# ---- design 1 ----
**Design 1: clock network drawn from the DEF**

(3 px per um)
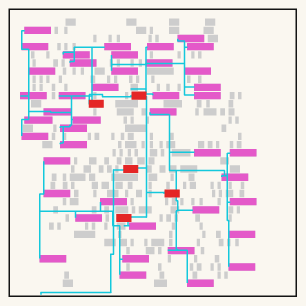

===== config.mk =====
export PLATFORM = sky130hd
export DESIGN_NAME = uart_rx
export DESIGN_NICKNAME = d
export VERILOG_FILES = /design/src/rtl/uart_rx.sv
export SDC_FILE = /design/constraint.sdc
export NUM_CORES = 1
export LEC_CHECK = 0
export ABC_AREA = 1
export CELL_PAD_IN_SITES_DETAIL_PLACEMENT = 1
export CELL_PAD_IN_SITES_GLOBAL_PLACEMENT = 2
export CORE_MARGIN = 2
export CORE_UTILIZATION = 25
export DETAILED_ROUTE_END_ITERATION = 8
export PLACE_DENSITY = 0.66
export SYNTH_ARGS = -nofsm -noshare
export SYNTH_HDL_FRONTEND = slang
export SYNTH_SLANG_ARGS = --single-unit

===== constraint.sdc =====
create_clock -name clk -period 2.1 [get_ports clk]
set_clock_uncertainty 0.2 [all_clocks]
set_input_delay 0.42 -clock clk [delete_from_list [all_inputs] [get_ports clk]]
set_output_delay 0.42 -clock clk [all_outputs]
set_load 0.03 [all_outputs]

===== src/rtl/uart_rx.sv =====
// uart_rx: oversampling asynchronous serial receiver (idle high, one start bit,
// DATA_WIDTH data bits LSB first, one stop bit). Each bit is sampled once near its
// centre; the tick grid is re-aligned to every start edge. Good words are presented on
// data_o with a one-clock rx_valid strobe. A bad stop bit raises a one-clock frame_err.
module uart_rx #(
    parameter int DATA_WIDTH   = 8,
    parameter int BAUDRATE     = 9600,
    parameter int CLK_FREQ_MHZ = 125,
    parameter int OVERSAMPLE   = 16
) (
    input  logic                  clk,
    input  logic                  rstn,
    input  logic                  rx,
    output logic [DATA_WIDTH-1:0] data_o,
    output logic                  rx_valid,
    output logic                  rx_busy,
    output logic                  frame_err
);

    localparam int TICK_RAW   = (CLK_FREQ_MHZ * 1_000_000) / (BAUDRATE * OVERSAMPLE);
    localparam int TICK_COUNT = (TICK_RAW < 1) ? 1 : TICK_RAW;
    localparam int TICK_W     = $clog2(TICK_COUNT + 1);
    localparam int OS_W       = $clog2(OVERSAMPLE + 1);
    localparam int BIT_W      = $clog2(DATA_WIDTH + 1);

    localparam logic [TICK_W-1:0] TICK_LAST = TICK_W'(TICK_COUNT - 1);
    localparam logic [OS_W-1:0]   OS_MID    = OS_W'(OVERSAMPLE / 2 - 1);
    localparam logic [OS_W-1:0]   OS_LAST   = OS_W'(OVERSAMPLE - 1);
    localparam logic [BIT_W-1:0]  BIT_LAST  = BIT_W'(DATA_WIDTH - 1);

    typedef enum logic [1:0] {
        S_IDLE,
        S_START,
        S_DATA,
        S_STOP
    } state_t;

    // Synchroniser and edge-detect history
    logic rx_meta_q;
    logic rx_s_q;
    logic rx_prev_q;

    // Receiver state
    state_t                  state_q,    state_d;
    logic [TICK_W-1:0]       tick_cnt_q, tick_cnt_d;
    logic [OS_W-1:0]         os_cnt_q,   os_cnt_d;
    logic [BIT_W-1:0]        bit_cnt_q,  bit_cnt_d;
    logic [DATA_WIDTH-1:0]   shift_q,    shift_d;
    logic [DATA_WIDTH-1:0]   data_q,     data_d;
    logic                    valid_q,    valid_d;
    logic                    err_q,      err_d;
    logic                    busy_q,     busy_d;

    logic tick;
    logic fall;

    assign tick = (tick_cnt_q == TICK_LAST);
    assign fall = rx_prev_q & ~rx_s_q;

    // Next-state and next-output computation for the whole receiver
    always_comb begin
        // NOTE: every variable gets a default before the case so no path leaves it
        // unassigned; otherwise synthesis infers a latch.
        state_d    = state_q;
        tick_cnt_d = tick ? '0 : tick_cnt_q + TICK_W'(1);
        os_cnt_d   = os_cnt_q;
        bit_cnt_d  = bit_cnt_q;
        shift_d    = shift_q;
        data_d     = data_q;
        valid_d    = 1'b0;
        err_d      = 1'b0;

        case (state_q)
            S_IDLE: begin
                if (fall) begin
                    state_d    = S_START;
                    tick_cnt_d = '0;
                    os_cnt_d   = '0;
                end
            end

            S_START: begin
                if (tick) begin
                    if (os_cnt_q == OS_MID) begin
                        os_cnt_d  = '0;
                        bit_cnt_d = '0;
                        state_d   = rx_s_q ? S_IDLE : S_DATA;
                    end else begin
                        os_cnt_d = os_cnt_q + OS_W'(1);
                    end
                end
            end

            S_DATA: begin
                if (tick) begin
                    if (os_cnt_q == OS_LAST) begin
                        os_cnt_d = '0;
                        shift_d  = {rx_s_q, shift_q[DATA_WIDTH-1:1]};
                        if (bit_cnt_q == BIT_LAST) begin
                            state_d = S_STOP;
                        end else begin
                            bit_cnt_d = bit_cnt_q + BIT_W'(1);
                        end
                    end else begin
                        os_cnt_d = os_cnt_q + OS_W'(1);
                    end
                end
            end

            S_STOP: begin
                if (tick) begin
                    if (os_cnt_q == OS_LAST) begin
                        os_cnt_d = '0;
                        state_d  = S_IDLE;
                        if (rx_s_q) begin
                            data_d  = shift_q;
                            valid_d = 1'b1;
                        end else begin
                            err_d = 1'b1;
                        end
                    end else begin
                        os_cnt_d = os_cnt_q + OS_W'(1);
                    end
                end
            end

            default: state_d = S_IDLE;
        endcase

        busy_d = (state_d != S_IDLE);
    end

    // Register synchroniser, FSM state, counters and outputs
    always_ff @(posedge clk or negedge rstn) begin
        if (!rstn) begin
            // NOTE: synchroniser flops reset to the idle line level (1) so releasing
            // reset can never look like a start edge.
            rx_meta_q  <= 1'b1;
            rx_s_q     <= 1'b1;
            rx_prev_q  <= 1'b1;
            state_q    <= S_IDLE;
            tick_cnt_q <= '0;
            os_cnt_q   <= '0;
            bit_cnt_q  <= '0;
            shift_q    <= '0;
            data_q     <= '0;
            valid_q    <= 1'b0;
            err_q      <= 1'b0;
            busy_q     <= 1'b0;
        end else begin
            // NOTE: non-blocking assignments so every flop samples pre-edge values;
            // blocking here would collapse the synchroniser chain into one stage.
            rx_meta_q  <= rx;
            rx_s_q     <= rx_meta_q;
            rx_prev_q  <= rx_s_q;
            state_q    <= state_d;
            tick_cnt_q <= tick_cnt_d;
            os_cnt_q   <= os_cnt_d;
            bit_cnt_q  <= bit_cnt_d;
            shift_q    <= shift_d;
            data_q     <= data_d;
            valid_q    <= valid_d;
            err_q      <= err_d;
            busy_q     <= busy_d;
        end
    end

    assign data_o    = data_q;
    assign rx_valid  = valid_q;
    assign frame_err = err_q;
    assign rx_busy   = busy_q;

endmodule


# ---- design 2 ----
File: src/rtl/tinker_prog_loader.sv
// Streams a length-prefixed program image into instruction memory, one 32-bit word per
// four bytes, then checks an XOR checksum before releasing the core from reset.
module tinker_prog_loader #(
  parameter logic [63:0] BASE_ADDR = 64'h2000,
  parameter logic [31:0] MAX_WORDS = 32'd129024
) (
  input  logic        clk,
  input  logic        rst,
  input  logic        in_valid,
  input  logic [7:0]  in_byte,
  output logic        in_ready,
  output logic        mem_wr_en,
  output logic [63:0] mem_wr_addr,
  output logic [31:0] mem_wr_data,
  output logic        core_rst,
  output logic        done,
  output logic        err,
  output logic [31:0] words_loaded
);

  typedef enum logic [2:0] {
    S_HDR  = 3'd0,
    S_DATA = 3'd1,
    S_CSUM = 3'd2,
    S_DONE = 3'd3,
    S_ERR  = 3'd4
  } state_t;

  state_t      state_q, state_d;
  logic [1:0]  byte_cnt_q, byte_cnt_d;
  logic [31:0] shift_q, shift_d;
  logic [31:0] n_q, n_d;
  logic [31:0] word_idx_q, word_idx_d;
  logic [7:0]  csum_q, csum_d;
  logic        wr_en_q, wr_en_d;
  logic [63:0] wr_addr_q, wr_addr_d;
  logic [31:0] wr_data_q, wr_data_d;
  logic [31:0] words_loaded_q, words_loaded_d;

  logic        accept;
  logic [31:0] assembled;
  logic [31:0] word_idx_inc;

  // Ready drops combinationally while rst is held so no byte is consumed during reset.
  assign in_ready     = ((state_q == S_HDR) || (state_q == S_DATA) || (state_q == S_CSUM)) && !rst;
  assign accept       = in_valid && in_ready;
  assign assembled    = {in_byte, shift_q[31:8]};
  assign word_idx_inc = word_idx_q + 32'd1;

  always_comb begin
    state_d        = state_q;
    byte_cnt_d     = byte_cnt_q;
    shift_d        = shift_q;
    n_d            = n_q;
    word_idx_d     = word_idx_q;
    csum_d         = csum_q;
    wr_en_d        = 1'b0;
    wr_addr_d      = wr_addr_q;
    wr_data_d      = wr_data_q;
    words_loaded_d = words_loaded_q;

    case (state_q)
      S_HDR: begin
        if (accept) begin
          shift_d    = assembled;
          byte_cnt_d = byte_cnt_q + 2'd1;
          if (byte_cnt_q == 2'd3) begin
            n_d = assembled;
            if (assembled == 32'd0) begin
              state_d = S_CSUM;
            end else if (assembled > MAX_WORDS) begin
              state_d = S_ERR;
            end else begin
              state_d = S_DATA;
            end
          end
        end
      end

      S_DATA: begin
        if (accept) begin
          shift_d    = assembled;
          byte_cnt_d = byte_cnt_q + 2'd1;
          csum_d     = csum_q ^ in_byte;
          if (byte_cnt_q == 2'd3) begin
            wr_en_d        = 1'b1;
            wr_addr_d      = BASE_ADDR + {30'd0, word_idx_q, 2'b00};
            wr_data_d      = assembled;
            words_loaded_d = word_idx_inc;
            word_idx_d     = word_idx_inc;
            if (word_idx_inc == n_q) begin
              state_d = S_CSUM;
            end
          end
        end
      end

      S_CSUM: begin
        if (accept) begin
          state_d = (in_byte == csum_q) ? S_DONE : S_ERR;
        end
      end

      S_DONE: state_d = S_DONE;
      S_ERR:  state_d = S_ERR;
      default: state_d = S_ERR;
    endcase
  end

  // Reset clears the strobe register, so a word completing on the reset edge is never written.
  always_ff @(posedge clk) begin
    if (rst) begin
      state_q        <= S_HDR;
      byte_cnt_q     <= 2'd0;
      shift_q        <= 32'd0;
      n_q            <= 32'd0;
      word_idx_q     <= 32'd0;
      csum_q         <= 8'd0;
      wr_en_q        <= 1'b0;
      wr_addr_q      <= 64'd0;
      wr_data_q      <= 32'd0;
      words_loaded_q <= 32'd0;
    end else begin
      state_q        <= state_d;
      byte_cnt_q     <= byte_cnt_d;
      shift_q        <= shift_d;
      n_q            <= n_d;
      word_idx_q     <= word_idx_d;
      csum_q         <= csum_d;
      wr_en_q        <= wr_en_d;
      wr_addr_q      <= wr_addr_d;
      wr_data_q      <= wr_data_d;
      words_loaded_q <= words_loaded_d;
    end
  end

  assign mem_wr_en    = wr_en_q;
  assign mem_wr_addr  = wr_addr_q;
  assign mem_wr_data  = wr_data_q;
  assign words_loaded = words_loaded_q;
  assign done         = (state_q == S_DONE);
  assign err          = (state_q == S_ERR);
  assign core_rst     = (state_q != S_DONE);

endmodule

File: config.mk
export PLATFORM = sky130hd
export DESIGN_NAME = tinker_prog_loader
export DESIGN_NICKNAME = d
export VERILOG_FILES = /design/src/rtl/tinker_prog_loader.sv
export SDC_FILE = /design/constraint.sdc
export NUM_CORES = 1
export LEC_CHECK = 0
export CELL_PAD_IN_SITES_DETAIL_PLACEMENT = 0
export CELL_PAD_IN_SITES_GLOBAL_PLACEMENT = 1
export CORE_ASPECT_RATIO = 1.4
export CORE_MARGIN = 8
export CORE_UTILIZATION = 35
export DETAILED_ROUTE_END_ITERATION = 6
export HOLD_SLACK_MARGIN = 0.15
export PLACE_DENSITY_LB_ADDON = 0.1
export SLEW_MARGIN = 0
export SYNTH_ARGS = -nofsm -noshare
export SYNTH_HDL_FRONTEND = slang
export SYNTH_SLANG_ARGS = --single-unit
File: constraint.sdc
create_clock -name clk -period 4.1 [get_ports clk]
set_input_delay 0.41 -clock clk [delete_from_list [all_inputs] [get_ports clk]]
set_output_delay 0.41 -clock clk [all_outputs]
set_load 0.03 [all_outputs]

==> notes/layouts.md <==
Pictures saved along the way, in no particular order.

Floorplan with the power grid.
(a)
(2 px per um) Pins as bars on the die edge.
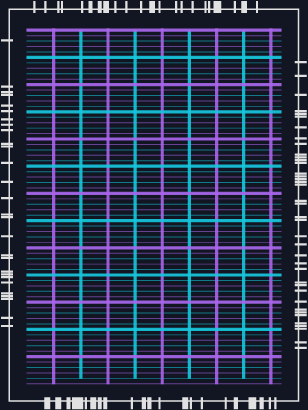
(b)
(4 px per um) Pins as bars on the die edge.
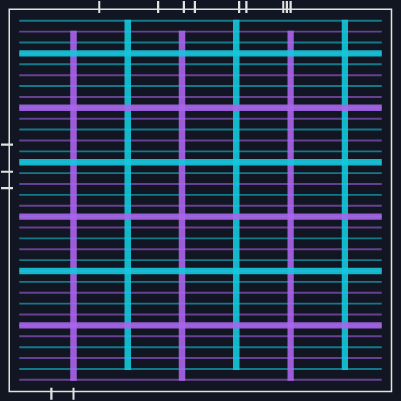
design 2 -> (a)
design 1 -> (b)
- most pins: (a)
- largest die: (a)

**Design 2: clock network drawn from the DEF**

(1.5 px per um)
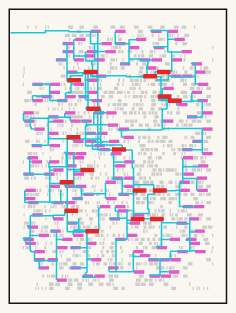
Key: clock drivers = red [count 17]; clock wires = cyan [length 2280 um]; flip-flops = magenta [count 167]
There are 18 routed clock nets. Position of the flops: widely spread.

**Design 2: selected gate families**

(1.5 px per um)
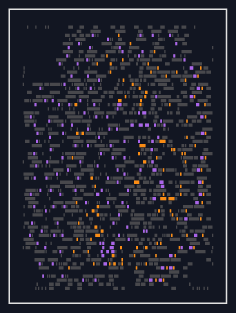
Key: aoi and oai cells = purple [cells 162, most used a21oi_1, where widely spread]; nor cells = orange [cells 108, most used nor2_1]

==> results.py, design 2 <==
# Metrics from the implementation run
metrics = {
    "run_status": {
        "status": "completed",
    },
    "final_layout": {
        "comb_area_mm2": 0.004123,
        "area_growth_pct": 21.09,
    },
    "global_routing": {
        "antenna_found_initial": 0,
    },
    "yosys": {
        "area_leaders": "dfxtp_1 42%, nand2_1 12%, xnor2_1 7.1%, a21oi_1 6.9%, xor2_1 4.8%",
        "synthSimpleGateAreaFrac": 0.2557,
        "ys_async_sr_fraction": 0,
    },
    "power": {
        "p_comb_frac": 0.035,
    },
    "worst_setup_path": {
        "r2r-start": "words_loaded[0]",
        "path_cells": "ha_1 -> nand4_1 -> nor3_1 -> buf_4 -> a31oi_1 -> nand4b_1 -> a2111oi_0 -> and4bb_1 -> a31o_1 -> a21oi_1",
        "ff2ff_path_depth": 10,
    },
    "cts": {
        "cts.repair_timing.setup_buffer_count": 0,
        "cts_root_buffer": "clkbuf_16",
    },
    "timing": {
        "final_max_slew_viol_count": 0,
    },
    "die": {
        "ios": 144,
    },
    "min_path": {
        "hold_class": "flop to flop",
    },
}
design 2: cell type report:
type                            count  share of cell area
Clock buffer                       20             0.04499
Clock inverter                     12             0.01714
Inverter                            6            0.002320
Multi-Input combinational cell    757              0.4247
Sequential cell                   167              0.3444
Tap cell                          301             0.03880
Timing Repair Buffer              128              0.1276
design 2: synthesized netlist by cell type (all sizes together), types with 2 or more instances:
| cell type | n |
|---|---|
| nand2 | 251 |
| dfxtp | 167 |
| a21oi | 111 |
| nor2 | 78 |
| xnor2 | 65 |
| clkbuf | 55 |
| buf | 51 |
| xor2 | 44 |
| nand3 | 23 |
| a211oi | 22 |
| nand4 | 21 |
| nor4 | 14 |
| nor3 | 12 |
| o21ai | 12 |
| and3 | 10 |
| or3 | 9 |
| and2 | 7 |
| and4 | 6 |
| inv | 6 |
| a31oi | 4 |
| ha | 4 |
| a32oi | 2 |
| mux2i | 2 |
| nand2b | 2 |
| nand4b | 2 |
| nor2b | 2 |
| nor3b | 2 |
| o21bai | 2 |
| or2 | 2 |
| or4 | 2 |
design 2: tightest hold or removal path: stages, from the launching register on:
cell	delay [ns]
dfxtp_1	0.31
nand2_1	0.05
a21oi_1	0.05
**Design 1: signal wires by layer**

(4 px per um)
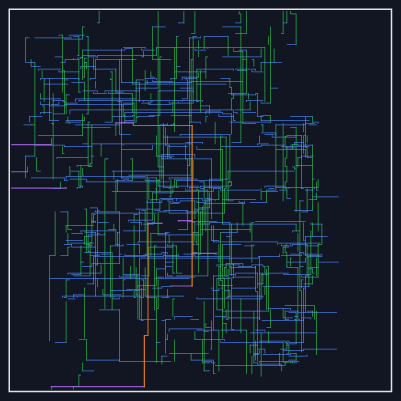
Key: metal 2 = green [wire length 2270 um]; metal 3 = purple [wire length 88.3 um]; metal 1 = blue [wire length 2370 um]; metal 4 = orange [wire length 81.8 um]

**Design 1: selected gate families**

(3 px per um)
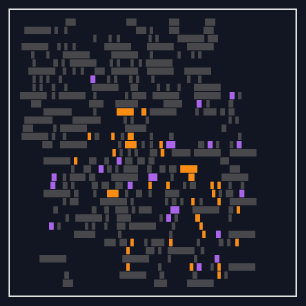
Key: aoi and oai cells = purple [cells 19, most used o21ai_1]; nor cells = orange [cells 32, most used nor2_1]

About 'clock network drawn from the DEF' of design 1:
Key: flip-flops = magenta [count 43]; clock wires = cyan [length 608 um]; clock drivers = red [count 5]
There are 6 routed clock nets. Position of the flops: widely spread.

==> results.py, design 1 <==
# Metrics from the implementation run
metrics = {
    "timing": {
        "period_used_share": 0.9540,
        "tightest_slew_ns": 0.4535,
    },
    "yosys": {
        "synthAdderAreaFrac": 0.04214,
        "yosysWarnings": 0,
        "flop_cell": "dfrtp_1",
        "synth.logic.top_family": "simple AND/OR/NAND/NOR gates",
        "ys_types": 29,
        "synth_seq_share": 0.5196,
        "ys_cells": 247,
    },
    "die": {
        "taps": 105,
    },
    "final_layout": {
        "flop_area_mm2": 0.001080,
    },
    "detailed_routing": {
        "first_iter_violations": 53,
    },
    "cts": {
        "cts_root_buffer": "clkbuf_8",
        "cts.clk_slew.worst_paths_ns": 0.09,
    },
    "worst_setup_path": {
        "cp.required_ns": 2.14,
    },
    "global_routing": {
        "grt_max_degree": 28,
    },
    "min_path": {
        "worstHoldStart": "rx_meta_q",
    },
    "run_status": {
        "status": "completed",
    },
}
design 1: report_power, final:
part | total, mW | internal (mW) | leakage [nW] | switching [mW]
sequential | 1.02 | 0.920 | 0.569 | 0.0988
clock | 0.551 | 0.238 | 0.0408 | 0.313
combinational | 0.396 | 0.160 | 0.647 | 0.236
total | 1.97 | 1.32 | 1.26 | 0.648
design 1: synthesized netlist by cell type (2+ instances only):
library cell / count / area, um^2
inv_1: 23 / 86.33
nand2_1: 86 / 322.8
o21ai_1: 7 / 35.03
o21ai_0: 7 / 35.03
dfrtp_1: 40 / 1001
nand3_1: 18 / 90.09
nor3_4: 2 / 32.53
nor3_1: 2 / 10.01
nand3_2: 2 / 20.02
nand2_2: 2 / 12.51
a21oi_1: 3 / 15.01
or2_2: 2 / 12.51
nand4_1: 3 / 18.77
dfstp_2: 3 / 78.83
xor2_1: 2 / 17.52
nor2_1: 26 / 97.59
ha_1: 7 / 87.58
design 1: metal layers:
layer | vias to the layer above | wire length, um | GRT usage
met3 | 6 | 88 | 0.02372
met4 | 0 | 81 | 0.04348
li1 | 845 | - | -
met1 | 795 | 2369 | 0.1545
met2 | 10 | 2272 | 0.1890
met5 | - | 0 | 0

# ---- design 3 ----
**Design 3: clock wiring as the flow saved it**

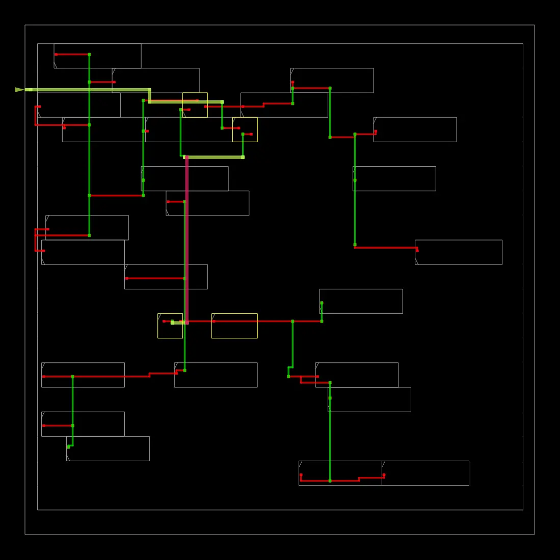

## src/rtl/uart_rx_pkg.sv

```systemverilog
`default_nettype none
// ============================================================================
//  Module   : uart_rx_pkg
//  Brief    : Shared widths and legal prescale values for the UART RX sampler.
//  Revision : 1.0 - initial release
// ============================================================================
package uart_rx_pkg;

    localparam int c_PRESCALE_W = 6;
    localparam int c_BIT_CNT_W  = 4;

    localparam int c_PRESCALE_8  = 8;
    localparam int c_PRESCALE_16 = 16;
    localparam int c_PRESCALE_32 = 32;

    function automatic logic is_legal_prescale(input logic [31:0] p);
        return (p == 32'(c_PRESCALE_8)) || (p == 32'(c_PRESCALE_16)) ||
               (p == 32'(c_PRESCALE_32));
    endfunction

endpackage
`default_nettype wire

```

## src/rtl/uart_rx_sampler_edge_bit_counter.sv

```systemverilog
`default_nettype none
// ============================================================================
//  Module   : edge_bit_counter
//  Brief    : Oversample tick and bit counters for one UART frame.
//  Revision : 1.0 - initial release
// ============================================================================
module edge_bit_counter
    import uart_rx_pkg::*;
#(
    parameter int PRESCALE_W = c_PRESCALE_W,
    parameter int BIT_CNT_W  = c_BIT_CNT_W
) (
    input  logic                  clk,
    input  logic                  rst,
    input  logic                  enable,
    input  logic [PRESCALE_W-1:0] prescale,
    input  logic [BIT_CNT_W-1:0]  frame_bits,
    output logic                  active,
    output logic [PRESCALE_W-1:0] prescale_q,
    output logic [PRESCALE_W-1:0] edge_cnt,
    output logic [BIT_CNT_W-1:0]  bit_cnt,
    output logic                  bit_done
);

    logic                  r_enable_d;
    logic                  r_run;
    logic [PRESCALE_W-1:0] r_prescale;
    logic [PRESCALE_W-1:0] r_edge_cnt;
    logic [BIT_CNT_W-1:0]  r_bit_cnt;

    logic                  w_rise;
    logic                  w_run;
    logic [PRESCALE_W-1:0] w_prescale_legal;
    logic [PRESCALE_W-1:0] w_prescale;
    logic                  w_edge_last;
    logic                  w_bit_last;

    // r_enable_d resets high so an enable held through reset is not a new frame.
    assign w_rise           = enable & ~r_enable_d;
    assign w_run            = enable & (r_run | w_rise);
    assign w_prescale_legal = is_legal_prescale(32'(prescale)) ? prescale
                                                               : PRESCALE_W'(c_PRESCALE_8);
    assign w_prescale       = w_rise ? w_prescale_legal : r_prescale;
    assign w_edge_last      = (r_edge_cnt == (w_prescale - PRESCALE_W'(1)));
    assign w_bit_last       = (r_bit_cnt == (frame_bits - BIT_CNT_W'(1)));

    always_ff @(posedge clk or negedge rst) begin
        if (!rst) begin
            r_enable_d <= 1'b1;
            r_run      <= 1'b0;
            r_prescale <= PRESCALE_W'(c_PRESCALE_8);
            r_edge_cnt <= '0;
            r_bit_cnt  <= '0;
        end else begin
            r_enable_d <= enable;
            r_run      <= w_run;
            if (w_rise) begin
                r_prescale <= w_prescale_legal;
            end
            if (!w_run) begin
                r_edge_cnt <= '0;
                r_bit_cnt  <= '0;
            end else if (w_edge_last) begin
                r_edge_cnt <= '0;
                r_bit_cnt  <= w_bit_last ? '0 : (r_bit_cnt + BIT_CNT_W'(1));
            end else begin
                r_edge_cnt <= r_edge_cnt + PRESCALE_W'(1);
            end
        end
    end

    assign active     = w_run;
    assign prescale_q = w_prescale;
    assign edge_cnt   = r_edge_cnt;
    assign bit_cnt    = r_bit_cnt;
    assign bit_done   = w_run & w_edge_last & w_bit_last;

endmodule
`default_nettype wire

```

## src/rtl/uart_rx_sampler.sv

```systemverilog
`default_nettype none
// ============================================================================
//  Module   : uart_rx_sampler
//  Brief    : RX line synchroniser, 3-tap majority voter and frame counters.
//  Revision : 1.0 - initial release
// ============================================================================
module uart_rx_sampler
    import uart_rx_pkg::*;
#(
    parameter int PRESCALE_W = c_PRESCALE_W,
    parameter int BIT_CNT_W  = c_BIT_CNT_W
) (
    input  logic                  clk,
    input  logic                  rst,
    input  logic                  rx_in,
    input  logic                  enable,
    input  logic                  data_sample_en,
    input  logic [PRESCALE_W-1:0] prescale,
    input  logic [BIT_CNT_W-1:0]  frame_bits,
    output logic                  rx_sync,
    output logic                  sampled_bit,
    output logic                  sample_valid,
    output logic [PRESCALE_W-1:0] edge_cnt,
    output logic [BIT_CNT_W-1:0]  bit_cnt,
    output logic                  bit_done
);

    logic                  r_sync_meta;
    logic                  r_sync;
    logic                  r_s0;
    logic                  r_s1;
    logic                  r_sampled_bit;
    logic                  r_sample_valid;

    logic                  w_active;
    logic [PRESCALE_W-1:0] w_prescale;
    logic [PRESCALE_W-1:0] w_half;
    logic                  w_sampling;
    logic                  w_tick_s0;
    logic                  w_tick_s1;
    logic                  w_tick_vote;
    logic                  w_vote;

    edge_bit_counter #(
        .PRESCALE_W (PRESCALE_W),
        .BIT_CNT_W  (BIT_CNT_W)
    ) u_edge_bit_counter (
        .clk        (clk),
        .rst        (rst),
        .enable     (enable),
        .prescale   (prescale),
        .frame_bits (frame_bits),
        .active     (w_active),
        .prescale_q (w_prescale),
        .edge_cnt   (edge_cnt),
        .bit_cnt    (bit_cnt),
        .bit_done   (bit_done)
    );

    // Three taps straddle the bit centre: P/2-2, P/2-1 and the live value at P/2.
    assign w_half      = w_prescale >> 1;
    assign w_sampling  = w_active & data_sample_en;
    assign w_tick_s0   = w_sampling & (edge_cnt == (w_half - PRESCALE_W'(2)));
    assign w_tick_s1   = w_sampling & (edge_cnt == (w_half - PRESCALE_W'(1)));
    assign w_tick_vote = w_sampling & (edge_cnt == w_half);
    assign w_vote      = (r_s0 & r_s1) | (r_s0 & r_sync) | (r_s1 & r_sync);

    always_ff @(posedge clk or negedge rst) begin
        if (!rst) begin
            r_sync_meta    <= 1'b1;
            r_sync         <= 1'b1;
            r_s0           <= 1'b1;
            r_s1           <= 1'b1;
            r_sampled_bit  <= 1'b1;
            r_sample_valid <= 1'b0;
        end else begin
            r_sync_meta    <= rx_in;
            r_sync         <= r_sync_meta;
            r_sample_valid <= w_tick_vote;
            if (w_tick_s0) begin
                r_s0 <= r_sync;
            end
            if (w_tick_s1) begin
                r_s1 <= r_sync;
            end
            if (w_tick_vote) begin
                r_sampled_bit <= w_vote;
            end
        end
    end

    assign rx_sync      = r_sync;
    assign sampled_bit  = r_sampled_bit;
    assign sample_valid = r_sample_valid;

endmodule
`default_nettype wire

```

## config.mk

```make
export PLATFORM = sky130hd
export DESIGN_NAME = uart_rx_sampler
export DESIGN_NICKNAME = d
export VERILOG_FILES = /design/src/rtl/uart_rx_pkg.sv /design/src/rtl/uart_rx_sampler_edge_bit_counter.sv /design/src/rtl/uart_rx_sampler.sv
export SDC_FILE = /design/constraint.sdc
export NUM_CORES = 1
export LEC_CHECK = 0
export ABC_AREA = 0
export CORE_UTILIZATION = 57
export DETAILED_ROUTE_END_ITERATION = 12
export GPL_TIMING_DRIVEN = 0
export PLACE_DENSITY = 0.85
export SYNTH_ARGS = -nofsm -noshare
export SYNTH_HDL_FRONTEND = slang
export SYNTH_SLANG_ARGS = --single-unit
```

## constraint.sdc

```tcl
create_clock -name clk -period 5.2 [get_ports clk]
set_input_delay 1.04 -clock clk [delete_from_list [all_inputs] [get_ports clk]]
set_output_delay 1.04 -clock clk [all_outputs]
set_load 0.1 [all_outputs]
```

# ---- design 4 ----
`config.mk`:
```
export PLATFORM = sky130hd
export DESIGN_NAME = bus_regfile_arbiter
export DESIGN_NICKNAME = d
export VERILOG_FILES = /design/src/rtl/bus_regfile_arbiter.sv
export SDC_FILE = /design/constraint.sdc
export NUM_CORES = 2
export LEC_CHECK = 0
export ABC_CLOCK_PERIOD_IN_PS = 110900
export CORE_MARGIN = 1
export CORE_UTILIZATION = 54
export CTS_BUF_LIST = sky130_fd_sc_hd__clkbuf_2
export DETAILED_ROUTE_END_ITERATION = 10
export PLACE_DENSITY = 0.82
export SLEW_MARGIN = 20
export SYNTH_ARGS = -nofsm -noshare
export SYNTH_HDL_FRONTEND = slang
export SYNTH_SLANG_ARGS = --single-unit
```
`constraint.sdc`:
```
create_clock -name clk -period 110.9 [get_ports clk]
set_clock_uncertainty 0.2 [all_clocks]
set_input_delay 22.18 -clock clk [delete_from_list [all_inputs] [get_ports clk]]
set_output_delay 22.18 -clock clk [all_outputs]
set_load 0.01 [all_outputs]
```
`src/rtl/bus_regfile_arbiter.sv`:
```
// Multi-master register-file bus: valid/ready requests, one transaction per 3 cycles.
// Define BUS_FIXED_PRIORITY_EN for fixed lowest-index-wins arbitration (default: round-robin).
module bus_regfile_arbiter #(
  parameter int unsigned N_MASTERS = 2,
  parameter int unsigned DATA_W    = 32,
  parameter int unsigned ADDR_W    = 5,
  parameter int unsigned DEPTH     = 32
) (
  input  logic                                              clk,
  input  logic                                              rst,
  input  logic [N_MASTERS-1:0]                              m_valid,
  input  logic [N_MASTERS-1:0]                              m_write,
  input  logic [N_MASTERS*ADDR_W-1:0]                       m_addr,
  input  logic [N_MASTERS*DATA_W-1:0]                       m_wdata,
  output logic [N_MASTERS-1:0]                              m_ready,
  output logic [N_MASTERS-1:0]                              m_rvalid,
  output logic [DATA_W-1:0]                                 m_rdata,
  output logic                                              m_err,
  output logic                                              busy,
  output logic [(N_MASTERS > 1 ? $clog2(N_MASTERS) : 1)-1:0] grant_id
);

  localparam int unsigned GW = (N_MASTERS > 1) ? $clog2(N_MASTERS) : 1;
  localparam int unsigned IW = (DEPTH > 1) ? $clog2(DEPTH) : 1;

  typedef enum logic [1:0] {IDLE, EXEC, RESP} state_t;

  state_t              state;
  logic [GW-1:0]       last_grant;
  logic [ADDR_W-1:0]   lat_addr;
  logic [DATA_W-1:0]   lat_wdata;
  logic                lat_write;
  logic [DATA_W-1:0]   rd_data;
  logic                err_flag;
  logic [DATA_W-1:0]   mem [DEPTH];

  logic                win_valid;
  logic [GW-1:0]       win_idx;
  int unsigned         cand;
  logic [N_MASTERS-1:0] vbits;
  logic [ADDR_W-1:0]   sel_addr;
  logic [DATA_W-1:0]   sel_wdata;
  logic [N_MASTERS-1:0] wbits;

  // Winner search: scan every master once, starting after the last grant.
  always_comb begin
    win_valid = 1'b0;
    win_idx   = '0;
    cand      = 0;
    vbits     = '0;
    for (int unsigned k = 0; k < N_MASTERS; k++) begin
`ifdef BUS_FIXED_PRIORITY_EN
      cand = k;
`else
      cand = (32'(last_grant) + 32'd1 + k) % N_MASTERS;
`endif
      vbits = m_valid >> cand;
      if (!win_valid && vbits[0]) begin
        win_valid = 1'b1;
        win_idx   = GW'(cand);
      end
    end
    sel_addr  = ADDR_W'(m_addr >> (32'(win_idx) * ADDR_W));
    sel_wdata = DATA_W'(m_wdata >> (32'(win_idx) * DATA_W));
    wbits     = m_write >> win_idx;
  end

  // Grant FSM with registered strobes; the register file shares its reset.
  always_ff @(posedge clk or posedge rst) begin
    if (rst) begin
      state      <= IDLE;
      last_grant <= GW'(N_MASTERS - 1);
      grant_id   <= '0;
      lat_addr   <= '0;
      lat_wdata  <= '0;
      lat_write  <= 1'b0;
      rd_data    <= '0;
      err_flag   <= 1'b0;
      m_ready    <= '0;
      m_rvalid   <= '0;
      m_rdata    <= '0;
      m_err      <= 1'b0;
      busy       <= 1'b0;
      for (int unsigned i = 0; i < DEPTH; i++) mem[IW'(i)] <= '0;
    end else begin
      m_ready  <= '0;
      m_rvalid <= '0;
      m_err    <= 1'b0;
      case (state)
        IDLE: begin
          if (win_valid) begin
            lat_addr   <= sel_addr;
            lat_wdata  <= sel_wdata;
            lat_write  <= wbits[0];
            last_grant <= win_idx;
            grant_id   <= win_idx;
            m_ready    <= N_MASTERS'(1) << win_idx;
            busy       <= 1'b1;
            state      <= EXEC;
          end
        end
        EXEC: begin
          if (32'(lat_addr) < DEPTH) begin
            err_flag <= 1'b0;
            if (lat_write) mem[IW'(lat_addr)] <= lat_wdata;
            rd_data <= lat_write ? lat_wdata : mem[IW'(lat_addr)];
          end else begin
            // Out-of-range: drop the write, reads return zero.
            err_flag <= 1'b1;
            rd_data  <= lat_write ? lat_wdata : '0;
          end
          state <= RESP;
        end
        RESP: begin
          m_rvalid <= N_MASTERS'(1) << grant_id;
          m_rdata  <= rd_data;
          m_err    <= err_flag;
          busy     <= 1'b0;
          state    <= IDLE;
        end
        default: state <= IDLE;
      endcase
    end
  end

endmodule
```
# ---- design 5 ----
File: config.mk
export PLATFORM = sky130hd
export DESIGN_NAME = font_rom_arbiter_flat
export DESIGN_NICKNAME = d
export VERILOG_FILES = /design/src/rtl/font_rom_arbiter_if.sv /design/src/rtl/font_rom_arbiter.sv /design/src/flat_wrapper.sv
export SDC_FILE = /design/constraint.sdc
export NUM_CORES = 1
export LEC_CHECK = 0
export CAP_MARGIN = 20
export CORE_ASPECT_RATIO = 0.9
export CORE_MARGIN = 3
export CORE_UTILIZATION = 41
export CTS_BUF_LIST = sky130_fd_sc_hd__clkbuf_16
export DETAILED_ROUTE_END_ITERATION = 10
export GPL_TIMING_DRIVEN = 1
export HOLD_SLACK_MARGIN = 0.1
export PLACE_DENSITY = 0.77
export SLEW_MARGIN = 20
export SYNTH_ARGS = -nofsm -noshare
export SYNTH_HDL_FRONTEND = slang
export SYNTH_SLANG_ARGS = --single-unit
File: constraint.sdc
create_clock -name clk -period 5.5 [get_ports clk]
set_clock_uncertainty 0.1 [all_clocks]
set_input_delay 1.1 -clock clk [delete_from_list [all_inputs] [get_ports clk]]
set_output_delay 1.1 -clock clk [all_outputs]
set_load 0.03 [all_outputs]
File: src/rtl/font_rom_arbiter_if.sv
// font_rom_arbiter_if: renderer, secondary requester, statistics and font ROM signals of the arbiter
interface font_rom_arbiter_if #(
  parameter int ADDR_W = 10,
  parameter int FONT_W = 8,
  parameter int CNT_W  = 16
);
  logic              ren_valid;
  logic [ADDR_W-1:0] ren_addr;
  logic [FONT_W-1:0] ren_q;
  logic              sec_req;
  logic [ADDR_W-1:0] sec_addr;
  logic              sec_ack;
  logic              sec_rvalid;
  logic [FONT_W-1:0] sec_rdata;
  logic              blanking;
  logic              conflict_clr;
  logic [CNT_W-1:0]  conflict_cnt;
  logic [ADDR_W-1:0] rom_addr;
  logic [FONT_W-1:0] rom_q;
  modport master (
    output ren_valid, ren_addr, sec_req, sec_addr, blanking, conflict_clr, rom_q,
    input  ren_q, sec_ack, sec_rvalid, sec_rdata, conflict_cnt, rom_addr
  );
  modport slave (
    input  ren_valid, ren_addr, sec_req, sec_addr, blanking, conflict_clr, rom_q,
    output ren_q, sec_ack, sec_rvalid, sec_rdata, conflict_cnt, rom_addr
  );
endinterface

File: src/rtl/font_rom_arbiter.sv
// font_rom_arbiter: shares the font ROM between the renderer (never stalled) and one req/ack secondary; FONT_ARB_BLANK_ONLY_EN limits secondary grants to blanking
module font_rom_arbiter #(
  parameter int ADDR_W  = 10,
  parameter int FONT_W  = 8,
  parameter int ROM_LAT = 1,
  parameter int CNT_W   = 16
) (
  input logic              clk,
  input logic              rst,
  font_rom_arbiter_if.slave bus
);
  typedef enum logic {IDLE, WAIT} state_t;
  state_t            state_q, state_d;
  logic [2:0]        lat_q, lat_d;
  logic [ADDR_W-1:0] rom_addr_q, rom_addr_d;
  logic              sec_ack_q, sec_ack_d;
  logic              sec_rvalid_q, sec_rvalid_d;
  logic [FONT_W-1:0] sec_rdata_q, sec_rdata_d;
  logic [CNT_W-1:0]  conflict_q, conflict_d;
  logic              grant_ok;
  logic              sec_go;
  logic              blocked;
`ifdef FONT_ARB_BLANK_ONLY_EN
  assign grant_ok = bus.blanking;
`else
  logic unused_blanking;
  assign unused_blanking = bus.blanking;
  assign grant_ok = 1'b1;
`endif
  assign sec_go  = (state_q == IDLE) && bus.sec_req && !bus.ren_valid && grant_ok;
  assign blocked = (state_q == IDLE) && bus.sec_req && bus.ren_valid;
  // next state: renderer owns the address port, secondary takes leftover cycles, data captured once the ROM pipe drains
  always_comb begin
    state_d      = state_q;
    lat_d        = lat_q;
    sec_ack_d    = 1'b0;
    sec_rvalid_d = 1'b0;
    sec_rdata_d  = sec_rdata_q;
    rom_addr_d   = bus.ren_valid ? bus.ren_addr : sec_go ? bus.sec_addr : rom_addr_q;
    conflict_d   = bus.conflict_clr ? '0 : (blocked && !(&conflict_q)) ? conflict_q + 1'b1 : conflict_q;
    if (state_q == IDLE) begin
      if (sec_go) begin
        state_d   = WAIT;
        sec_ack_d = 1'b1;
        lat_d     = 3'(ROM_LAT);
      end
    end else if (lat_q == 3'd0) begin
      state_d      = IDLE;
      sec_rvalid_d = 1'b1;
      sec_rdata_d  = bus.rom_q;
    end else begin
      lat_d = lat_q - 3'd1;
    end
  end
  // state register; reset discards any in-flight secondary read
  always_ff @(posedge clk) begin
    if (rst) begin
      state_q      <= IDLE;
      lat_q        <= '0;
      rom_addr_q   <= '0;
      sec_ack_q    <= 1'b0;
      sec_rvalid_q <= 1'b0;
      sec_rdata_q  <= '0;
      conflict_q   <= '0;
    end else begin
      state_q      <= state_d;
      lat_q        <= lat_d;
      rom_addr_q   <= rom_addr_d;
      sec_ack_q    <= sec_ack_d;
      sec_rvalid_q <= sec_rvalid_d;
      sec_rdata_q  <= sec_rdata_d;
      conflict_q   <= conflict_d;
    end
  end
  assign bus.ren_q        = bus.rom_q;
  assign bus.rom_addr     = rom_addr_q;
  assign bus.sec_ack      = sec_ack_q;
  assign bus.sec_rvalid   = sec_rvalid_q;
  assign bus.sec_rdata    = sec_rdata_q;
  assign bus.conflict_cnt = conflict_q;
endmodule
File: src/flat_wrapper.sv
// flat-port wrapper written by rule: the top's interface ports become plain ports
module font_rom_arbiter_flat 
#(
  parameter int ADDR_W  = 10,
  parameter int FONT_W  = 8,
  parameter int ROM_LAT = 1,
  parameter int CNT_W   = 16
)
  (clk, rst, bus_ren_valid, bus_ren_addr, bus_sec_req, bus_sec_addr, bus_blanking, bus_conflict_clr, bus_rom_q, bus_ren_q, bus_sec_ack, bus_sec_rvalid, bus_sec_rdata, bus_conflict_cnt, bus_rom_addr);
  font_rom_arbiter_if #(.ADDR_W(ADDR_W), .FONT_W(FONT_W), .CNT_W(CNT_W)) bus_i ();
  input logic clk;
  input logic rst;
  input wire logic [$bits(bus_i.ren_valid)-1:0] bus_ren_valid;
  input wire logic [$bits(bus_i.ren_addr)-1:0] bus_ren_addr;
  input wire logic [$bits(bus_i.sec_req)-1:0] bus_sec_req;
  input wire logic [$bits(bus_i.sec_addr)-1:0] bus_sec_addr;
  input wire logic [$bits(bus_i.blanking)-1:0] bus_blanking;
  input wire logic [$bits(bus_i.conflict_clr)-1:0] bus_conflict_clr;
  input wire logic [$bits(bus_i.rom_q)-1:0] bus_rom_q;
  output wire logic [$bits(bus_i.ren_q)-1:0] bus_ren_q;
  output wire logic [$bits(bus_i.sec_ack)-1:0] bus_sec_ack;
  output wire logic [$bits(bus_i.sec_rvalid)-1:0] bus_sec_rvalid;
  output wire logic [$bits(bus_i.sec_rdata)-1:0] bus_sec_rdata;
  output wire logic [$bits(bus_i.conflict_cnt)-1:0] bus_conflict_cnt;
  output wire logic [$bits(bus_i.rom_addr)-1:0] bus_rom_addr;
  assign bus_i.ren_valid = bus_ren_valid;
  assign bus_i.ren_addr = bus_ren_addr;
  assign bus_i.sec_req = bus_sec_req;
  assign bus_i.sec_addr = bus_sec_addr;
  assign bus_i.blanking = bus_blanking;
  assign bus_i.conflict_clr = bus_conflict_clr;
  assign bus_i.rom_q = bus_rom_q;
  assign bus_ren_q = bus_i.ren_q;
  assign bus_sec_ack = bus_i.sec_ack;
  assign bus_sec_rvalid = bus_i.sec_rvalid;
  assign bus_sec_rdata = bus_i.sec_rdata;
  assign bus_conflict_cnt = bus_i.conflict_cnt;
  assign bus_rom_addr = bus_i.rom_addr;
  font_rom_arbiter #(.ADDR_W(ADDR_W), .FONT_W(FONT_W), .ROM_LAT(ROM_LAT), .CNT_W(CNT_W)) u_core (.clk(clk), .rst(rst), .bus(bus_i));
endmodule
# ---- design 6 ----
### config.mk
export PLATFORM = sky130hd
export DESIGN_NAME = ztex_hostif_multi
export DESIGN_NICKNAME = d
export VERILOG_FILES = /design/src/rtl/ztex_hostif_pkg.sv /design/src/rtl/ztex_sync_edge.sv /design/src/rtl/ztex_hostif_multi.sv
export SDC_FILE = /design/constraint.sdc
export NUM_CORES = 1
export LEC_CHECK = 0
export CORE_UTILIZATION = 40
export CTS_BUF_LIST = sky130_fd_sc_hd__clkbuf_8
export CTS_CLUSTER_DIAMETER = 60
export DETAILED_ROUTE_END_ITERATION = 8
export PLACE_DENSITY_LB_ADDON = 0.12
export SYNTH_ARGS = -nofsm -noshare
export SYNTH_HDL_FRONTEND = slang
export SYNTH_HIERARCHICAL = 1
export SYNTH_SLANG_ARGS = --single-unit
### constraint.sdc
create_clock -name clk -period 4.1 [get_ports clk]
set_clock_uncertainty 0.05 [all_clocks]
set_input_delay 0.82 -clock clk [delete_from_list [all_inputs] [get_ports clk]]
set_output_delay 0.82 -clock clk [all_outputs]
set_load 0.02 [all_outputs]
### src/rtl/ztex_hostif_pkg.sv
// rtl/ztex_hostif_pkg.sv - shared constants and helpers for the multi-core host interface
//
// Purpose: byte/word geometry of the result frame and the XOR checksum
// helper used when HOSTIF_CHECKSUM_EN is defined.
// Ports: none (package).
package ztex_hostif_pkg;

  localparam int BYTE_W         = 8;
  localparam int WORD_W         = 32;
  localparam int WORDS_PER_CORE = 3;
  localparam int BYTES_PER_CORE = WORDS_PER_CORE * WORD_W / BYTE_W;

  // Upper bound on the payload the checksum helper can fold; callers
  // zero-extend their payload, and zero bytes do not change an XOR.
  localparam int MAX_IN_BYTES   = 128;

  // Length of the serialised result frame for a given core count.
  function automatic int out_bytes(input int num_cores);
    return num_cores * BYTES_PER_CORE;
  endfunction

  function automatic logic [BYTE_W-1:0] xor_bytes(input logic [MAX_IN_BYTES*BYTE_W-1:0] v);
    logic [BYTE_W-1:0] acc;
    acc = '0;
    for (int i = 0; i < MAX_IN_BYTES; i++) begin
      acc = acc ^ v[i*BYTE_W +: BYTE_W];
    end
    return acc;
  endfunction

endpackage

### src/rtl/ztex_sync_edge.sv
// rtl/ztex_sync_edge.sv - multi-flop synchroniser with toggle and rise event outputs
//
// Purpose: brings one asynchronous host strobe onto clk and flags changes.
// Ports:
//   clk, reset (async, active-low)
//   async_in   asynchronous host level/strobe
//   toggle     one-cycle event: last two stages differ
//   rise       one-cycle event: synced level went 0 -> 1
module ztex_sync_edge #(
  parameter int SYNC_STAGES = 2
) (
  input  logic clk,
  input  logic reset,
  input  logic async_in,
  output logic toggle,
  output logic rise
);

  logic [SYNC_STAGES-1:0] chain;

  always_ff @(posedge clk or negedge reset) begin
    if (!reset) chain <= '0;
    else        chain <= {chain[SYNC_STAGES-2:0], async_in};
  end

  assign toggle = chain[SYNC_STAGES-1] ^ chain[SYNC_STAGES-2];
  assign rise   = chain[SYNC_STAGES-2] & ~chain[SYNC_STAGES-1];

endmodule

### src/rtl/ztex_hostif_multi.sv
// rtl/ztex_hostif_multi.sv - EZ-USB byte port to multi-core hash pipe host interface
//
// Purpose: assembles host bytes into a work frame committed atomically, and
// serialises per-core result snapshots back to the host byte by byte.
// Optional build macro: HOSTIF_CHECKSUM_EN (trailing XOR byte, chk_err port).
// Ports:
//   clk, reset (async, active-low)
//   rd_clk    host write strobe, each toggle delivers the byte on read
//   wr_clk    host read strobe, each toggle advances write by one byte
//   wr_start  host snapshot request (rising level)
//   read      host data byte in; write  output byte to host
//   golden_nonce/nonce2/hash2  per-core 32-bit results, core 0 in [31:0]
//   work_data committed frame, first byte in [7:0]; work_valid commit pulse
//   frame_cnt committed frame count (wraps); chk_err sticky checksum error
module ztex_hostif_multi
  import ztex_hostif_pkg::*;
#(
  parameter int IN_BYTES    = 44,
  parameter int NUM_CORES   = 1,
  parameter int SYNC_STAGES = 2
) (
  input  logic                     clk,
  input  logic                     reset,
  input  logic                     rd_clk,
  input  logic                     wr_clk,
  input  logic                     wr_start,
  input  logic [7:0]               read,
  output logic [7:0]               write,
  input  logic [32*NUM_CORES-1:0]  golden_nonce,
  input  logic [32*NUM_CORES-1:0]  nonce2,
  input  logic [32*NUM_CORES-1:0]  hash2,
  output logic [8*IN_BYTES-1:0]    work_data,
  output logic                     work_valid,
  output logic [7:0]               frame_cnt
`ifdef HOSTIF_CHECKSUM_EN
  ,
  output logic                     chk_err
`endif
);

`ifdef HOSTIF_CHECKSUM_EN
  localparam int FRAME_BYTES = IN_BYTES + 1;
`else
  localparam int FRAME_BYTES = IN_BYTES;
`endif
  localparam int OUT_BYTES = out_bytes(NUM_CORES);
  localparam int IN_CNT_W  = $clog2(FRAME_BYTES);
  localparam int OUT_IDX_W = $clog2(OUT_BYTES + 1);
  localparam logic [IN_CNT_W-1:0]  LAST_IN = IN_CNT_W'(FRAME_BYTES - 1);
  localparam logic [OUT_IDX_W-1:0] OUT_END = OUT_IDX_W'(OUT_BYTES);

  logic rd_ev, wr_ev, snap_ev;
  logic rd_rise_unused, wr_rise_unused, snap_tog_unused;

  ztex_sync_edge #(.SYNC_STAGES(SYNC_STAGES)) u_sync_rd (
    .clk(clk), .reset(reset), .async_in(rd_clk), .toggle(rd_ev), .rise(rd_rise_unused));
  ztex_sync_edge #(.SYNC_STAGES(SYNC_STAGES)) u_sync_wr (
    .clk(clk), .reset(reset), .async_in(wr_clk), .toggle(wr_ev), .rise(wr_rise_unused));
  ztex_sync_edge #(.SYNC_STAGES(SYNC_STAGES)) u_sync_snap (
    .clk(clk), .reset(reset), .async_in(wr_start), .toggle(snap_tog_unused), .rise(snap_ev));

  // ---------------- input assembly ----------------
  logic [7:0]          stage_mem [IN_BYTES];
  logic [IN_CNT_W-1:0] in_cnt;
  logic [IN_CNT_W-1:0] in_idx;

  // A snapshot in the same cycle restarts the frame before the byte lands.
  assign in_idx = snap_ev ? '0 : in_cnt;

`ifdef HOSTIF_CHECKSUM_EN
  logic [MAX_IN_BYTES*BYTE_W-1:0] chk_vec;
  logic                           chk_ok;
  always_comb begin
    chk_vec = '0;
    for (int i = 0; i < IN_BYTES; i++) chk_vec[8*i +: 8] = stage_mem[i];
  end
  assign chk_ok = (xor_bytes(chk_vec) == read);
`endif

  always_ff @(posedge clk or negedge reset) begin
    if (!reset) begin
      in_cnt     <= '0;
      work_data  <= '0;
      work_valid <= 1'b0;
      frame_cnt  <= '0;
      for (int i = 0; i < IN_BYTES; i++) stage_mem[i] <= '0;
`ifdef HOSTIF_CHECKSUM_EN
      chk_err    <= 1'b0;
`endif
    end else begin
      work_valid <= 1'b0;
      if (snap_ev) in_cnt <= '0;
      if (rd_ev) begin
        if (in_idx == LAST_IN) begin
          in_cnt <= '0;
`ifdef HOSTIF_CHECKSUM_EN
          // Final byte is the checksum; the payload is entirely in staging.
          if (chk_ok) begin
            for (int i = 0; i < IN_BYTES; i++) work_data[8*i +: 8] <= stage_mem[i];
            work_valid <= 1'b1;
            frame_cnt  <= frame_cnt + 8'd1;
            chk_err    <= 1'b0;
          end else begin
            chk_err    <= 1'b1;
          end
`else
          // Final payload byte goes straight into work_data with the rest.
          for (int i = 0; i < IN_BYTES - 1; i++) work_data[8*i +: 8] <= stage_mem[i];
          work_data[8*(IN_BYTES-1) +: 8] <= read;
          work_valid <= 1'b1;
          frame_cnt  <= frame_cnt + 8'd1;
`endif
        end else begin
          stage_mem[in_idx] <= read;
          in_cnt            <= in_idx + 1'b1;
        end
      end
    end
  end

  // ---------------- output snapshot / shift ----------------
  logic [7:0]           snap_frame [OUT_BYTES];
  logic [7:0]           out_mem    [OUT_BYTES];
  logic [OUT_IDX_W-1:0] out_idx;
  logic [OUT_IDX_W-1:0] out_next;

  always_comb begin
    for (int c = 0; c < NUM_CORES; c++) begin
      for (int b = 0; b < 4; b++) begin
        snap_frame[c*BYTES_PER_CORE + b]     = golden_nonce[32*c + 8*b +: 8];
        snap_frame[c*BYTES_PER_CORE + 4 + b] = nonce2[32*c + 8*b +: 8];
        snap_frame[c*BYTES_PER_CORE + 8 + b] = hash2[32*c + 8*b +: 8];
      end
    end
  end

  // Index saturates one past the last byte; write then reads as zero.
  assign out_next = (out_idx == OUT_END) ? out_idx : out_idx + 1'b1;

  always_ff @(posedge clk or negedge reset) begin
    if (!reset) begin
      out_idx <= '0;
      write   <= 8'h00;
      for (int i = 0; i < OUT_BYTES; i++) out_mem[i] <= '0;
    end else if (snap_ev) begin
      out_mem <= snap_frame;
      out_idx <= '0;
      write   <= snap_frame[0];
    end else if (wr_ev) begin
      out_idx <= out_next;
      write   <= (out_next == OUT_END) ? 8'h00 : out_mem[out_next];
    end
  end

endmodule

**Design 5: signal wires by layer**

(6 px per um)
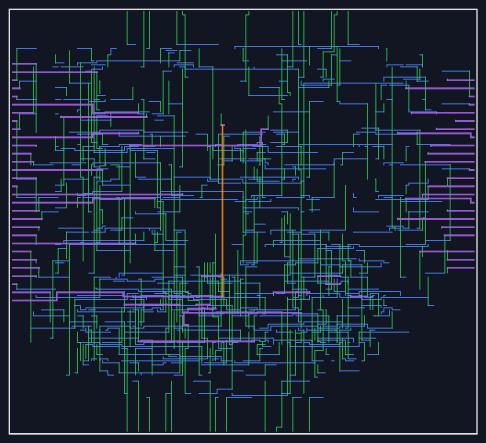
Key: metal 4 = orange [wire length 28.6 um]; metal 2 = green [wire length 1930 um]; metal 1 = blue [wire length 1930 um]; metal 3 = purple [wire length 516 um]

==> results.py, design 5 <==
# Metrics from the implementation run
metrics = {
    "run_status": {
        "status": "completed",
    },
    "power": {
        "largestPowerGroup": "sequential cells",
        "p_sw_mw": 0.1671,
        "leakage_nw": 1.128,
    },
    "final_layout": {
        "ff_count": 40,
    },
    "cts": {
        "cts_tree": "yes",
        "cts.repair_timing.setup_buffer_count": 0,
    },
    "placed_design": {
        "globalplace.congestion": 0.7840,
    },
    "yosys": {
        "top_cell_area_share": 0.4222,
        "yosys.area.top_type": "dfxtp_1",
    },
    "flow_run": {
        "warning_count": 28,
    },
    "worst_setup_path": {
        "ff2ff_path_depth": 5,
        "critPathArrivalTime_ns": 2.27,
    },
    "detailed_routing": {
        "ant_nets": 0,
        "drt-total-wl_um": 4397,
    },
    "timing": {
        "finalHoldViolations": 0,
        "tns_ns": 0,
    },
}
## design 5: sequential cells by signal (all words and copies together), names as in the netlist
name                     count
u_core.bus.conflict_cnt     16
u_core.state_q               1
u_core.lat_q                 3
u_core.bus.rom_addr         10
u_core.bus.sec_rvalid        1
u_core.bus.sec_rdata         8
u_core.bus.sec_ack           1
## design 5: routing by layer
metal	vias up	part of all wire	track usage
li1	880	-	-
met1	754	0.44	0.2132
met2	80	0.44	0.2424
met3	2	0.12	0.08247
met4	0	0.0064	0.05336
met5	-	0	0
## design 5: logic make-up after synthesis
logic type,count (synthesis)
buffers and inverters,21
XOR/XNOR,2
AND-OR/OR-AND,39
flip-flops,40
multiplexers,20
AND/OR/NAND/NOR,80
adder cells (fa/ha/maj),3
## design 5: through the flow
step / util / power, mW / area [um^2] / worst slack [ns] / instances
global route: 0.6496 / 0.7143 / 2771 / 2.014 / 332
detailed placement: 0.6176 / 0.4275 / 2635 / 1.957 / 324
CTS: 0.6496 / 0.6969 / 2771 / 2.022 / 332
floorplan: - / 0.3768 / 1897 / 3.055 / 205
finish: 0.6496 / 0.6867 / 2771 / 2.029 / 332
global placement: 0.6176 / 0.4260 / 2635 / 1.978 / 324
**Design 3: clock network drawn from the DEF**

(4 px per um)
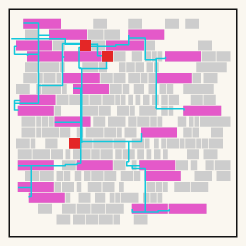
Key: flip-flops = magenta [count 24]; clock wires = cyan [length 289 um]; clock drivers = red [count 3]
There are 4 routed clock nets. Position of the flops: widely spread.

About 'clock wiring as the flow saved it' of design 3:
Final Skew: 0.001985 ns
clk ins delay skew pair: 0.32 ns
Flops: 24

==> results.py, design 3 <==
# Metrics from the implementation run
metrics = {
    "yosys": {
        "netlist_instances": 175,
        "ys_area_mm2": 0.001692,
        "ys_async_sr_fraction": 1.000,
        "synth-edff-count": 0,
        "yosysWarnings": 0,
        "syn-num-nets": 196,
    },
    "final_layout": {
        "stdcell_area_mm2": 0.002049,
        "inverters": 12,
        "seq_share": 0.2973,
        "comb_area_um2": 970.9,
        "final_cell_mix": "27 x clkdlybuf4s50_1, 17 x xnor2_1, 17 x dfrtp_1",
        "comb_area_frac": 0.4737,
        "clk_share": 0.01770,
    },
    "timing": {
        "fin_ws_ns": 0.2261,
        "slew_headroom": 0.2776,
        "min_period_ns": 4.974,
        "finalSetupViolCount": 0,
    },
    "worst_setup_path": {
        "ff2ff_path_depth": 11,
        "crit_slowest_cell": "clkdlybuf4s50_1",
        "r2r-end": "u_edge_bit_counter.bit_cnt[3]",
        "end_kind": "primary output",
        "cp.required_ns": 4.16,
        "endpoint": "bit_done",
        "crit_family": "buffers and inverters",
        "startpoint": "enable",
    },
    "die": {
        "die_area_mm2": 0.003189,
        "taps": 31,
    },
    "placed_design": {
        "hpwl_um": 2749,
        "placedCellCount": 234,
        "globalplace.congestion": 0.9370,
    },
    "cts": {
        "cts_buffers": 3,
        "cts.clk_slew.worst_paths_ns": 0.13,
        "cts.sinks": 24,
    },
    "power": {
        "p_per_area_mw_per_mm2": 185.8,
        "p_seq_mw": 0.203,
        "pg_clk_mw": 0.102,
        "power_frac_seq": 0.533,
        "switching_share": 0.2882,
        "p_int_mw": 0.2710,
    },
    "min_path": {
        "hold_class": "flop to flop",
        "hold_end": "rx_sync",
    },
    "run_status": {
        "status": "completed",
    },
    "global_routing": {
        "grt.overflow.total": 0,
    },
}
design 3: routing by layer:
| metal | share of wire | wire length (um) | track usage |
|---|---|---|---|
| met4 | 0.018 | 66 | 0.08362 |
| met5 | 0 | 0 | 0 |
| met1 | 0.43 | 1567 | 0.3003 |
| met2 | 0.49 | 1779 | 0.4050 |
| met3 | 0.054 | 193 | 0.03226 |
design 3: cell families after synthesis:
logic type	after synthesis	share of synthesized area
fa+ha+maj	7	0.05029
xor+xnor	29	0.1501
compound gates	32	0.1413
flops	24	0.3602
simple gates	60	0.2034
mux	4	0.02589
buf+inv	19	0.06879
design 3: repair_timing:
action	CTS	global route
setup buffers	0	0
endpoints found under the setup margin	1	1
hold buffers	0	0
resized	5	2
design 3: flip-flops by register name, indices dropped and copies added, names as in the netlist:
name	flops
u_edge_bit_counter.bit_cnt	4
u_edge_bit_counter.r_prescale	6
r_s0	1
r_sync_meta	1
u_edge_bit_counter.r_run	1
rx_sync	1
u_edge_bit_counter.r_enable_d	1
sampled_bit	1
u_edge_bit_counter.edge_cnt	6
sample_valid	1
r_s1	1
**Design 6: signal wires by layer**

(1.5 px per um)
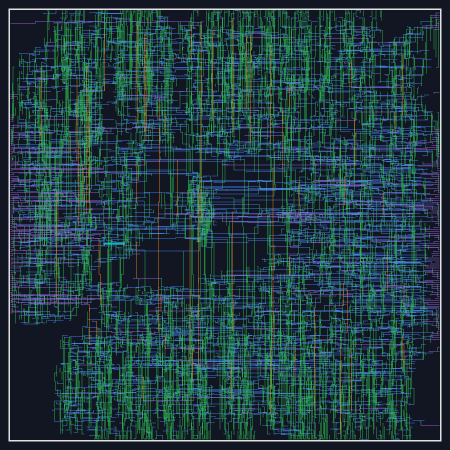
Key: metal 2 = green [wire length 45.5 mm]; metal 1 = blue [wire length 37.6 mm]; metal 5 = cyan [wire length 12.9 um]; metal 3 = purple [wire length 5650 um]; metal 4 = orange [wire length 2540 um]

==> results.py, design 6 <==
# Metrics from the implementation run
metrics = {
    "worst_setup_path": {
        "critPathArrivalTime_ns": 4.00,
        "criticalPathCategory": "flop to flop",
        "crit_buf_inv": 3,
        "end_kind": "flop",
    },
    "die": {
        "die_x_um": 286.7,
        "die_area_mm2": 0.08217,
        "fp_util": 0.4037,
    },
    "run_status": {
        "status": "completed",
    },
    "global_routing": {
        "antenna_found_initial": 5,
        "grt_pass1_wl_um": 139600,
        "busiest_layer": "met2",
        "grt_pass1_vias": 22980,
        "grt_max_degree": 168,
        "grt.overflow.total": 0,
    },
    "cts": {
        "cts.repair_timing.setup_buffer_count": 0,
        "cts_buffers": 142,
        "ctsHoldBuffers": 0,
        "cts.sinks": 825,
    },
    "final_layout": {
        "post-route-util": 0.5134,
        "dominant_cells": "flip-flops and latches",
        "fillers": 7114,
        "stdcell_area_mm2": 0.04122,
        "n_antenna_cell": 5,
        "final.clkbuf_count": 174,
        "comb_area_mm2": 0.01108,
        "clk_share": 0.06708,
        "seq_share": 0.5008,
        "comb_area_frac": 0.2689,
    },
    "timing": {
        "final_max_slew_viol_count": 0,
        "finalSetupViolCount": 0,
        "rsz0062_at_grt": "no",
        "holdWs_ns": 0.06942,
        "slew_headroom": 0.2419,
    },
    "detailed_routing": {
        "wl_met3_um": 5651,
        "first_pass_iters": 5,
        "first_iter_violations": 1450,
    },
    "yosys": {
        "avgSynthCellArea_um2": 11.75,
        "yosysWarnings": 6,
    },
    "placed_design": {
        "placedCellCount": 4193,
    },
    "power": {
        "peakVddDrop_v": 0.0003113,
        "p_per_area_mw_per_mm2": 461.9,
    },
}
[design 6: path summary, 6_finish.rpt]
check | startpoint | to | slack [ns] | depth (start not counted)
setup / recovery | u_sync_snap/chain[0] | work_data[188] | 0.72 | 10
setup reg to reg | u_sync_snap/chain[0] | work_data[188] | 0.72 | 10
min in group clk | u_sync_wr/chain[0] | u_sync_wr/chain[1] | 0.32 | 0
max in group asynchronous | reset | stage_mem[217] | 2.75 | 2
hold / removal | reset | work_data[298] | 0.07 | 1
hold reg to reg | u_sync_wr/chain[0] | u_sync_wr/chain[1] | 0.32 | 0
[design 6: flip-flops by register name, indices dropped and copies added (netlist names)]
signal and flops:
work_valid 1, frame_cnt 8, out_idx 4, u_sync_rd/chain 2, stage_mem 344, u_sync_snap/chain 2
u_sync_wr/chain 2, out_mem 96, in_cnt 6, work_data 352, write 8
[design 6: power breakdown]
group          total, mW  internal [mW]  switching [mW]  leakage (nW)
combinational       2.54           1.23            1.31          7.65
clock               7.19           3.85            3.34          1.60
sequential          9.31           8.87           0.438          10.7
**Design 4: clock network drawn from the DEF**

(1 px per um)
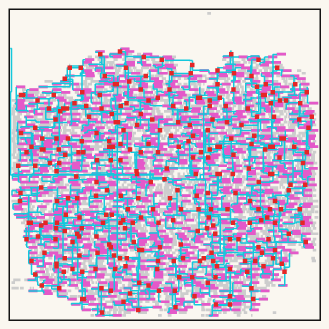
Key: flip-flops = magenta [count 1135]; clock wires = cyan [length 14400 um]; clock drivers = red [count 295]
There are 296 routed clock nets. Position of the flops: widely spread.

==> results.py, design 4 <==
# Metrics from the implementation run
metrics = {
    "worst_setup_path": {
        "r2r-end": "rd_data[13]",
        "crit_slowest_cell": "clkdlybuf4s50_1",
        "cp_max_fo": 2,
        "criticalPathCategory": "flop to primary output",
        "startpoint": "m_rdata[20]",
        "end_kind": "primary output",
        "crit_family": "buffers and inverters",
    },
    "final_layout": {
        "final_cell_mix": "1125 x dfrtp_1, 1045 x mux2_2, 418 x clkbuf_2, 319 x mux2i_1, 117 x clkdlybuf4s50_1",
        "flop_area_mm2": 0.02842,
    },
    "power": {
        "power_frac_seq": 0.492,
        "leakage_nw": 26.96,
        "p_int_mw": 0.8982,
        "p_per_area_mw_per_mm2": 25.61,
        "clkPwrFrac": 0.188,
        "p_seq_mw": 0.698,
    },
    "placed_design": {
        "globalplace.congestion": 0.8064,
        "place_area_mm2": 0.05306,
        "portBuffers": 117,
    },
    "timing": {
        "rsz0062_at_grt": "no",
        "tightest_slew_ns": 1.140,
    },
    "detailed_routing": {
        "wl_met3_um": 11800,
        "wl_met2_um": 63770,
        "met1_length_um": 56450,
        "first_pass_iters": 6,
    },
    "yosys": {
        "top_cell_area_share": 0.5561,
        "yosys.area.top_type": "dfrtp_1",
    },
    "die": {
        "ios": 119,
        "die_y_um": 309.4,
        "die_area_mm2": 0.09574,
    },
    "min_path": {
        "worstHoldStart": "rd_data[8]",
    },
    "global_routing": {
        "grtUsageTotal": 0.2938,
        "grt.overflow.total": 0,
        "busiest_layer": "met2",
        "grt_pass1_vias": 33750,
        "antenna_found_initial": 3,
    },
    "flow_run": {
        "warning_count": 33,
    },
    "cts": {
        "ctsLongestPathBuffers": 4,
        "cts.sinks": 1135,
    },
    "run_status": {
        "status": "completed",
    },
}
==> design 4: layout make-up <==
class	instances	area share
tap	1254	0.02832
multi-input combinational	2056	0.3824
antenna	6	0.0002710
clock buffer	418	0.03775
timing repair buffer	200	0.03294
clock inverter	42	0.003861
sequential	1135	0.5129
inverter	20	0.001490
==> design 4: cells by family (layout without fill, tap and decap cells) <==
group                  after synthesis  in the layout  share of synthesized area
DFF                               1135           1135                     0.5566
buffers and inverters              355            680                    0.03258
other                                1              7                 0.00007348
and+or+nand+nor                    259            259                    0.02770
muxes                             1499           1499                     0.3459
AOI/OAI and AO/OA                  297            297                    0.03717
==> design 4: state kept, by name, summed over array words and instances (netlist names) <==
register / flops
state: 2
m_rdata: 32
grant_id: 1
m_ready: 2
lat_wdata: 32
busy: 1
mem: 1024
lat_write: 1
m_rvalid: 2
rd_data: 32
lat_addr: 5
last_grant: 1

# ---- design 7 ----
**Design 7: signal wires by layer**

(8 px per um)
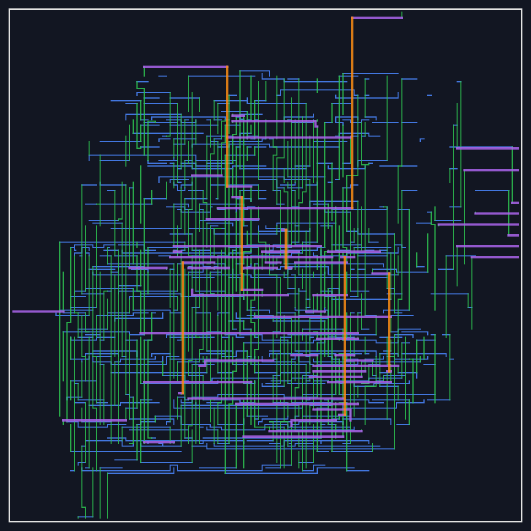

`config.mk`:
```
export PLATFORM = sky130hd
export DESIGN_NAME = arbitro_rr
export DESIGN_NICKNAME = d
export VERILOG_FILES = /design/src/rtl/arbitro_rr.sv
export SDC_FILE = /design/constraint.sdc
export NUM_CORES = 1
export LEC_CHECK = 0
export CORE_MARGIN = 5
export CORE_UTILIZATION = 51
export DETAILED_ROUTE_END_ITERATION = 7
export PLACE_DENSITY = 0.81
export RECOVER_POWER = 50
export REMOVE_ABC_BUFFERS = 1
export SLEW_MARGIN = 20
export SYNTH_ARGS = -nofsm -noshare
export SYNTH_HDL_FRONTEND = slang
export SYNTH_SLANG_ARGS = --single-unit
```
`constraint.sdc`:
```
create_clock -name clk -period 1.99 [get_ports clk]
set_input_delay 0.2985 -clock clk [delete_from_list [all_inputs] [get_ports clk]]
set_output_delay 0.2985 -clock clk [all_outputs]
set_load 0.02 [all_outputs]
```
`src/rtl/arbitro_rr.sv`:
```
// Registered N-way bus arbiter: round-robin or fixed-priority selection,
// grant locking with a bounded hold time, one-hot grant plus encoded index.
module arbitro_rr #(
    parameter int N        = 4,
    parameter int IDX_W    = $clog2(N),
    parameter int MAX_HOLD = 8
) (
    input  logic             clk,
    input  logic             rst_n,
    input  logic             mode,
    input  logic [N-1:0]     req,
    output logic [N-1:0]     grant,
    output logic [IDX_W-1:0] grant_num,
    output logic             available
);

    typedef enum logic {IDLE, BUSY} state_t;

    localparam logic [7:0]       HOLD_MAX = 8'(MAX_HOLD);
    localparam logic [IDX_W-1:0] LAST_RST = IDX_W'(N - 1);

    state_t           state, state_n;
    logic [IDX_W-1:0] owner, owner_n;
    logic [IDX_W-1:0] last, last_n;
    logic [7:0]       hold_cnt, hold_n;
    logic [N-1:0]     grant_n;
    logic [N-1:0]     req_masked;
    logic [IDX_W-1:0] win_req, win_masked;

    // Round-robin scans upward from ptr+1 with wrap; fixed priority from index 0.
    function automatic logic [IDX_W-1:0] pick(input logic [N-1:0] r,
                                              input logic rr,
                                              input logic [IDX_W-1:0] ptr);
        logic [IDX_W-1:0] w;
        logic             found;
        int               idx;
        w     = '0;
        found = 1'b0;
        for (int i = 0; i < N; i++) begin
            idx = rr ? (int'(ptr) + 1 + i) % N : i;
            if (!found && r[idx]) begin
                w     = IDX_W'(idx);
                found = 1'b1;
            end
        end
        return w;
    endfunction

    assign req_masked = req & ~(N'(1) << owner);
    assign win_req    = pick(req, ~mode, last);
    assign win_masked = pick(req_masked, ~mode, last);

    // NOTE: every output of this block gets a default first so no path can infer a latch.
    always_comb begin
        state_n = state;
        owner_n = owner;
        last_n  = last;
        hold_n  = hold_cnt;
        case (state)
            IDLE: begin
                if (|req) begin
                    state_n = BUSY;
                    owner_n = win_req;
                    last_n  = win_req;
                    hold_n  = 8'd1;
                end
            end
            BUSY: begin
                if (!req[owner]) begin
                    if (|req) begin
                        owner_n = win_req;
                        last_n  = win_req;
                        hold_n  = 8'd1;
                    end else begin
                        state_n = IDLE;
                        hold_n  = 8'd0;
                    end
                end else if (hold_cnt < HOLD_MAX) begin
                    hold_n = hold_cnt + 8'd1;
                end else begin
                    // Expiry: hand over if anyone else waits, otherwise re-grant the owner.
                    owner_n = (|req_masked) ? win_masked : owner;
                    last_n  = owner_n;
                    hold_n  = 8'd1;
                end
            end
            default: begin
                state_n = IDLE;
                hold_n  = 8'd0;
            end
        endcase
        grant_n = (state_n == BUSY) ? (N'(1) << owner_n) : '0;
    end

    // NOTE: state registers use non-blocking assignments so all flops update together.
    always_ff @(posedge clk or negedge rst_n) begin
        if (!rst_n) begin
            state     <= IDLE;
            owner     <= '0;
            last      <= LAST_RST;
            hold_cnt  <= 8'd0;
            grant     <= '0;
            grant_num <= '0;
            available <= 1'b1;
        end else begin
            state     <= state_n;
            owner     <= owner_n;
            last      <= last_n;
            hold_cnt  <= hold_n;
            grant     <= grant_n;
            grant_num <= (state_n == BUSY) ? owner_n : '0;
            available <= (state_n != BUSY);
        end
    end

endmodule

```
# ---- design 8 ----
$ cat config.mk
export PLATFORM = sky130hd
export DESIGN_NAME = obuf_tag_fsm_flat
export DESIGN_NICKNAME = d
export VERILOG_FILES = /design/src/rtl/obuf_tag_if.sv /design/src/rtl/obuf_tag_fsm.sv /design/src/flat_wrapper.sv
export SDC_FILE = /design/constraint.sdc
export NUM_CORES = 1
export LEC_CHECK = 0
export CORE_MARGIN = 5
export CORE_UTILIZATION = 37
export CTS_CLUSTER_DIAMETER = 30
export CTS_CLUSTER_SIZE = 8
export DETAILED_ROUTE_END_ITERATION = 8
export GPL_TIMING_DRIVEN = 0
export PLACE_DENSITY = 0.65
export SLEW_MARGIN = 20
export SYNTH_ARGS = -nofsm -noshare
export SYNTH_HDL_FRONTEND = slang
export SYNTH_SLANG_ARGS = --single-unit
$ cat constraint.sdc
create_clock -name clk -period 1.8 [get_ports clk]
set_input_delay 0.36 -clock clk [delete_from_list [all_inputs] [get_ports clk]]
set_output_delay 0.36 -clock clk [all_outputs]
set_load 0.03 [all_outputs]
$ cat src/rtl/obuf_tag_if.sv
// Handshake bundle between an output-buffer tag controller and the
// load/compute/store engines that share the buffer.
interface obuf_tag_if;
  logic tag_req;
  logic tag_reuse;
  logic tag_bias_prev_sw;
  logic tag_ddr_pe_sw;
  logic tag_flush;
  logic next_sync_compute_tag;
  logic ldmem_tag_done;
  logic compute_tag_done;
  logic stmem_tag_done;

  logic tag_ready;
  logic tag_done;
  logic ldmem_tag_ready;
  logic compute_tag_ready;
  logic compute_bias_prev_sw;
  logic next_compute_tag;
  logic stmem_tag_ready;
  logic stmem_ddr_pe_sw;

  modport master (
    output tag_req, tag_reuse, tag_bias_prev_sw, tag_ddr_pe_sw, tag_flush,
           next_sync_compute_tag, ldmem_tag_done, compute_tag_done, stmem_tag_done,
    input  tag_ready, tag_done, ldmem_tag_ready, compute_tag_ready,
           compute_bias_prev_sw, next_compute_tag, stmem_tag_ready, stmem_ddr_pe_sw
  );

  modport slave (
    input  tag_req, tag_reuse, tag_bias_prev_sw, tag_ddr_pe_sw, tag_flush,
           next_sync_compute_tag, ldmem_tag_done, compute_tag_done, stmem_tag_done,
    output tag_ready, tag_done, ldmem_tag_ready, compute_tag_ready,
           compute_bias_prev_sw, next_compute_tag, stmem_tag_ready, stmem_ddr_pe_sw
  );
endinterface

$ cat src/rtl/obuf_tag_fsm.sv
// Output-buffer tag controller: walks one buffer through load, one or more
// compute passes, and store, then frees it for the next block.
//
// state        | meaning
// FREE         | buffer idle, accepts tag_req
// LDMEM        | load engine filling the buffer
// COMPUTE      | one compute pass running
// COMPUTE_DONE | pass finished; replay pending reuses or wait for flush + sync
// STMEM        | store engine writing the buffer back
module obuf_tag_fsm #(
  parameter int REUSE_W = 4
) (
  input  logic      clk,
  input  logic      reset,
  obuf_tag_if.slave bus
);

  typedef enum logic [2:0] {
    FREE         = 3'd0,
    LDMEM        = 3'd1,
    COMPUTE      = 3'd2,
    COMPUTE_DONE = 3'd3,
    STMEM        = 3'd4
  } state_t;

  localparam logic [REUSE_W-1:0] REUSE_MAX = '1;

  state_t             state_q;
  state_t             state_d;
  logic [REUSE_W-1:0] reuse_cnt;
  logic               flush_q;
  logic               bias_q;
  logic               ddr_q;

  logic               alloc;
  logic               reuse_dec;
  logic               flush_ready;
  logic               to_stmem;
  logic               active;

  assign active = (state_q != FREE);

  // Next-state decode plus the one-cycle strobes the datapath registers use.
  always_comb begin
    state_d     = state_q;
    alloc       = 1'b0;
    reuse_dec   = 1'b0;
    flush_ready = 1'b0;
    to_stmem    = 1'b0;
    case (state_q)
      FREE: begin
        if (bus.tag_req) begin
          state_d = LDMEM;
          alloc   = 1'b1;
        end
      end
      LDMEM: begin
        if (bus.ldmem_tag_done) state_d = COMPUTE;
      end
      COMPUTE: begin
        if (bus.compute_tag_done) state_d = COMPUTE_DONE;
      end
      COMPUTE_DONE: begin
        // Pending reuse passes always drain before write-back is considered.
        if (reuse_cnt != '0) begin
          state_d   = COMPUTE;
          reuse_dec = 1'b1;
        end else if (flush_q || bus.tag_flush) begin
          flush_ready = 1'b1;
          if (bus.next_sync_compute_tag) begin
            state_d  = STMEM;
            to_stmem = 1'b1;
          end
        end
      end
      STMEM: begin
        if (bus.stmem_tag_done) state_d = FREE;
      end
      default: state_d = FREE;
    endcase
  end

  // State register.
  always_ff @(posedge clk) begin
    if (!reset) state_q <= FREE;
    else        state_q <= state_d;
  end

  // Reuse counter: saturating up on tag_reuse, down on each replayed pass;
  // both in the same cycle cancel out.
  always_ff @(posedge clk) begin
    if (!reset) begin
      reuse_cnt <= '0;
    end else if (alloc) begin
      reuse_cnt <= '0;
    end else if (active) begin
      if (bus.tag_reuse && !reuse_dec) begin
        if (reuse_cnt != REUSE_MAX) reuse_cnt <= reuse_cnt + REUSE_W'(1);
      end else if (reuse_dec && !bus.tag_reuse) begin
        reuse_cnt <= reuse_cnt - REUSE_W'(1);
      end
    end
  end

  // Sticky flush request, consumed when the buffer moves to store.
  always_ff @(posedge clk) begin
    if (!reset)                      flush_q <= 1'b0;
    else if (alloc || to_stmem)      flush_q <= 1'b0;
    else if (active && bus.tag_flush) flush_q <= 1'b1;
  end

  // Per-block path selects, captured once at allocation.
  always_ff @(posedge clk) begin
    if (!reset) begin
      bias_q <= 1'b0;
      ddr_q  <= 1'b0;
    end else if (alloc) begin
      bias_q <= bus.tag_bias_prev_sw;
      ddr_q  <= bus.tag_ddr_pe_sw;
    end
  end

  assign bus.tag_ready            = (state_q == FREE);
  assign bus.tag_done             = (state_q == FREE);
  assign bus.ldmem_tag_ready      = (state_q == LDMEM);
  assign bus.compute_tag_ready    = (state_q == COMPUTE);
  assign bus.stmem_tag_ready      = (state_q == STMEM);
  assign bus.next_compute_tag     = flush_ready;
  assign bus.compute_bias_prev_sw = bias_q;
  assign bus.stmem_ddr_pe_sw      = ddr_q;

endmodule

$ cat src/flat_wrapper.sv
// flat-port wrapper written by rule: the top's interface ports become plain ports
module obuf_tag_fsm_flat 
#(
  parameter int REUSE_W = 4
)
  (clk, reset, bus_tag_req, bus_tag_reuse, bus_tag_bias_prev_sw, bus_tag_ddr_pe_sw, bus_tag_flush, bus_next_sync_compute_tag, bus_ldmem_tag_done, bus_compute_tag_done, bus_stmem_tag_done, bus_tag_ready, bus_tag_done, bus_ldmem_tag_ready, bus_compute_tag_ready, bus_compute_bias_prev_sw, bus_next_compute_tag, bus_stmem_tag_ready, bus_stmem_ddr_pe_sw);
  obuf_tag_if bus_i ();
  input  logic clk;
  input  logic reset;
  input wire logic [$bits(bus_i.tag_req)-1:0] bus_tag_req;
  input wire logic [$bits(bus_i.tag_reuse)-1:0] bus_tag_reuse;
  input wire logic [$bits(bus_i.tag_bias_prev_sw)-1:0] bus_tag_bias_prev_sw;
  input wire logic [$bits(bus_i.tag_ddr_pe_sw)-1:0] bus_tag_ddr_pe_sw;
  input wire logic [$bits(bus_i.tag_flush)-1:0] bus_tag_flush;
  input wire logic [$bits(bus_i.next_sync_compute_tag)-1:0] bus_next_sync_compute_tag;
  input wire logic [$bits(bus_i.ldmem_tag_done)-1:0] bus_ldmem_tag_done;
  input wire logic [$bits(bus_i.compute_tag_done)-1:0] bus_compute_tag_done;
  input wire logic [$bits(bus_i.stmem_tag_done)-1:0] bus_stmem_tag_done;
  output wire logic [$bits(bus_i.tag_ready)-1:0] bus_tag_ready;
  output wire logic [$bits(bus_i.tag_done)-1:0] bus_tag_done;
  output wire logic [$bits(bus_i.ldmem_tag_ready)-1:0] bus_ldmem_tag_ready;
  output wire logic [$bits(bus_i.compute_tag_ready)-1:0] bus_compute_tag_ready;
  output wire logic [$bits(bus_i.compute_bias_prev_sw)-1:0] bus_compute_bias_prev_sw;
  output wire logic [$bits(bus_i.next_compute_tag)-1:0] bus_next_compute_tag;
  output wire logic [$bits(bus_i.stmem_tag_ready)-1:0] bus_stmem_tag_ready;
  output wire logic [$bits(bus_i.stmem_ddr_pe_sw)-1:0] bus_stmem_ddr_pe_sw;
  assign bus_i.tag_req = bus_tag_req;
  assign bus_i.tag_reuse = bus_tag_reuse;
  assign bus_i.tag_bias_prev_sw = bus_tag_bias_prev_sw;
  assign bus_i.tag_ddr_pe_sw = bus_tag_ddr_pe_sw;
  assign bus_i.tag_flush = bus_tag_flush;
  assign bus_i.next_sync_compute_tag = bus_next_sync_compute_tag;
  assign bus_i.ldmem_tag_done = bus_ldmem_tag_done;
  assign bus_i.compute_tag_done = bus_compute_tag_done;
  assign bus_i.stmem_tag_done = bus_stmem_tag_done;
  assign bus_tag_ready = bus_i.tag_ready;
  assign bus_tag_done = bus_i.tag_done;
  assign bus_ldmem_tag_ready = bus_i.ldmem_tag_ready;
  assign bus_compute_tag_ready = bus_i.compute_tag_ready;
  assign bus_compute_bias_prev_sw = bus_i.compute_bias_prev_sw;
  assign bus_next_compute_tag = bus_i.next_compute_tag;
  assign bus_stmem_tag_ready = bus_i.stmem_tag_ready;
  assign bus_stmem_ddr_pe_sw = bus_i.stmem_ddr_pe_sw;
  obuf_tag_fsm #(.REUSE_W(REUSE_W)) u_core (.clk(clk), .reset(reset), .bus(bus_i));
endmodule
**Design 7: clock wiring as the flow saved it**

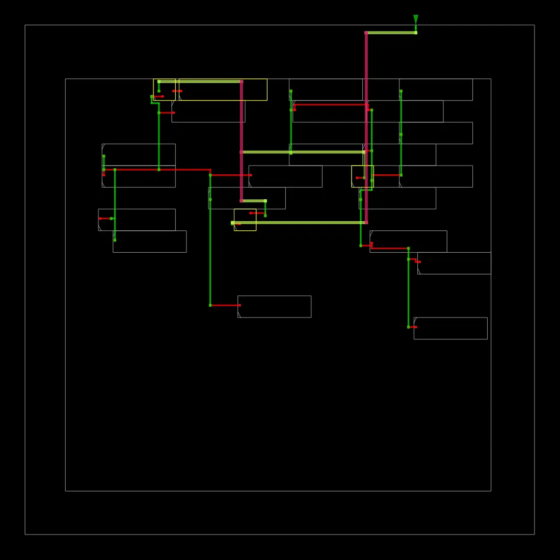
CTS Sinks: 20
TritonCTS Buffers: 3
Final Skew: 0.001850 ns
CLK BUF: 3

**Design 7: clock network drawn from the DEF**

(4 px per um)
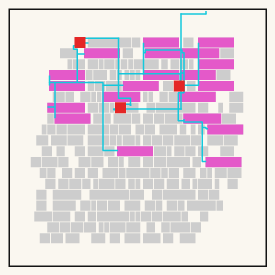
Key: clock wires = cyan [length 241 um]; flip-flops = magenta [count 20]; clock drivers = red [count 3]
There are 4 routed clock nets.

Notes on 'signal wires by layer' of design 7 above:
Key: metal 3 = purple [wire length 425 um]; metal 4 = orange [wire length 103 um]; metal 2 = green [wire length 2370 um]; metal 1 = blue [wire length 1830 um]

==> results.py, design 7 <==
# Metrics from the implementation run
metrics = {
    "cts": {
        "ctsResizeCount": 23,
        "cts_root_buffer": "clkbuf_4",
        "h-tree-depth": 1,
    },
    "final_layout": {
        "bufAreaShareNonClock": 0.2643,
        "n_all_buffers": 66,
        "dominant_cells": "logic gates",
        "n_antenna_cell": 0,
        "flop_area_um2": 506.7,
        "comb_area_frac": 0.4543,
        "ff_count": 20,
        "finalNonFillerCells": 252,
        "fillers": 168,
    },
    "worst_setup_path": {
        "crit_family": "flip-flops",
        "criticalPathCategory": "flop to flop",
        "path_cells": "buf_6 -> nor2_4 -> buf_4 -> mux4_2 -> a211o_1 -> a21oi_2 -> o21ai_4 -> and2_1",
        "ff2ff_path_depth": 8,
    },
    "run_status": {
        "status": "finished with violations",
        "violations": "negative setup slack",
    },
    "timing": {
        "fin_ws_ns": -0.1446,
        "finalSetupViolCount": 13,
    },
    "die": {
        "ios": 14,
        "taps": 31,
    },
    "yosys": {
        "ys_area_mm2": 0.001480,
        "synthAdderAreaFrac": 0.008453,
        "top_cell_area_share": 0.2874,
    },
    "power": {
        "clkPwrFrac": 0.097,
        "p_per_area_mw_per_mm2": 1553,
        "p_seq_mw": 0.682,
    },
    "detailed_routing": {
        "post_drt_wl_per_cell_um": 18.77,
    },
}
==> design 7: how the worst max path moves through the flow <==
stage / from / endpoint / slack (ns) / cells after the start
3_5_place_dp: req[3] / grant[1] / -0.58 / 8
6_report: last[0] / grant[2] / -0.14 / 8
5_1_grt: req[2] / grant[1] / -0.22 / 9
4_1_cts: last[0] / grant[1] / -0.07 / 8
3_3_place_gp: req[3] / grant[2] / -0.50 / 8
2_1_floorplan: owner[1] / grant[2] / -0.05 / 7
==> design 7: stage by stage <==
stage                     total power, mW  setup slack [ns]
final                               3.404           -0.1446
after global routing                3.607           -0.2198
after CTS                           3.030          -0.07051
after detailed placement            2.452           -0.5782
after global placement              2.389           -0.4951
after floorplan                     1.705          -0.04604
==> design 7: registers in the layout, indices dropped and copies added, names as in the netlist <==
signal	flops
grant	4
available	1
owner	2
grant_num	2
hold_cnt	8
last	2
state	1
==> design 7: metal layers <==
metal / GRT usage / up-vias / part of all wire
li1: - / 710 / -
met1: 0.2703 / 783 / 0.39
met2: 0.3543 / 103 / 0.50
met3: 0.05429 / 15 / 0.090
met4: 0.06753 / 0 / 0.022
met5: 0 / - / 0
**Design 8: clock network drawn from the DEF**

(4 px per um)
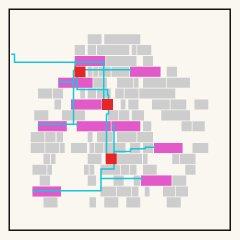
Key: clock drivers = red [count 3]; flip-flops = magenta [count 10]; clock wires = cyan [length 171 um]
There are 4 routed clock nets.

**Design 8: selected gate families**

(4 px per um)
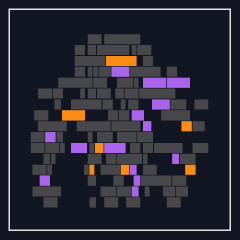
Key: aoi and oai cells = purple [cells 14]; nor cells = orange [cells 7]

==> results.py, design 8 <==
# Metrics from the implementation run
metrics = {
    "final_layout": {
        "stdcell_area_mm2": 0.001096,
        "finalNonFillerCells": 131,
        "nets": 119,
        "post-route-util": 0.5644,
        "area_growth_pct": 46.98,
        "ff_count": 10,
    },
    "cts": {
        "ctsResizeCount": 22,
        "cts.sinks": 10,
        "cts.clk_slew.worst_paths_ns": 0.07,
        "cts_buffers": 3,
        "ctsHoldBuffers": 0,
    },
    "timing": {
        "finalSetupViolCount": 2,
        "fin_ws_ns": -0.1373,
        "rsz0062_at_grt": "yes",
        "holdWs_ns": 0.4726,
    },
    "yosys": {
        "synthSimpleGateAreaFrac": 0.3104,
        "synth_seq_share": 0.2685,
        "top_cell_area_share": 0.2685,
        "yosys.area.top_type": "dfxtp_1",
        "netlist_instances": 76,
        "ys_async_sr_fraction": 0,
        "synthAdderAreaFrac": 0.06040,
    },
    "worst_setup_path": {
        "path_cells": "nor4_4 -> buf_4 -> and4b_4 -> o21a_1 -> buf_6",
        "crit_slowest_cell": "dfxtp_4",
    },
    "placed_design": {
        "place_area_um2": 963.4,
        "hpwl_um": 1186,
        "dp_slack_ns": -0.4704,
        "portBuffers": 18,
    },
    "detailed_routing": {
        "met1_length_um": 794,
        "first_pass_iters": 4,
        "vias_per_cell": 5.008,
        "first_iter_violations": 13,
    },
    "global_routing": {
        "gr-usage-met1": 0.1591,
        "grt_pass1_vias": 634,
        "globalRouteMet3Util": 0.04290,
    },
    "run_status": {
        "violations": "negative setup slack",
        "status": "finished with violations",
    },
    "die": {
        "coreArea_mm2": 0.001942,
        "ios": 19,
        "die_y_um": 54.90,
    },
}
## design 8: synth_stat cells, types with 2 or more instances
cell type   n
buf_4       2
mux2i_1     6
a21boi_0    2
or3b_1      2
buf_6       2
dfxtp_1    10
o21ai_0     3
ha_1        2
nand2b_1    2
a21oi_1     3
nand3_1     3
nor3b_1     2
nor2b_1     2
nand2_1    14
## design 8: path summary, 6_finish.rpt
kind | startpoint | endpoint | slack (ns) | depth (start not counted)
max | u_core.reuse_cnt[2] | bus_next_compute_tag | -0.14 | 5
min | u_core.bus.compute_bias_prev_sw | u_core.bus.compute_bias_prev_sw | 0.47 | 2
max reg2reg | u_core.reuse_cnt[2] | u_core.reuse_cnt[3] | -0.03 | 8
min reg2reg | u_core.bus.compute_bias_prev_sw | u_core.bus.compute_bias_prev_sw | 0.47 | 2
## design 8: state kept, by name (all words and copies together), names as in the netlist
register,cells
u_core.flush_q,1
u_core.state_q,3
u_core.bus.stmem_ddr_pe_sw,1
u_core.reuse_cnt,4
u_core.bus.compute_bias_prev_sw,1
## design 8: power by group
part           switching [mW]  internal [mW]
Combinational           0.425          0.394
Sequential             0.0594          0.276
Clock                  0.0841          0.123

==> gallery <==
Floorplan with the power grid.
(6 px per um) Pins as bars on the die edge.
image #1
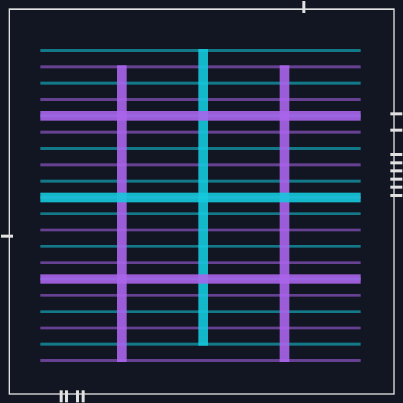
image #2
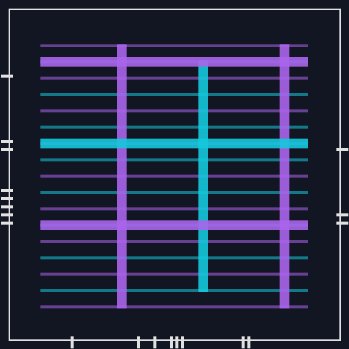
Design 7 is image #1.
Design 8 is image #2.


# ---- design 9 ----
**Design 9: floorplan with the power grid**

(4 px per um) Pins as bars on the die edge.
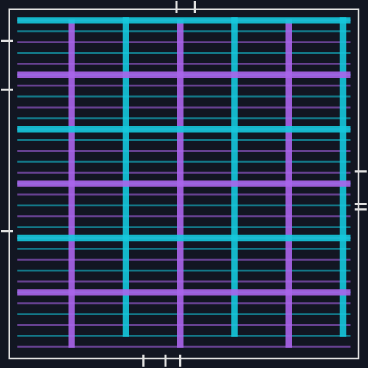

## src/rtl/duck_pkg.sv

```systemverilog
// Shared types and constants for the Duck Hunt light-gun path.
package duck_pkg;

  localparam int unsigned CNT_W = 16;

  // Literals carry a prefix because both enums share this package scope.
  typedef enum logic [1:0] {
    FLASH_NORMAL = 2'b00,
    FLASH_BLACK  = 2'b01,
    FLASH_TARGET = 2'b10
  } flash_mode_t;

  typedef enum logic [2:0] {
    ST_IDLE     = 3'd0,
    ST_ARM      = 3'd1,
    ST_BLACK    = 3'd2,
    ST_TARGET   = 3'd3,
    ST_EVAL     = 3'd4,
    ST_COOLDOWN = 3'd5
  } gun_state_t;

  // Increment that sticks at all-ones instead of wrapping.
  function automatic logic [CNT_W-1:0] sat_inc(input logic [CNT_W-1:0] v);
    return (v == '1) ? v : v + CNT_W'(1);
  endfunction

endpackage

```

## src/rtl/sync_debounce.sv

```systemverilog
// Two-flop synchroniser, level debouncer and rising-edge pulse for one
// asynchronous, mechanically bouncing input.
module sync_debounce #(
  parameter int unsigned CYCLES = 250000
) (
  input  logic clk,
  input  logic reset,
  input  logic din_i,
  output logic rise_o
);

  localparam int unsigned CW   = (CYCLES < 1) ? 1 : $clog2(CYCLES + 1);
  localparam logic [CW-1:0] CMAX = CW'(CYCLES);

  logic          s1_q, s2_q;
  logic          acc_q, acc_d;
  logic          rise_q, rise_d;
  logic [CW-1:0] cnt_q, cnt_d;

  // Bring the raw pin into the clock domain.
  always_ff @(posedge clk) begin
    if (reset) begin
      s1_q <= 1'b0;
      s2_q <= 1'b0;
    end else begin
      s1_q <= din_i;
      s2_q <= s1_q;
    end
  end

  // Accept a new level only after it has held CYCLES cycles; emit the 0->1 edge.
  always_comb begin
    acc_d = acc_q;
    cnt_d = cnt_q;
    if (s2_q == acc_q) begin
      cnt_d = '0;
    end else if (cnt_q >= CMAX) begin
      acc_d = s2_q;
      cnt_d = '0;
    end else begin
      cnt_d = cnt_q + CW'(1);
    end
    rise_d = acc_d & ~acc_q;
  end

  // Debounce state and registered edge pulse.
  always_ff @(posedge clk) begin
    if (reset) begin
      acc_q  <= 1'b0;
      cnt_q  <= '0;
      rise_q <= 1'b0;
    end else begin
      acc_q  <= acc_d;
      cnt_q  <= cnt_d;
      rise_q <= rise_d;
    end
  end

  assign rise_o = rise_q;

endmodule

```

## src/rtl/gun_hit_detector.sv

```systemverilog
// Light-gun front end: conditions trigger/photodiode, runs the black frame /
// target frame flash sequence on frame boundaries and issues hit or miss.
module gun_hit_detector
  import duck_pkg::*;
#(
  parameter int unsigned DEBOUNCE_CYCLES = 250000,
  parameter int unsigned DETECT_MIN      = 64,
  parameter int unsigned COOLDOWN_FRAMES = 15
) (
  input  logic       clk,
  input  logic       reset,
  input  logic       frame_start,
  input  logic       valid,
  input  logic       trigger,
  input  logic       detect,
  output logic [1:0] flash_mode,
  output logic       hit,
  output logic       miss,
  output logic       busy
);

  localparam int unsigned COOL_W = (COOLDOWN_FRAMES < 1) ? 1 : $clog2(COOLDOWN_FRAMES + 1);
  localparam logic [COOL_W-1:0] COOL_MAX = COOL_W'(COOLDOWN_FRAMES);
  localparam logic [CNT_W-1:0]  DMIN     = CNT_W'(DETECT_MIN);

  logic              shot;
  logic              det_s1_q, det_s2_q;
  logic              det_s;

  gun_state_t        state_q, state_d;
  logic [CNT_W-1:0]  black_q, black_d;
  logic [CNT_W-1:0]  target_q, target_d;
  logic [COOL_W-1:0] cool_q, cool_d;
  logic [COOL_W-1:0] cool_inc;

  flash_mode_t       flash_q, flash_d;
  logic              hit_q, hit_d;
  logic              miss_q, miss_d;
  logic              busy_q, busy_d;

  sync_debounce #(
    .CYCLES (DEBOUNCE_CYCLES)
  ) u_trig (
    .clk    (clk),
    .reset  (reset),
    .din_i  (trigger),
    .rise_o (shot)
  );

  // Photodiode needs only synchronising; it is sampled per pixel, not debounced.
  always_ff @(posedge clk) begin
    if (reset) begin
      det_s1_q <= 1'b0;
      det_s2_q <= 1'b0;
    end else begin
      det_s1_q <= detect;
      det_s2_q <= det_s1_q;
    end
  end

  assign det_s    = det_s2_q;
  assign cool_inc = cool_q + COOL_W'(frame_start);

  // Sequence next-state, light counters and the verdict decided as TARGET ends.
  always_comb begin
    state_d  = state_q;
    black_d  = black_q;
    target_d = target_q;
    cool_d   = cool_q;
    hit_d    = 1'b0;
    miss_d   = 1'b0;
    unique case (state_q)
      ST_IDLE: begin
        if (shot) state_d = ST_ARM;
      end
      ST_ARM: begin
        black_d  = '0;
        target_d = '0;
        if (frame_start) state_d = ST_BLACK;
      end
      ST_BLACK: begin
        if (valid && det_s) black_d = sat_inc(black_q);
        if (frame_start) state_d = ST_TARGET;
      end
      ST_TARGET: begin
        if (valid && det_s) target_d = sat_inc(target_q);
        if (frame_start) begin
          state_d = ST_EVAL;
          // Light during the black frame means a lamp, not the target.
          hit_d   = (target_d >= DMIN) && (black_q < DMIN);
          miss_d  = !hit_d;
        end
      end
      ST_EVAL: begin
        state_d = ST_COOLDOWN;
        cool_d  = '0;
      end
      ST_COOLDOWN: begin
        if (cool_inc >= COOL_MAX) begin
          state_d = ST_IDLE;
          cool_d  = '0;
        end else begin
          cool_d  = cool_inc;
        end
      end
      default: begin
        state_d = ST_IDLE;
      end
    endcase
  end

  // Output decode from the next state so every output leaves a flop.
  always_comb begin
    flash_d = FLASH_NORMAL;
    if (state_d == ST_BLACK) begin
      flash_d = FLASH_BLACK;
    end else if (state_d == ST_TARGET) begin
      flash_d = FLASH_TARGET;
    end
    busy_d = (state_d != ST_IDLE);
  end

  // State, counters and registered outputs.
  always_ff @(posedge clk) begin
    if (reset) begin
      state_q  <= ST_IDLE;
      black_q  <= '0;
      target_q <= '0;
      cool_q   <= '0;
      flash_q  <= FLASH_NORMAL;
      hit_q    <= 1'b0;
      miss_q   <= 1'b0;
      busy_q   <= 1'b0;
    end else begin
      state_q  <= state_d;
      black_q  <= black_d;
      target_q <= target_d;
      cool_q   <= cool_d;
      flash_q  <= flash_d;
      hit_q    <= hit_d;
      miss_q   <= miss_d;
      busy_q   <= busy_d;
    end
  end

  assign flash_mode = flash_q;
  assign hit        = hit_q;
  assign miss       = miss_q;
  assign busy       = busy_q;

endmodule

```

## config.mk

```make
export PLATFORM = sky130hd
export DESIGN_NAME = gun_hit_detector
export DESIGN_NICKNAME = d
export VERILOG_FILES = /design/src/rtl/duck_pkg.sv /design/src/rtl/sync_debounce.sv /design/src/rtl/gun_hit_detector.sv
export SDC_FILE = /design/constraint.sdc
export NUM_CORES = 1
export LEC_CHECK = 0
export CAP_MARGIN = 0
export CORE_MARGIN = 1.5
export CORE_UTILIZATION = 50
export DETAILED_ROUTE_END_ITERATION = 10
export DONT_BUFFER_PORTS = 1
export PLACE_DENSITY = 0.74
export SLEW_MARGIN = 25
export SYNTH_ARGS = -nofsm -noshare
export SYNTH_HDL_FRONTEND = slang
export SYNTH_SLANG_ARGS = --single-unit
```

## constraint.sdc

```tcl
create_clock -name clk -period 2.4 [get_ports clk]
set_clock_uncertainty 0.15 [all_clocks]
set_input_delay 0.6 -clock clk [delete_from_list [all_inputs] [get_ports clk]]
set_output_delay 0.6 -clock clk [all_outputs]
set_load 0.02 [all_outputs]
```

# ---- design 10 ----
File: config.mk
export PLATFORM = sky130hd
export DESIGN_NAME = i2c_boot_target
export DESIGN_NICKNAME = d
export VERILOG_FILES = /design/src/rtl/boot_pkg.sv /design/src/rtl/i2c_line_sync.sv /design/src/rtl/i2c_boot_target.sv
export SDC_FILE = /design/constraint.sdc
export NUM_CORES = 2
export LEC_CHECK = 0
export CORE_UTILIZATION = 50
export DETAILED_ROUTE_END_ITERATION = 8
export PLACE_DENSITY = 0.62
export SETUP_SLACK_MARGIN = 0.1
export SLEW_MARGIN = 20
export SYNTH_ARGS = -nofsm -noshare
export SYNTH_HDL_FRONTEND = slang
export SYNTH_SLANG_ARGS = --single-unit
File: constraint.sdc
create_clock -name clk -period 4.71 [get_ports clk]
set_input_delay 0.942 -clock clk [delete_from_list [all_inputs] [get_ports clk]]
set_output_delay 0.942 -clock clk [all_outputs]
set_load 0.05 [all_outputs]
File: src/rtl/boot_pkg.sv
// Shared definitions for the boot I2C target: responder state encoding and image geometry.
package boot_pkg;

    localparam logic [6:0] BOOT_DEV_ADDR  = 7'h50;
    localparam int         BOOT_IMG_BYTES = 256;

    typedef enum logic [3:0] {
        ST_IDLE,
        ST_ADDR,
        ST_ADDR_ACK,
        ST_PTR,
        ST_PTR_ACK,
        ST_IGNORE_W,
        ST_TX,
        ST_ACK_CHK,
        ST_IGNORE
    } i2c_tgt_state_t;

endpackage

File: src/rtl/i2c_line_sync.sv
// Synchronises SCL/SDA into the clk domain and decodes bus edges and START/STOP conditions.
module i2c_line_sync #(
    parameter int SYNC_STAGES = 2
) (
    input  logic clk,
    input  logic rst_n,
    input  logic scl_i,
    input  logic sda_i,
    output logic sda,
    output logic scl_rise,
    output logic scl_fall,
    output logic start_det,
    output logic stop_det
);

    logic [SYNC_STAGES-1:0] r_scl_sync;
    logic [SYNC_STAGES-1:0] r_sda_sync;
    logic                   r_scl_prev;
    logic                   r_sda_prev;
    logic                   w_scl;
    logic                   w_sda;

    // Reset to the idle-bus level so leaving reset never fabricates a START.
    always_ff @(posedge clk or negedge rst_n) begin
        if (!rst_n) begin
            r_scl_sync <= '1;
            r_sda_sync <= '1;
            r_scl_prev <= 1'b1;
            r_sda_prev <= 1'b1;
        end else begin
            r_scl_sync <= {r_scl_sync[SYNC_STAGES-2:0], scl_i};
            r_sda_sync <= {r_sda_sync[SYNC_STAGES-2:0], sda_i};
            r_scl_prev <= w_scl;
            r_sda_prev <= w_sda;
        end
    end

    assign w_scl     = r_scl_sync[SYNC_STAGES-1];
    assign w_sda     = r_sda_sync[SYNC_STAGES-1];
    assign sda       = w_sda;
    assign scl_rise  = w_scl & ~r_scl_prev;
    assign scl_fall  = ~w_scl & r_scl_prev;
    assign start_det = w_scl & r_scl_prev & r_sda_prev & ~w_sda;
    assign stop_det  = w_scl & r_scl_prev & ~r_sda_prev & w_sda;

endmodule

File: src/rtl/i2c_boot_target.sv
// Read-only I2C responder serving a locally loaded boot image with pointer write and auto-increment reads.
module i2c_boot_target
    import boot_pkg::*;
#(
    parameter logic [6:0] DEV_ADDR    = BOOT_DEV_ADDR,
    parameter int         MEM_DEPTH   = BOOT_IMG_BYTES,
    parameter int         SYNC_STAGES = 2
) (
    input  logic       clk,
    input  logic       rst_n,
    input  logic       scl_i,
    input  logic       sda_i,
    output logic       sda_oe,
    input  logic       load_we,
    input  logic [7:0] load_addr,
    input  logic [7:0] load_data,
    output logic       busy,
    output logic [7:0] ptr,
    output logic       rd_done
);

    localparam int AW = (MEM_DEPTH > 1) ? $clog2(MEM_DEPTH) : 1;

    logic w_sda, w_scl_rise, w_scl_fall, w_start, w_stop;

    i2c_line_sync #(.SYNC_STAGES(SYNC_STAGES)) u_sync (
        .clk      (clk),
        .rst_n    (rst_n),
        .scl_i    (scl_i),
        .sda_i    (sda_i),
        .sda      (w_sda),
        .scl_rise (w_scl_rise),
        .scl_fall (w_scl_fall),
        .start_det(w_start),
        .stop_det (w_stop)
    );

    i2c_tgt_state_t r_state;
    logic [7:0]     r_shift;
    logic [3:0]     r_bit_cnt;
    logic           r_rw;
    logic           r_ack_phase;
    logic           r_load_pend;
    logic           r_drive_now;
    logic           r_sda_oe;
    logic           r_busy;
    logic           r_rd_done;
    logic [AW-1:0]  r_ptr;

    logic [7:0]     r_mem [MEM_DEPTH];
    logic [7:0]     r_rd_data;
    logic           w_latch_first;
    logic           w_latch_next;
    logic           w_rd_en;
    logic [AW-1:0]  w_rd_addr;
    logic [AW-1:0]  w_wr_addr;
    logic           w_bus_evt;

    assign w_bus_evt     = w_start | w_stop;
    assign w_latch_first = (r_state == ST_ADDR_ACK) && w_scl_fall && r_ack_phase && r_rw && !w_bus_evt;
    assign w_latch_next  = (r_state == ST_ACK_CHK) && w_scl_rise && !w_sda && !w_bus_evt;
    assign w_rd_en       = w_latch_first | w_latch_next;
    assign w_rd_addr     = w_latch_next ? r_ptr + AW'(1) : r_ptr;
    assign w_wr_addr     = load_addr[AW-1:0];

    // Write-first bypass so a load coinciding with the latch clk is what gets transmitted.
    always_ff @(posedge clk) begin
        if (load_we)
            r_mem[w_wr_addr] <= load_data;
        if (w_rd_en)
            r_rd_data <= (load_we && (w_wr_addr == w_rd_addr)) ? load_data : r_mem[w_rd_addr];
    end

    always_ff @(posedge clk or negedge rst_n) begin
        if (!rst_n) begin
            r_state     <= ST_IDLE;
            r_shift     <= '0;
            r_bit_cnt   <= '0;
            r_rw        <= 1'b0;
            r_ack_phase <= 1'b0;
            r_load_pend <= 1'b0;
            r_drive_now <= 1'b0;
            r_sda_oe    <= 1'b0;
            r_busy      <= 1'b0;
            r_rd_done   <= 1'b0;
            r_ptr       <= '0;
        end else begin
            r_rd_done   <= 1'b0;
            r_load_pend <= 1'b0;
            if (w_start) begin
                r_state     <= ST_ADDR;
                r_bit_cnt   <= '0;
                r_sda_oe    <= 1'b0;
                r_ack_phase <= 1'b0;
            end else if (w_stop) begin
                r_state  <= ST_IDLE;
                r_sda_oe <= 1'b0;
                r_busy   <= 1'b0;
            end else begin
                // First byte after the address ACK must be on SDA right as the ACK ends.
                if (r_load_pend) begin
                    if (r_drive_now) begin
                        r_shift   <= {r_rd_data[6:0], 1'b0};
                        r_sda_oe  <= ~r_rd_data[7];
                        r_bit_cnt <= 4'd1;
                    end else begin
                        r_shift   <= r_rd_data;
                        r_bit_cnt <= 4'd0;
                    end
                end
                case (r_state)
                    ST_ADDR, ST_PTR: begin
                        if (w_scl_rise) begin
                            r_shift   <= {r_shift[6:0], w_sda};
                            r_bit_cnt <= r_bit_cnt + 4'd1;
                            if (r_bit_cnt == 4'd7) begin
                                r_ack_phase <= 1'b0;
                                if (r_state == ST_PTR) begin
                                    r_state <= ST_PTR_ACK;
                                end else if (r_shift[6:0] == DEV_ADDR) begin
                                    r_state <= ST_ADDR_ACK;
                                    r_rw    <= w_sda;
                                    r_busy  <= 1'b1;
                                end else begin
                                    r_state <= ST_IGNORE;
                                end
                            end
                        end
                    end
                    ST_ADDR_ACK, ST_PTR_ACK: begin
                        if (w_scl_fall) begin
                            if (!r_ack_phase) begin
                                r_sda_oe    <= 1'b1;
                                r_ack_phase <= 1'b1;
                            end else begin
                                r_ack_phase <= 1'b0;
                                r_bit_cnt   <= '0;
                                if (r_state == ST_PTR_ACK) begin
                                    r_sda_oe <= 1'b0;
                                    r_ptr    <= r_shift[AW-1:0];
                                    r_state  <= ST_IGNORE_W;
                                end else if (r_rw) begin
                                    r_state     <= ST_TX;
                                    r_load_pend <= 1'b1;
                                    r_drive_now <= 1'b1;
                                end else begin
                                    r_sda_oe <= 1'b0;
                                    r_state  <= ST_PTR;
                                end
                            end
                        end
                    end
                    ST_TX: begin
                        if (w_scl_fall && !r_load_pend) begin
                            if (r_bit_cnt == 4'd8) begin
                                r_sda_oe <= 1'b0;
                                r_state  <= ST_ACK_CHK;
                            end else begin
                                r_sda_oe  <= ~r_shift[7];
                                r_shift   <= {r_shift[6:0], 1'b0};
                                r_bit_cnt <= r_bit_cnt + 4'd1;
                            end
                        end
                    end
                    ST_ACK_CHK: begin
                        if (w_scl_rise) begin
                            r_ptr <= r_ptr + AW'(1);
                            if (!w_sda) begin
                                r_state     <= ST_TX;
                                r_load_pend <= 1'b1;
                                r_drive_now <= 1'b0;
                            end else begin
                                r_rd_done <= 1'b1;
                                r_state   <= ST_IGNORE;
                            end
                        end
                    end
                    default: ;
                endcase
            end
        end
    end

    assign sda_oe  = r_sda_oe;
    assign busy    = r_busy;
    assign rd_done = r_rd_done;
    assign ptr     = 8'(r_ptr);

endmodule

**Design 9: clock wiring as the flow saved it**

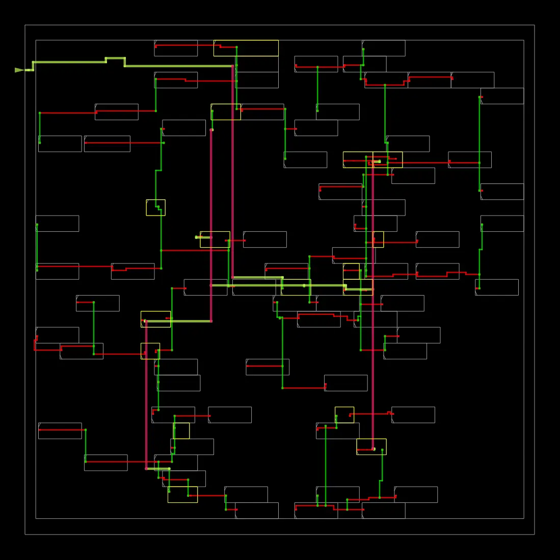
CLK BUF: 9
clk ins delay skew pair: 0.35 ns
TritonCTS Buffers: 9

**Design 9: selected gate families**

(3 px per um)
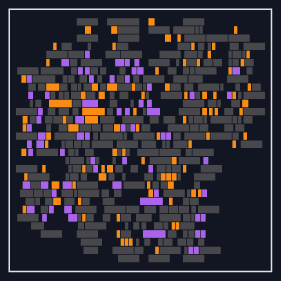
Key: nor cells = orange [cells 90, most used nor2_1, where widely spread]; aoi and oai cells = purple [cells 65, most used a21oi_1]

Notes on 'floorplan with the power grid' of design 9 above:
Key: VDD = cyan; VSS = purple
The core has 30 rows. 11 signal pins sit on the boundary. 6 straps on met4. 6 straps on met5. 31 met1 rails follow the rows.

==> results.py, design 9 <==
# Metrics from the implementation run
metrics = {
    "run_status": {
        "status": "completed",
    },
    "timing": {
        "min_period_ns": 2.299,
        "tightest_slew_ns": 0.6289,
        "finalHoldViolations": 0,
        "fin_ws_ns": 0.1008,
    },
    "yosys": {
        "syn-num-nets": 424,
        "top_cell_area_share": 0.3866,
        "flop_cell": "dfxtp_1",
        "avgSynthCellArea_um2": 8.546,
        "area_leaders": "dfxtp_1 39%, nor2_1 6.0%, xnor2_1 4.2%, xor2_1 4.0%, a21oi_1 3.7%",
    },
    "final_layout": {
        "fillers": 601,
        "finalNonFillerCells": 520,
        "layout-drive-gt1-share": 0.1392,
        "flop_area_mm2": 0.001363,
    },
    "worst_setup_path": {
        "path_depth": 7,
        "crit_slowest_cell": "dfxtp_2",
        "crit_family": "simple AND/OR/NAND/NOR gates",
        "cp.required_ns": 2.50,
    },
    "power": {
        "p_total_mw": 2.110,
        "peakVddDrop_v": 0.0003115,
    },
    "detailed_routing": {
        "wl_met3_um": 277,
        "wl_met2_um": 3481,
        "first_pass_iters": 4,
    },
    "flow_run": {
        "drv_cap": 0,
    },
    "die": {
        "ios": 11,
        "die_y_um": 86.92,
        "die_area_mm2": 0.007554,
    },
    "global_routing": {
        "grt.overflow.total": 0,
    },
    "cts": {
        "cts.clk_slew.worst_paths_ns": 0.08,
    },
    "placed_design": {
        "globalplace.congestion": 0.8734,
    },
}
-- design 9: cell type report --
| class | instances | area share |
|---|---|---|
| Clock buffer | 9 | 0.03208 |
| Clock inverter | 7 | 0.01977 |
| Inverter | 13 | 0.01264 |
| Multi-Input combinational cell | 313 | 0.5243 |
| Sequential cell | 68 | 0.3529 |
| Tap cell | 96 | 0.03111 |
| Timing Repair Buffer | 14 | 0.02722 |
-- design 9: synth_stat cells, types with 2 or more instances --
cell,number
nor2b_1,5
dfxtp_1,68
nor4_1,5
nand3_1,20
a22oi_1,4
o31ai_1,2
nand3b_1,3
inv_1,12
nand4_1,14
clkbuf_1,9
mux2i_1,4
o211ai_4,2
ha_1,6
buf_6,3
mux2_2,3
and4_1,6
nand4_4,2
a21o_1,3
buf_2,5
or3_1,7
and2_1,4
a21oi_1,26
nor3_1,16
nand3_2,2
nor3b_1,3
xnor2_1,17
a211oi_1,2
or3_2,2
nand2_1,30
nor2_1,56
and3_1,6
o21ai_0,20
xor2_1,16
nor4_4,2
-- design 9: power breakdown --
part           total, mW  internal [mW]  switching (mW)
Sequential          1.13           1.13         0.00227
Combinational     0.0160        0.00581          0.0102
Clock              0.961          0.484           0.477
Total               2.11           1.62           0.490
**Design 10: floorplan with the power grid**

(1 px per um) Pins as bars on the die edge.
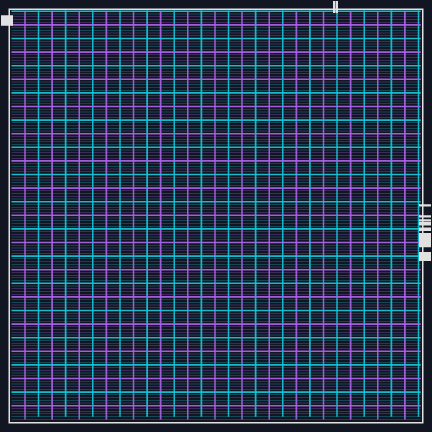
Key: VDD = cyan; VSS = purple
30 straps on met5. 151 met1 rails follow the rows. The core has 150 rows. 30 straps on met4.

**Design 10: clock network drawn from the DEF**

(1 px per um)
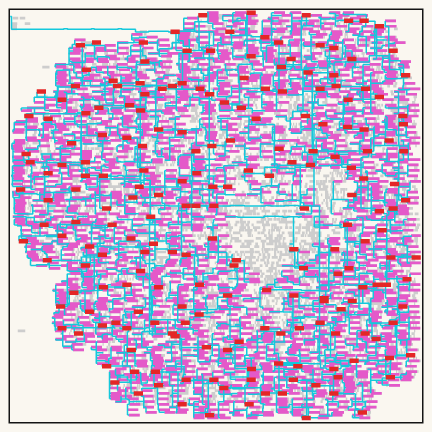
Key: clock wires = cyan [length 23.7 mm]; clock drivers = red [count 212]; flip-flops = magenta [count 2093]
Position of the flops: widely spread.

==> results.py, design 10 <==
# Metrics from the implementation run
metrics = {
    "worst_setup_path": {
        "crit_buf_inv": 3,
        "r2r-start": "u_sync.r_scl_sync[1]",
        "crit_slowest_cell": "nor2_1",
        "r2r_slack_ns": 0.06,
    },
    "final_layout": {
        "dominant_cells": "flip-flops and latches",
        "area_growth_pct": 14.97,
        "final.clkbuf_count": 265,
        "comb_area_frac": 0.2040,
    },
    "yosys": {
        "yosys.area.top_type": "edfxtp_1",
        "ys_types": 85,
        "top_cell_area_share": 0.7345,
        "ys_area_mm2": 0.08405,
    },
    "timing": {
        "rsz0062_at_grt": "no",
        "period_used_share": 0.9871,
    },
    "power": {
        "power_frac_seq": 0.540,
        "largestPowerGroup": "sequential cells",
        "p_seq_mw": 20.6,
    },
    "detailed_routing": {
        "vias": 54660,
        "drc": 0,
    },
    "run_status": {
        "status": "completed",
    },
    "global_routing": {
        "grt_pass1_vias": 51630,
    },
    "cts": {
        "cts_tree": "yes",
    },
}
## design 10: registers in the layout, summed over array words and instances (netlist names)
register           count
r_load_pend            1
u_sync.r_sda_sync      2
ptr                    8
r_rw                   1
r_mem               2048
r_rd_data              8
r_ack_phase            1
sda_oe                 1
r_shift                8
r_state                4
r_drive_now            1
rd_done                1
u_sync.r_scl_sync      2
r_bit_cnt              4
u_sync.r_sda_prev      1
busy                   1
u_sync.r_scl_prev      1
## design 10: layer usage
metal | wire length [um] | track usage | up-vias
met1 | 103100 | 0.4234 | 27400
met3 | 26490 | 0.06553 | 568
li1 | - | - | 23630
met4 | 11650 | 0.1270 | 8
met5 | 40 | 0 | -
met2 | 113500 | 0.4430 | 3052
## design 10: placed cells by master (no fill, tap or decap), types with 29 or more instances in the layout
master     netlist  final
a21oi_1        155    152
a31oi_1         56     56
a32oi_1        230    230
buf_12           0     53
buf_4           15    414
clkbuf_1       184     45
clkbuf_16        0    220
clkinv_1         1     61
dfrtp_1         31     29
edfxtp_1      2056   2056
mux2i_1        273    273
nand2_1       1462   1458
nand3_1        496    496
nand4_1        132    132
nor2_1         322    317
nor3_1          46     44
o21ai_0         79     79
o22ai_1         62     62

# ---- design 11 ----
File: config.mk
export PLATFORM = sky130hd
export DESIGN_NAME = bit_reverse_reorder
export DESIGN_NICKNAME = d
export VERILOG_FILES = /design/src/rtl/bit_reverse_reorder.sv
export SDC_FILE = /design/constraint.sdc
export NUM_CORES = 1
export LEC_CHECK = 0
export CORE_ASPECT_RATIO = 0.75
export CORE_UTILIZATION = 44
export CTS_CLUSTER_DIAMETER = 150
export DETAILED_ROUTE_END_ITERATION = 16
export PLACE_DENSITY = 0.62
export SKIP_LAST_GASP = 1
export SYNTH_ARGS = -nofsm -noshare
export SYNTH_HDL_FRONTEND = slang
export SYNTH_SLANG_ARGS = --single-unit
export TNS_END_PERCENT = 1
File: constraint.sdc
create_clock -name clk -period 3.27 [get_ports clk]
set_clock_uncertainty 0.1 [all_clocks]
set_input_delay 0.327 -clock clk [delete_from_list [all_inputs] [get_ports clk]]
set_output_delay 0.327 -clock clk [all_outputs]
set_load 0.02 [all_outputs]
File: src/rtl/bit_reverse_reorder.sv
// Ping-pong frame buffer that emits each N-sample frame in bit-reversed order.
// One bank fills while the other drains, so steady-state throughput is 1/cycle.
module bit_reverse_reorder #(
  parameter int DATA_W = 8,
  parameter int LOG2N  = 3
) (
  input  logic              clk,
  input  logic              rst,
  input  logic              in_valid,
  input  logic [DATA_W-1:0] in_data,
  output logic              in_ready,
  output logic              out_valid,
  output logic [DATA_W-1:0] out_data,
  output logic              out_last,
  input  logic              out_ready
);

  localparam int N = 1 << LOG2N;
  localparam logic [LOG2N-1:0] ONE = 1;

  logic [DATA_W-1:0] mem_q [2][N];
  logic [1:0]        full_q, full_d;
  logic              wbank_q, wbank_d;
  logic              rbank_q, rbank_d;
  logic [LOG2N-1:0]  wcnt_q, wcnt_d;
  logic [LOG2N-1:0]  rcnt_q, rcnt_d;
  logic [LOG2N-1:0]  raddr;
  logic              wr_en, rd_en;

  function automatic logic [LOG2N-1:0] bitrev(
    input logic [LOG2N-1:0] v
  );
    logic [LOG2N-1:0] r;
    r = '0;
    for (int i = 0; i < LOG2N; i++)
      r[i] = v[LOG2N-1-i];
    return r;
  endfunction

  assign in_ready  = !full_q[wbank_q];
  assign out_valid = full_q[rbank_q];
  assign raddr     = bitrev(rcnt_q);
  assign out_data  = mem_q[rbank_q][raddr];
  assign out_last  = out_valid && (rcnt_q == '1);
  assign wr_en     = in_valid && in_ready;
  assign rd_en     = out_valid && out_ready;

  // Write and read sides always target different banks when both
  // complete a frame, so both full-flag updates land together.
  always_comb begin
    full_d  = full_q;
    wbank_d = wbank_q;
    rbank_d = rbank_q;
    wcnt_d  = wcnt_q;
    rcnt_d  = rcnt_q;
    if (wr_en) begin
      wcnt_d = wcnt_q + ONE;
      if (wcnt_q == '1) begin
        full_d[wbank_q] = 1'b1;
        wbank_d         = ~wbank_q;
      end
    end
    if (rd_en) begin
      rcnt_d = rcnt_q + ONE;
      if (rcnt_q == '1) begin
        full_d[rbank_q] = 1'b0;
        rbank_d         = ~rbank_q;
      end
    end
  end

  always_ff @(posedge clk or posedge rst) begin
    if (rst) begin
      full_q  <= '0;
      wbank_q <= 1'b0;
      rbank_q <= 1'b0;
      wcnt_q  <= '0;
      rcnt_q  <= '0;
    end else begin
      full_q  <= full_d;
      wbank_q <= wbank_d;
      rbank_q <= rbank_d;
      wcnt_q  <= wcnt_d;
      rcnt_q  <= rcnt_d;
    end
  end

  // Sample storage needs no reset; contents are only visible when FULL.
  always_ff @(posedge clk) begin
    if (wr_en)
      mem_q[wbank_q][wcnt_q] <= in_data;
  end

endmodule
**Design 11: signal wires by layer**

(4 px per um)
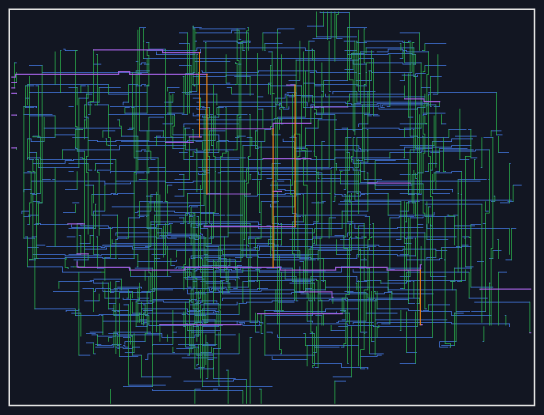
Key: metal 3 = purple [wire length 364 um]; metal 2 = green [wire length 5240 um]; metal 4 = orange [wire length 135 um]; metal 1 = blue [wire length 5130 um]

==> results.py <==
# Metrics from the implementation run
metrics = {
    "final_layout": {
        "logic_gates": 108,
        "comb_area_frac": 0.1942,
        "ff_count": 138,
    },
    "worst_setup_path": {
        "startpoint": "rbank_q",
        "ff2ff_path_depth": 4,
        "end_kind": "primary output",
    },
    "yosys": {
        "ys_cells": 263,
        "area_leaders": "edfxtp_1 70%, mux4_2 7.8%, mux4_1 6.2%, dfrtp_1 4.6%, a22oi_1 2.2%",
        "syn-num-nets": 279,
        "ys_async_sr_fraction": 0.07246,
        "top_cells_by_count": "128 x edfxtp_1, 19 x mux4_2, 16 x a22oi_1",
        "synth.logic.top_family": "multiplexers",
        "yosys.area_share.aoi": 0.02782,
    },
    "global_routing": {
        "met2_usage": 0.2934,
        "grt_pass1_wl_um": 16970,
    },
    "timing": {
        "tns_ns": 0,
        "min_period_ns": 3.097,
        "period_used_share": 0.9472,
    },
    "die": {
        "die_area_mm2": 0.01292,
        "taps": 162,
    },
    "flow_run": {
        "warning_count": 26,
    },
    "cts": {
        "cts_root_buffer": "clkbuf_16",
    },
    "power": {
        "largestPowerGroup": "sequential cells",
        "pg_clk_mw": 1.78,
        "p_comb_frac": 0.309,
    },
    "detailed_routing": {
        "wl_met2_um": 5243,
    },
    "run_status": {
        "status": "completed",
    },
}
## flip-flops by register name, indices dropped and copies added, names as in the netlist
name,cells
wbank_q,1
full_q,2
wcnt_q,3
rbank_q,1
mem_q,128
rcnt_q,3
## repair_timing
item | in CTS | in global routing
hold endpoints to repair | 0 | 0
endpoints found under the setup margin | 1 | 2
buffers inserted | 0 | 3
resized | 1 | 0
pin swaps | 0 | 0
## layout by cell type (no fill, tap or decap), types with 3 or more instances in the layout
cell / count
a22oi_1: 16
buf_12: 3
buf_4: 25
clkbuf_1: 5
clkbuf_16: 17
clkdlybuf4s50_1: 22
clkinv_1: 4
dfrtp_1: 9
edfxtp_1: 128
ha_1: 4
inv_1: 3
mux2_2: 5
mux4_1: 13
mux4_2: 19
nand2_1: 13
nor2_1: 5
nor3_1: 10
## per-stage QoR
stage                     utilization  instances  total power [mW]  hold slack, ns  setup slack, ns
final                          0.5568        493             5.842         0.08442           0.1727
after CTS                      0.5539        490             5.859         0.08820          0.07285
after global routing           0.5568        493             6.122         0.09804           0.1041
after global placement         0.5077        458             4.047          0.4184           0.4265
after detailed placement       0.5077        458             4.071          0.4265           0.4479
after floorplan                     -        263             3.444         0.06718           0.6103


==> layout pictures side by side <==
Signal wires by layer.
Plate I
(8 px per um)
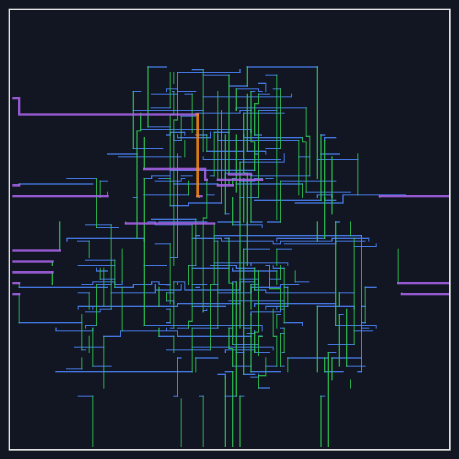
Plate II
(6 px per um)
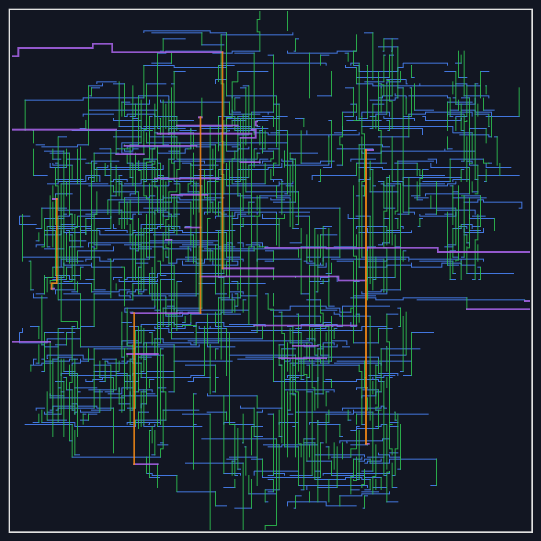
Plate III
(8 px per um)
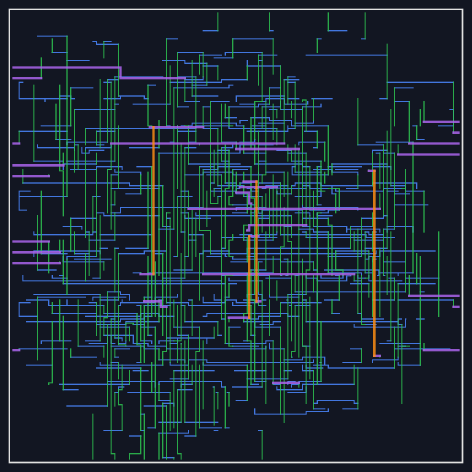
Plate IV
(2 px per um)
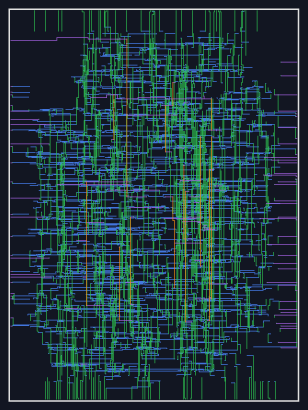
Plate V
(1 px per um)
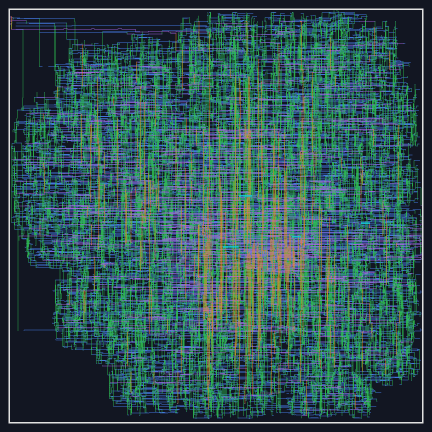
Plate VI
(1.5 px per um)
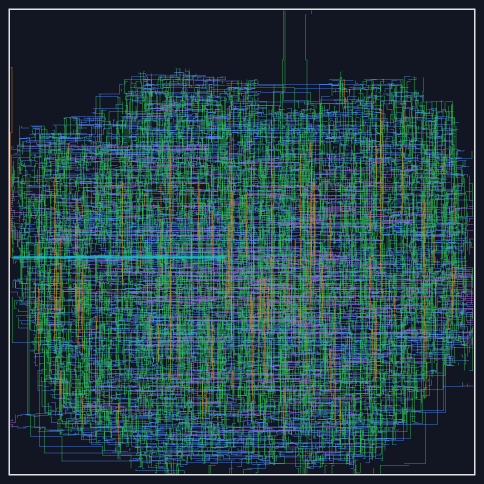
| picture | from |
|---|---|
| Plate II | design 9 |
| Plate V | design 10 |
| Plate III | design 3 |
| Plate I | design 8 |
| Plate VI | design 4 |
| Plate IV | design 2 |
Of these, most wire: Plate V


==> screenshots <==
Selected gate families.
shot_01.png
(2 px per um)
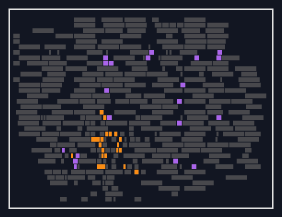
shot_02.png
(4 px per um)
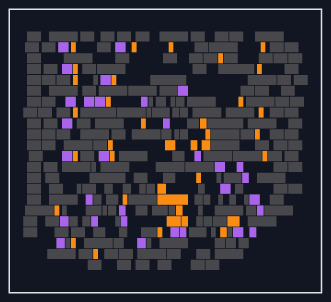
shot_03.png
(4 px per um)
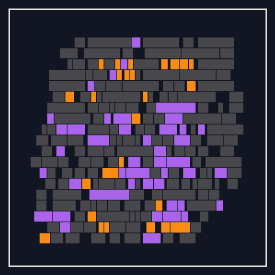
shot_04.png
(4 px per um)
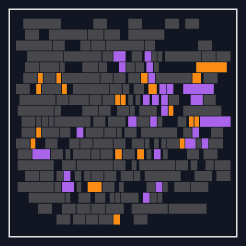
- shot_04.png = design 3
- shot_03.png = design 7
- shot_02.png = design 5
- shot_01.png = design 11
The one with the largest die is shot_01.png.
The one with the most cells is shot_01.png.

Power and IR drop assume default switching activity.
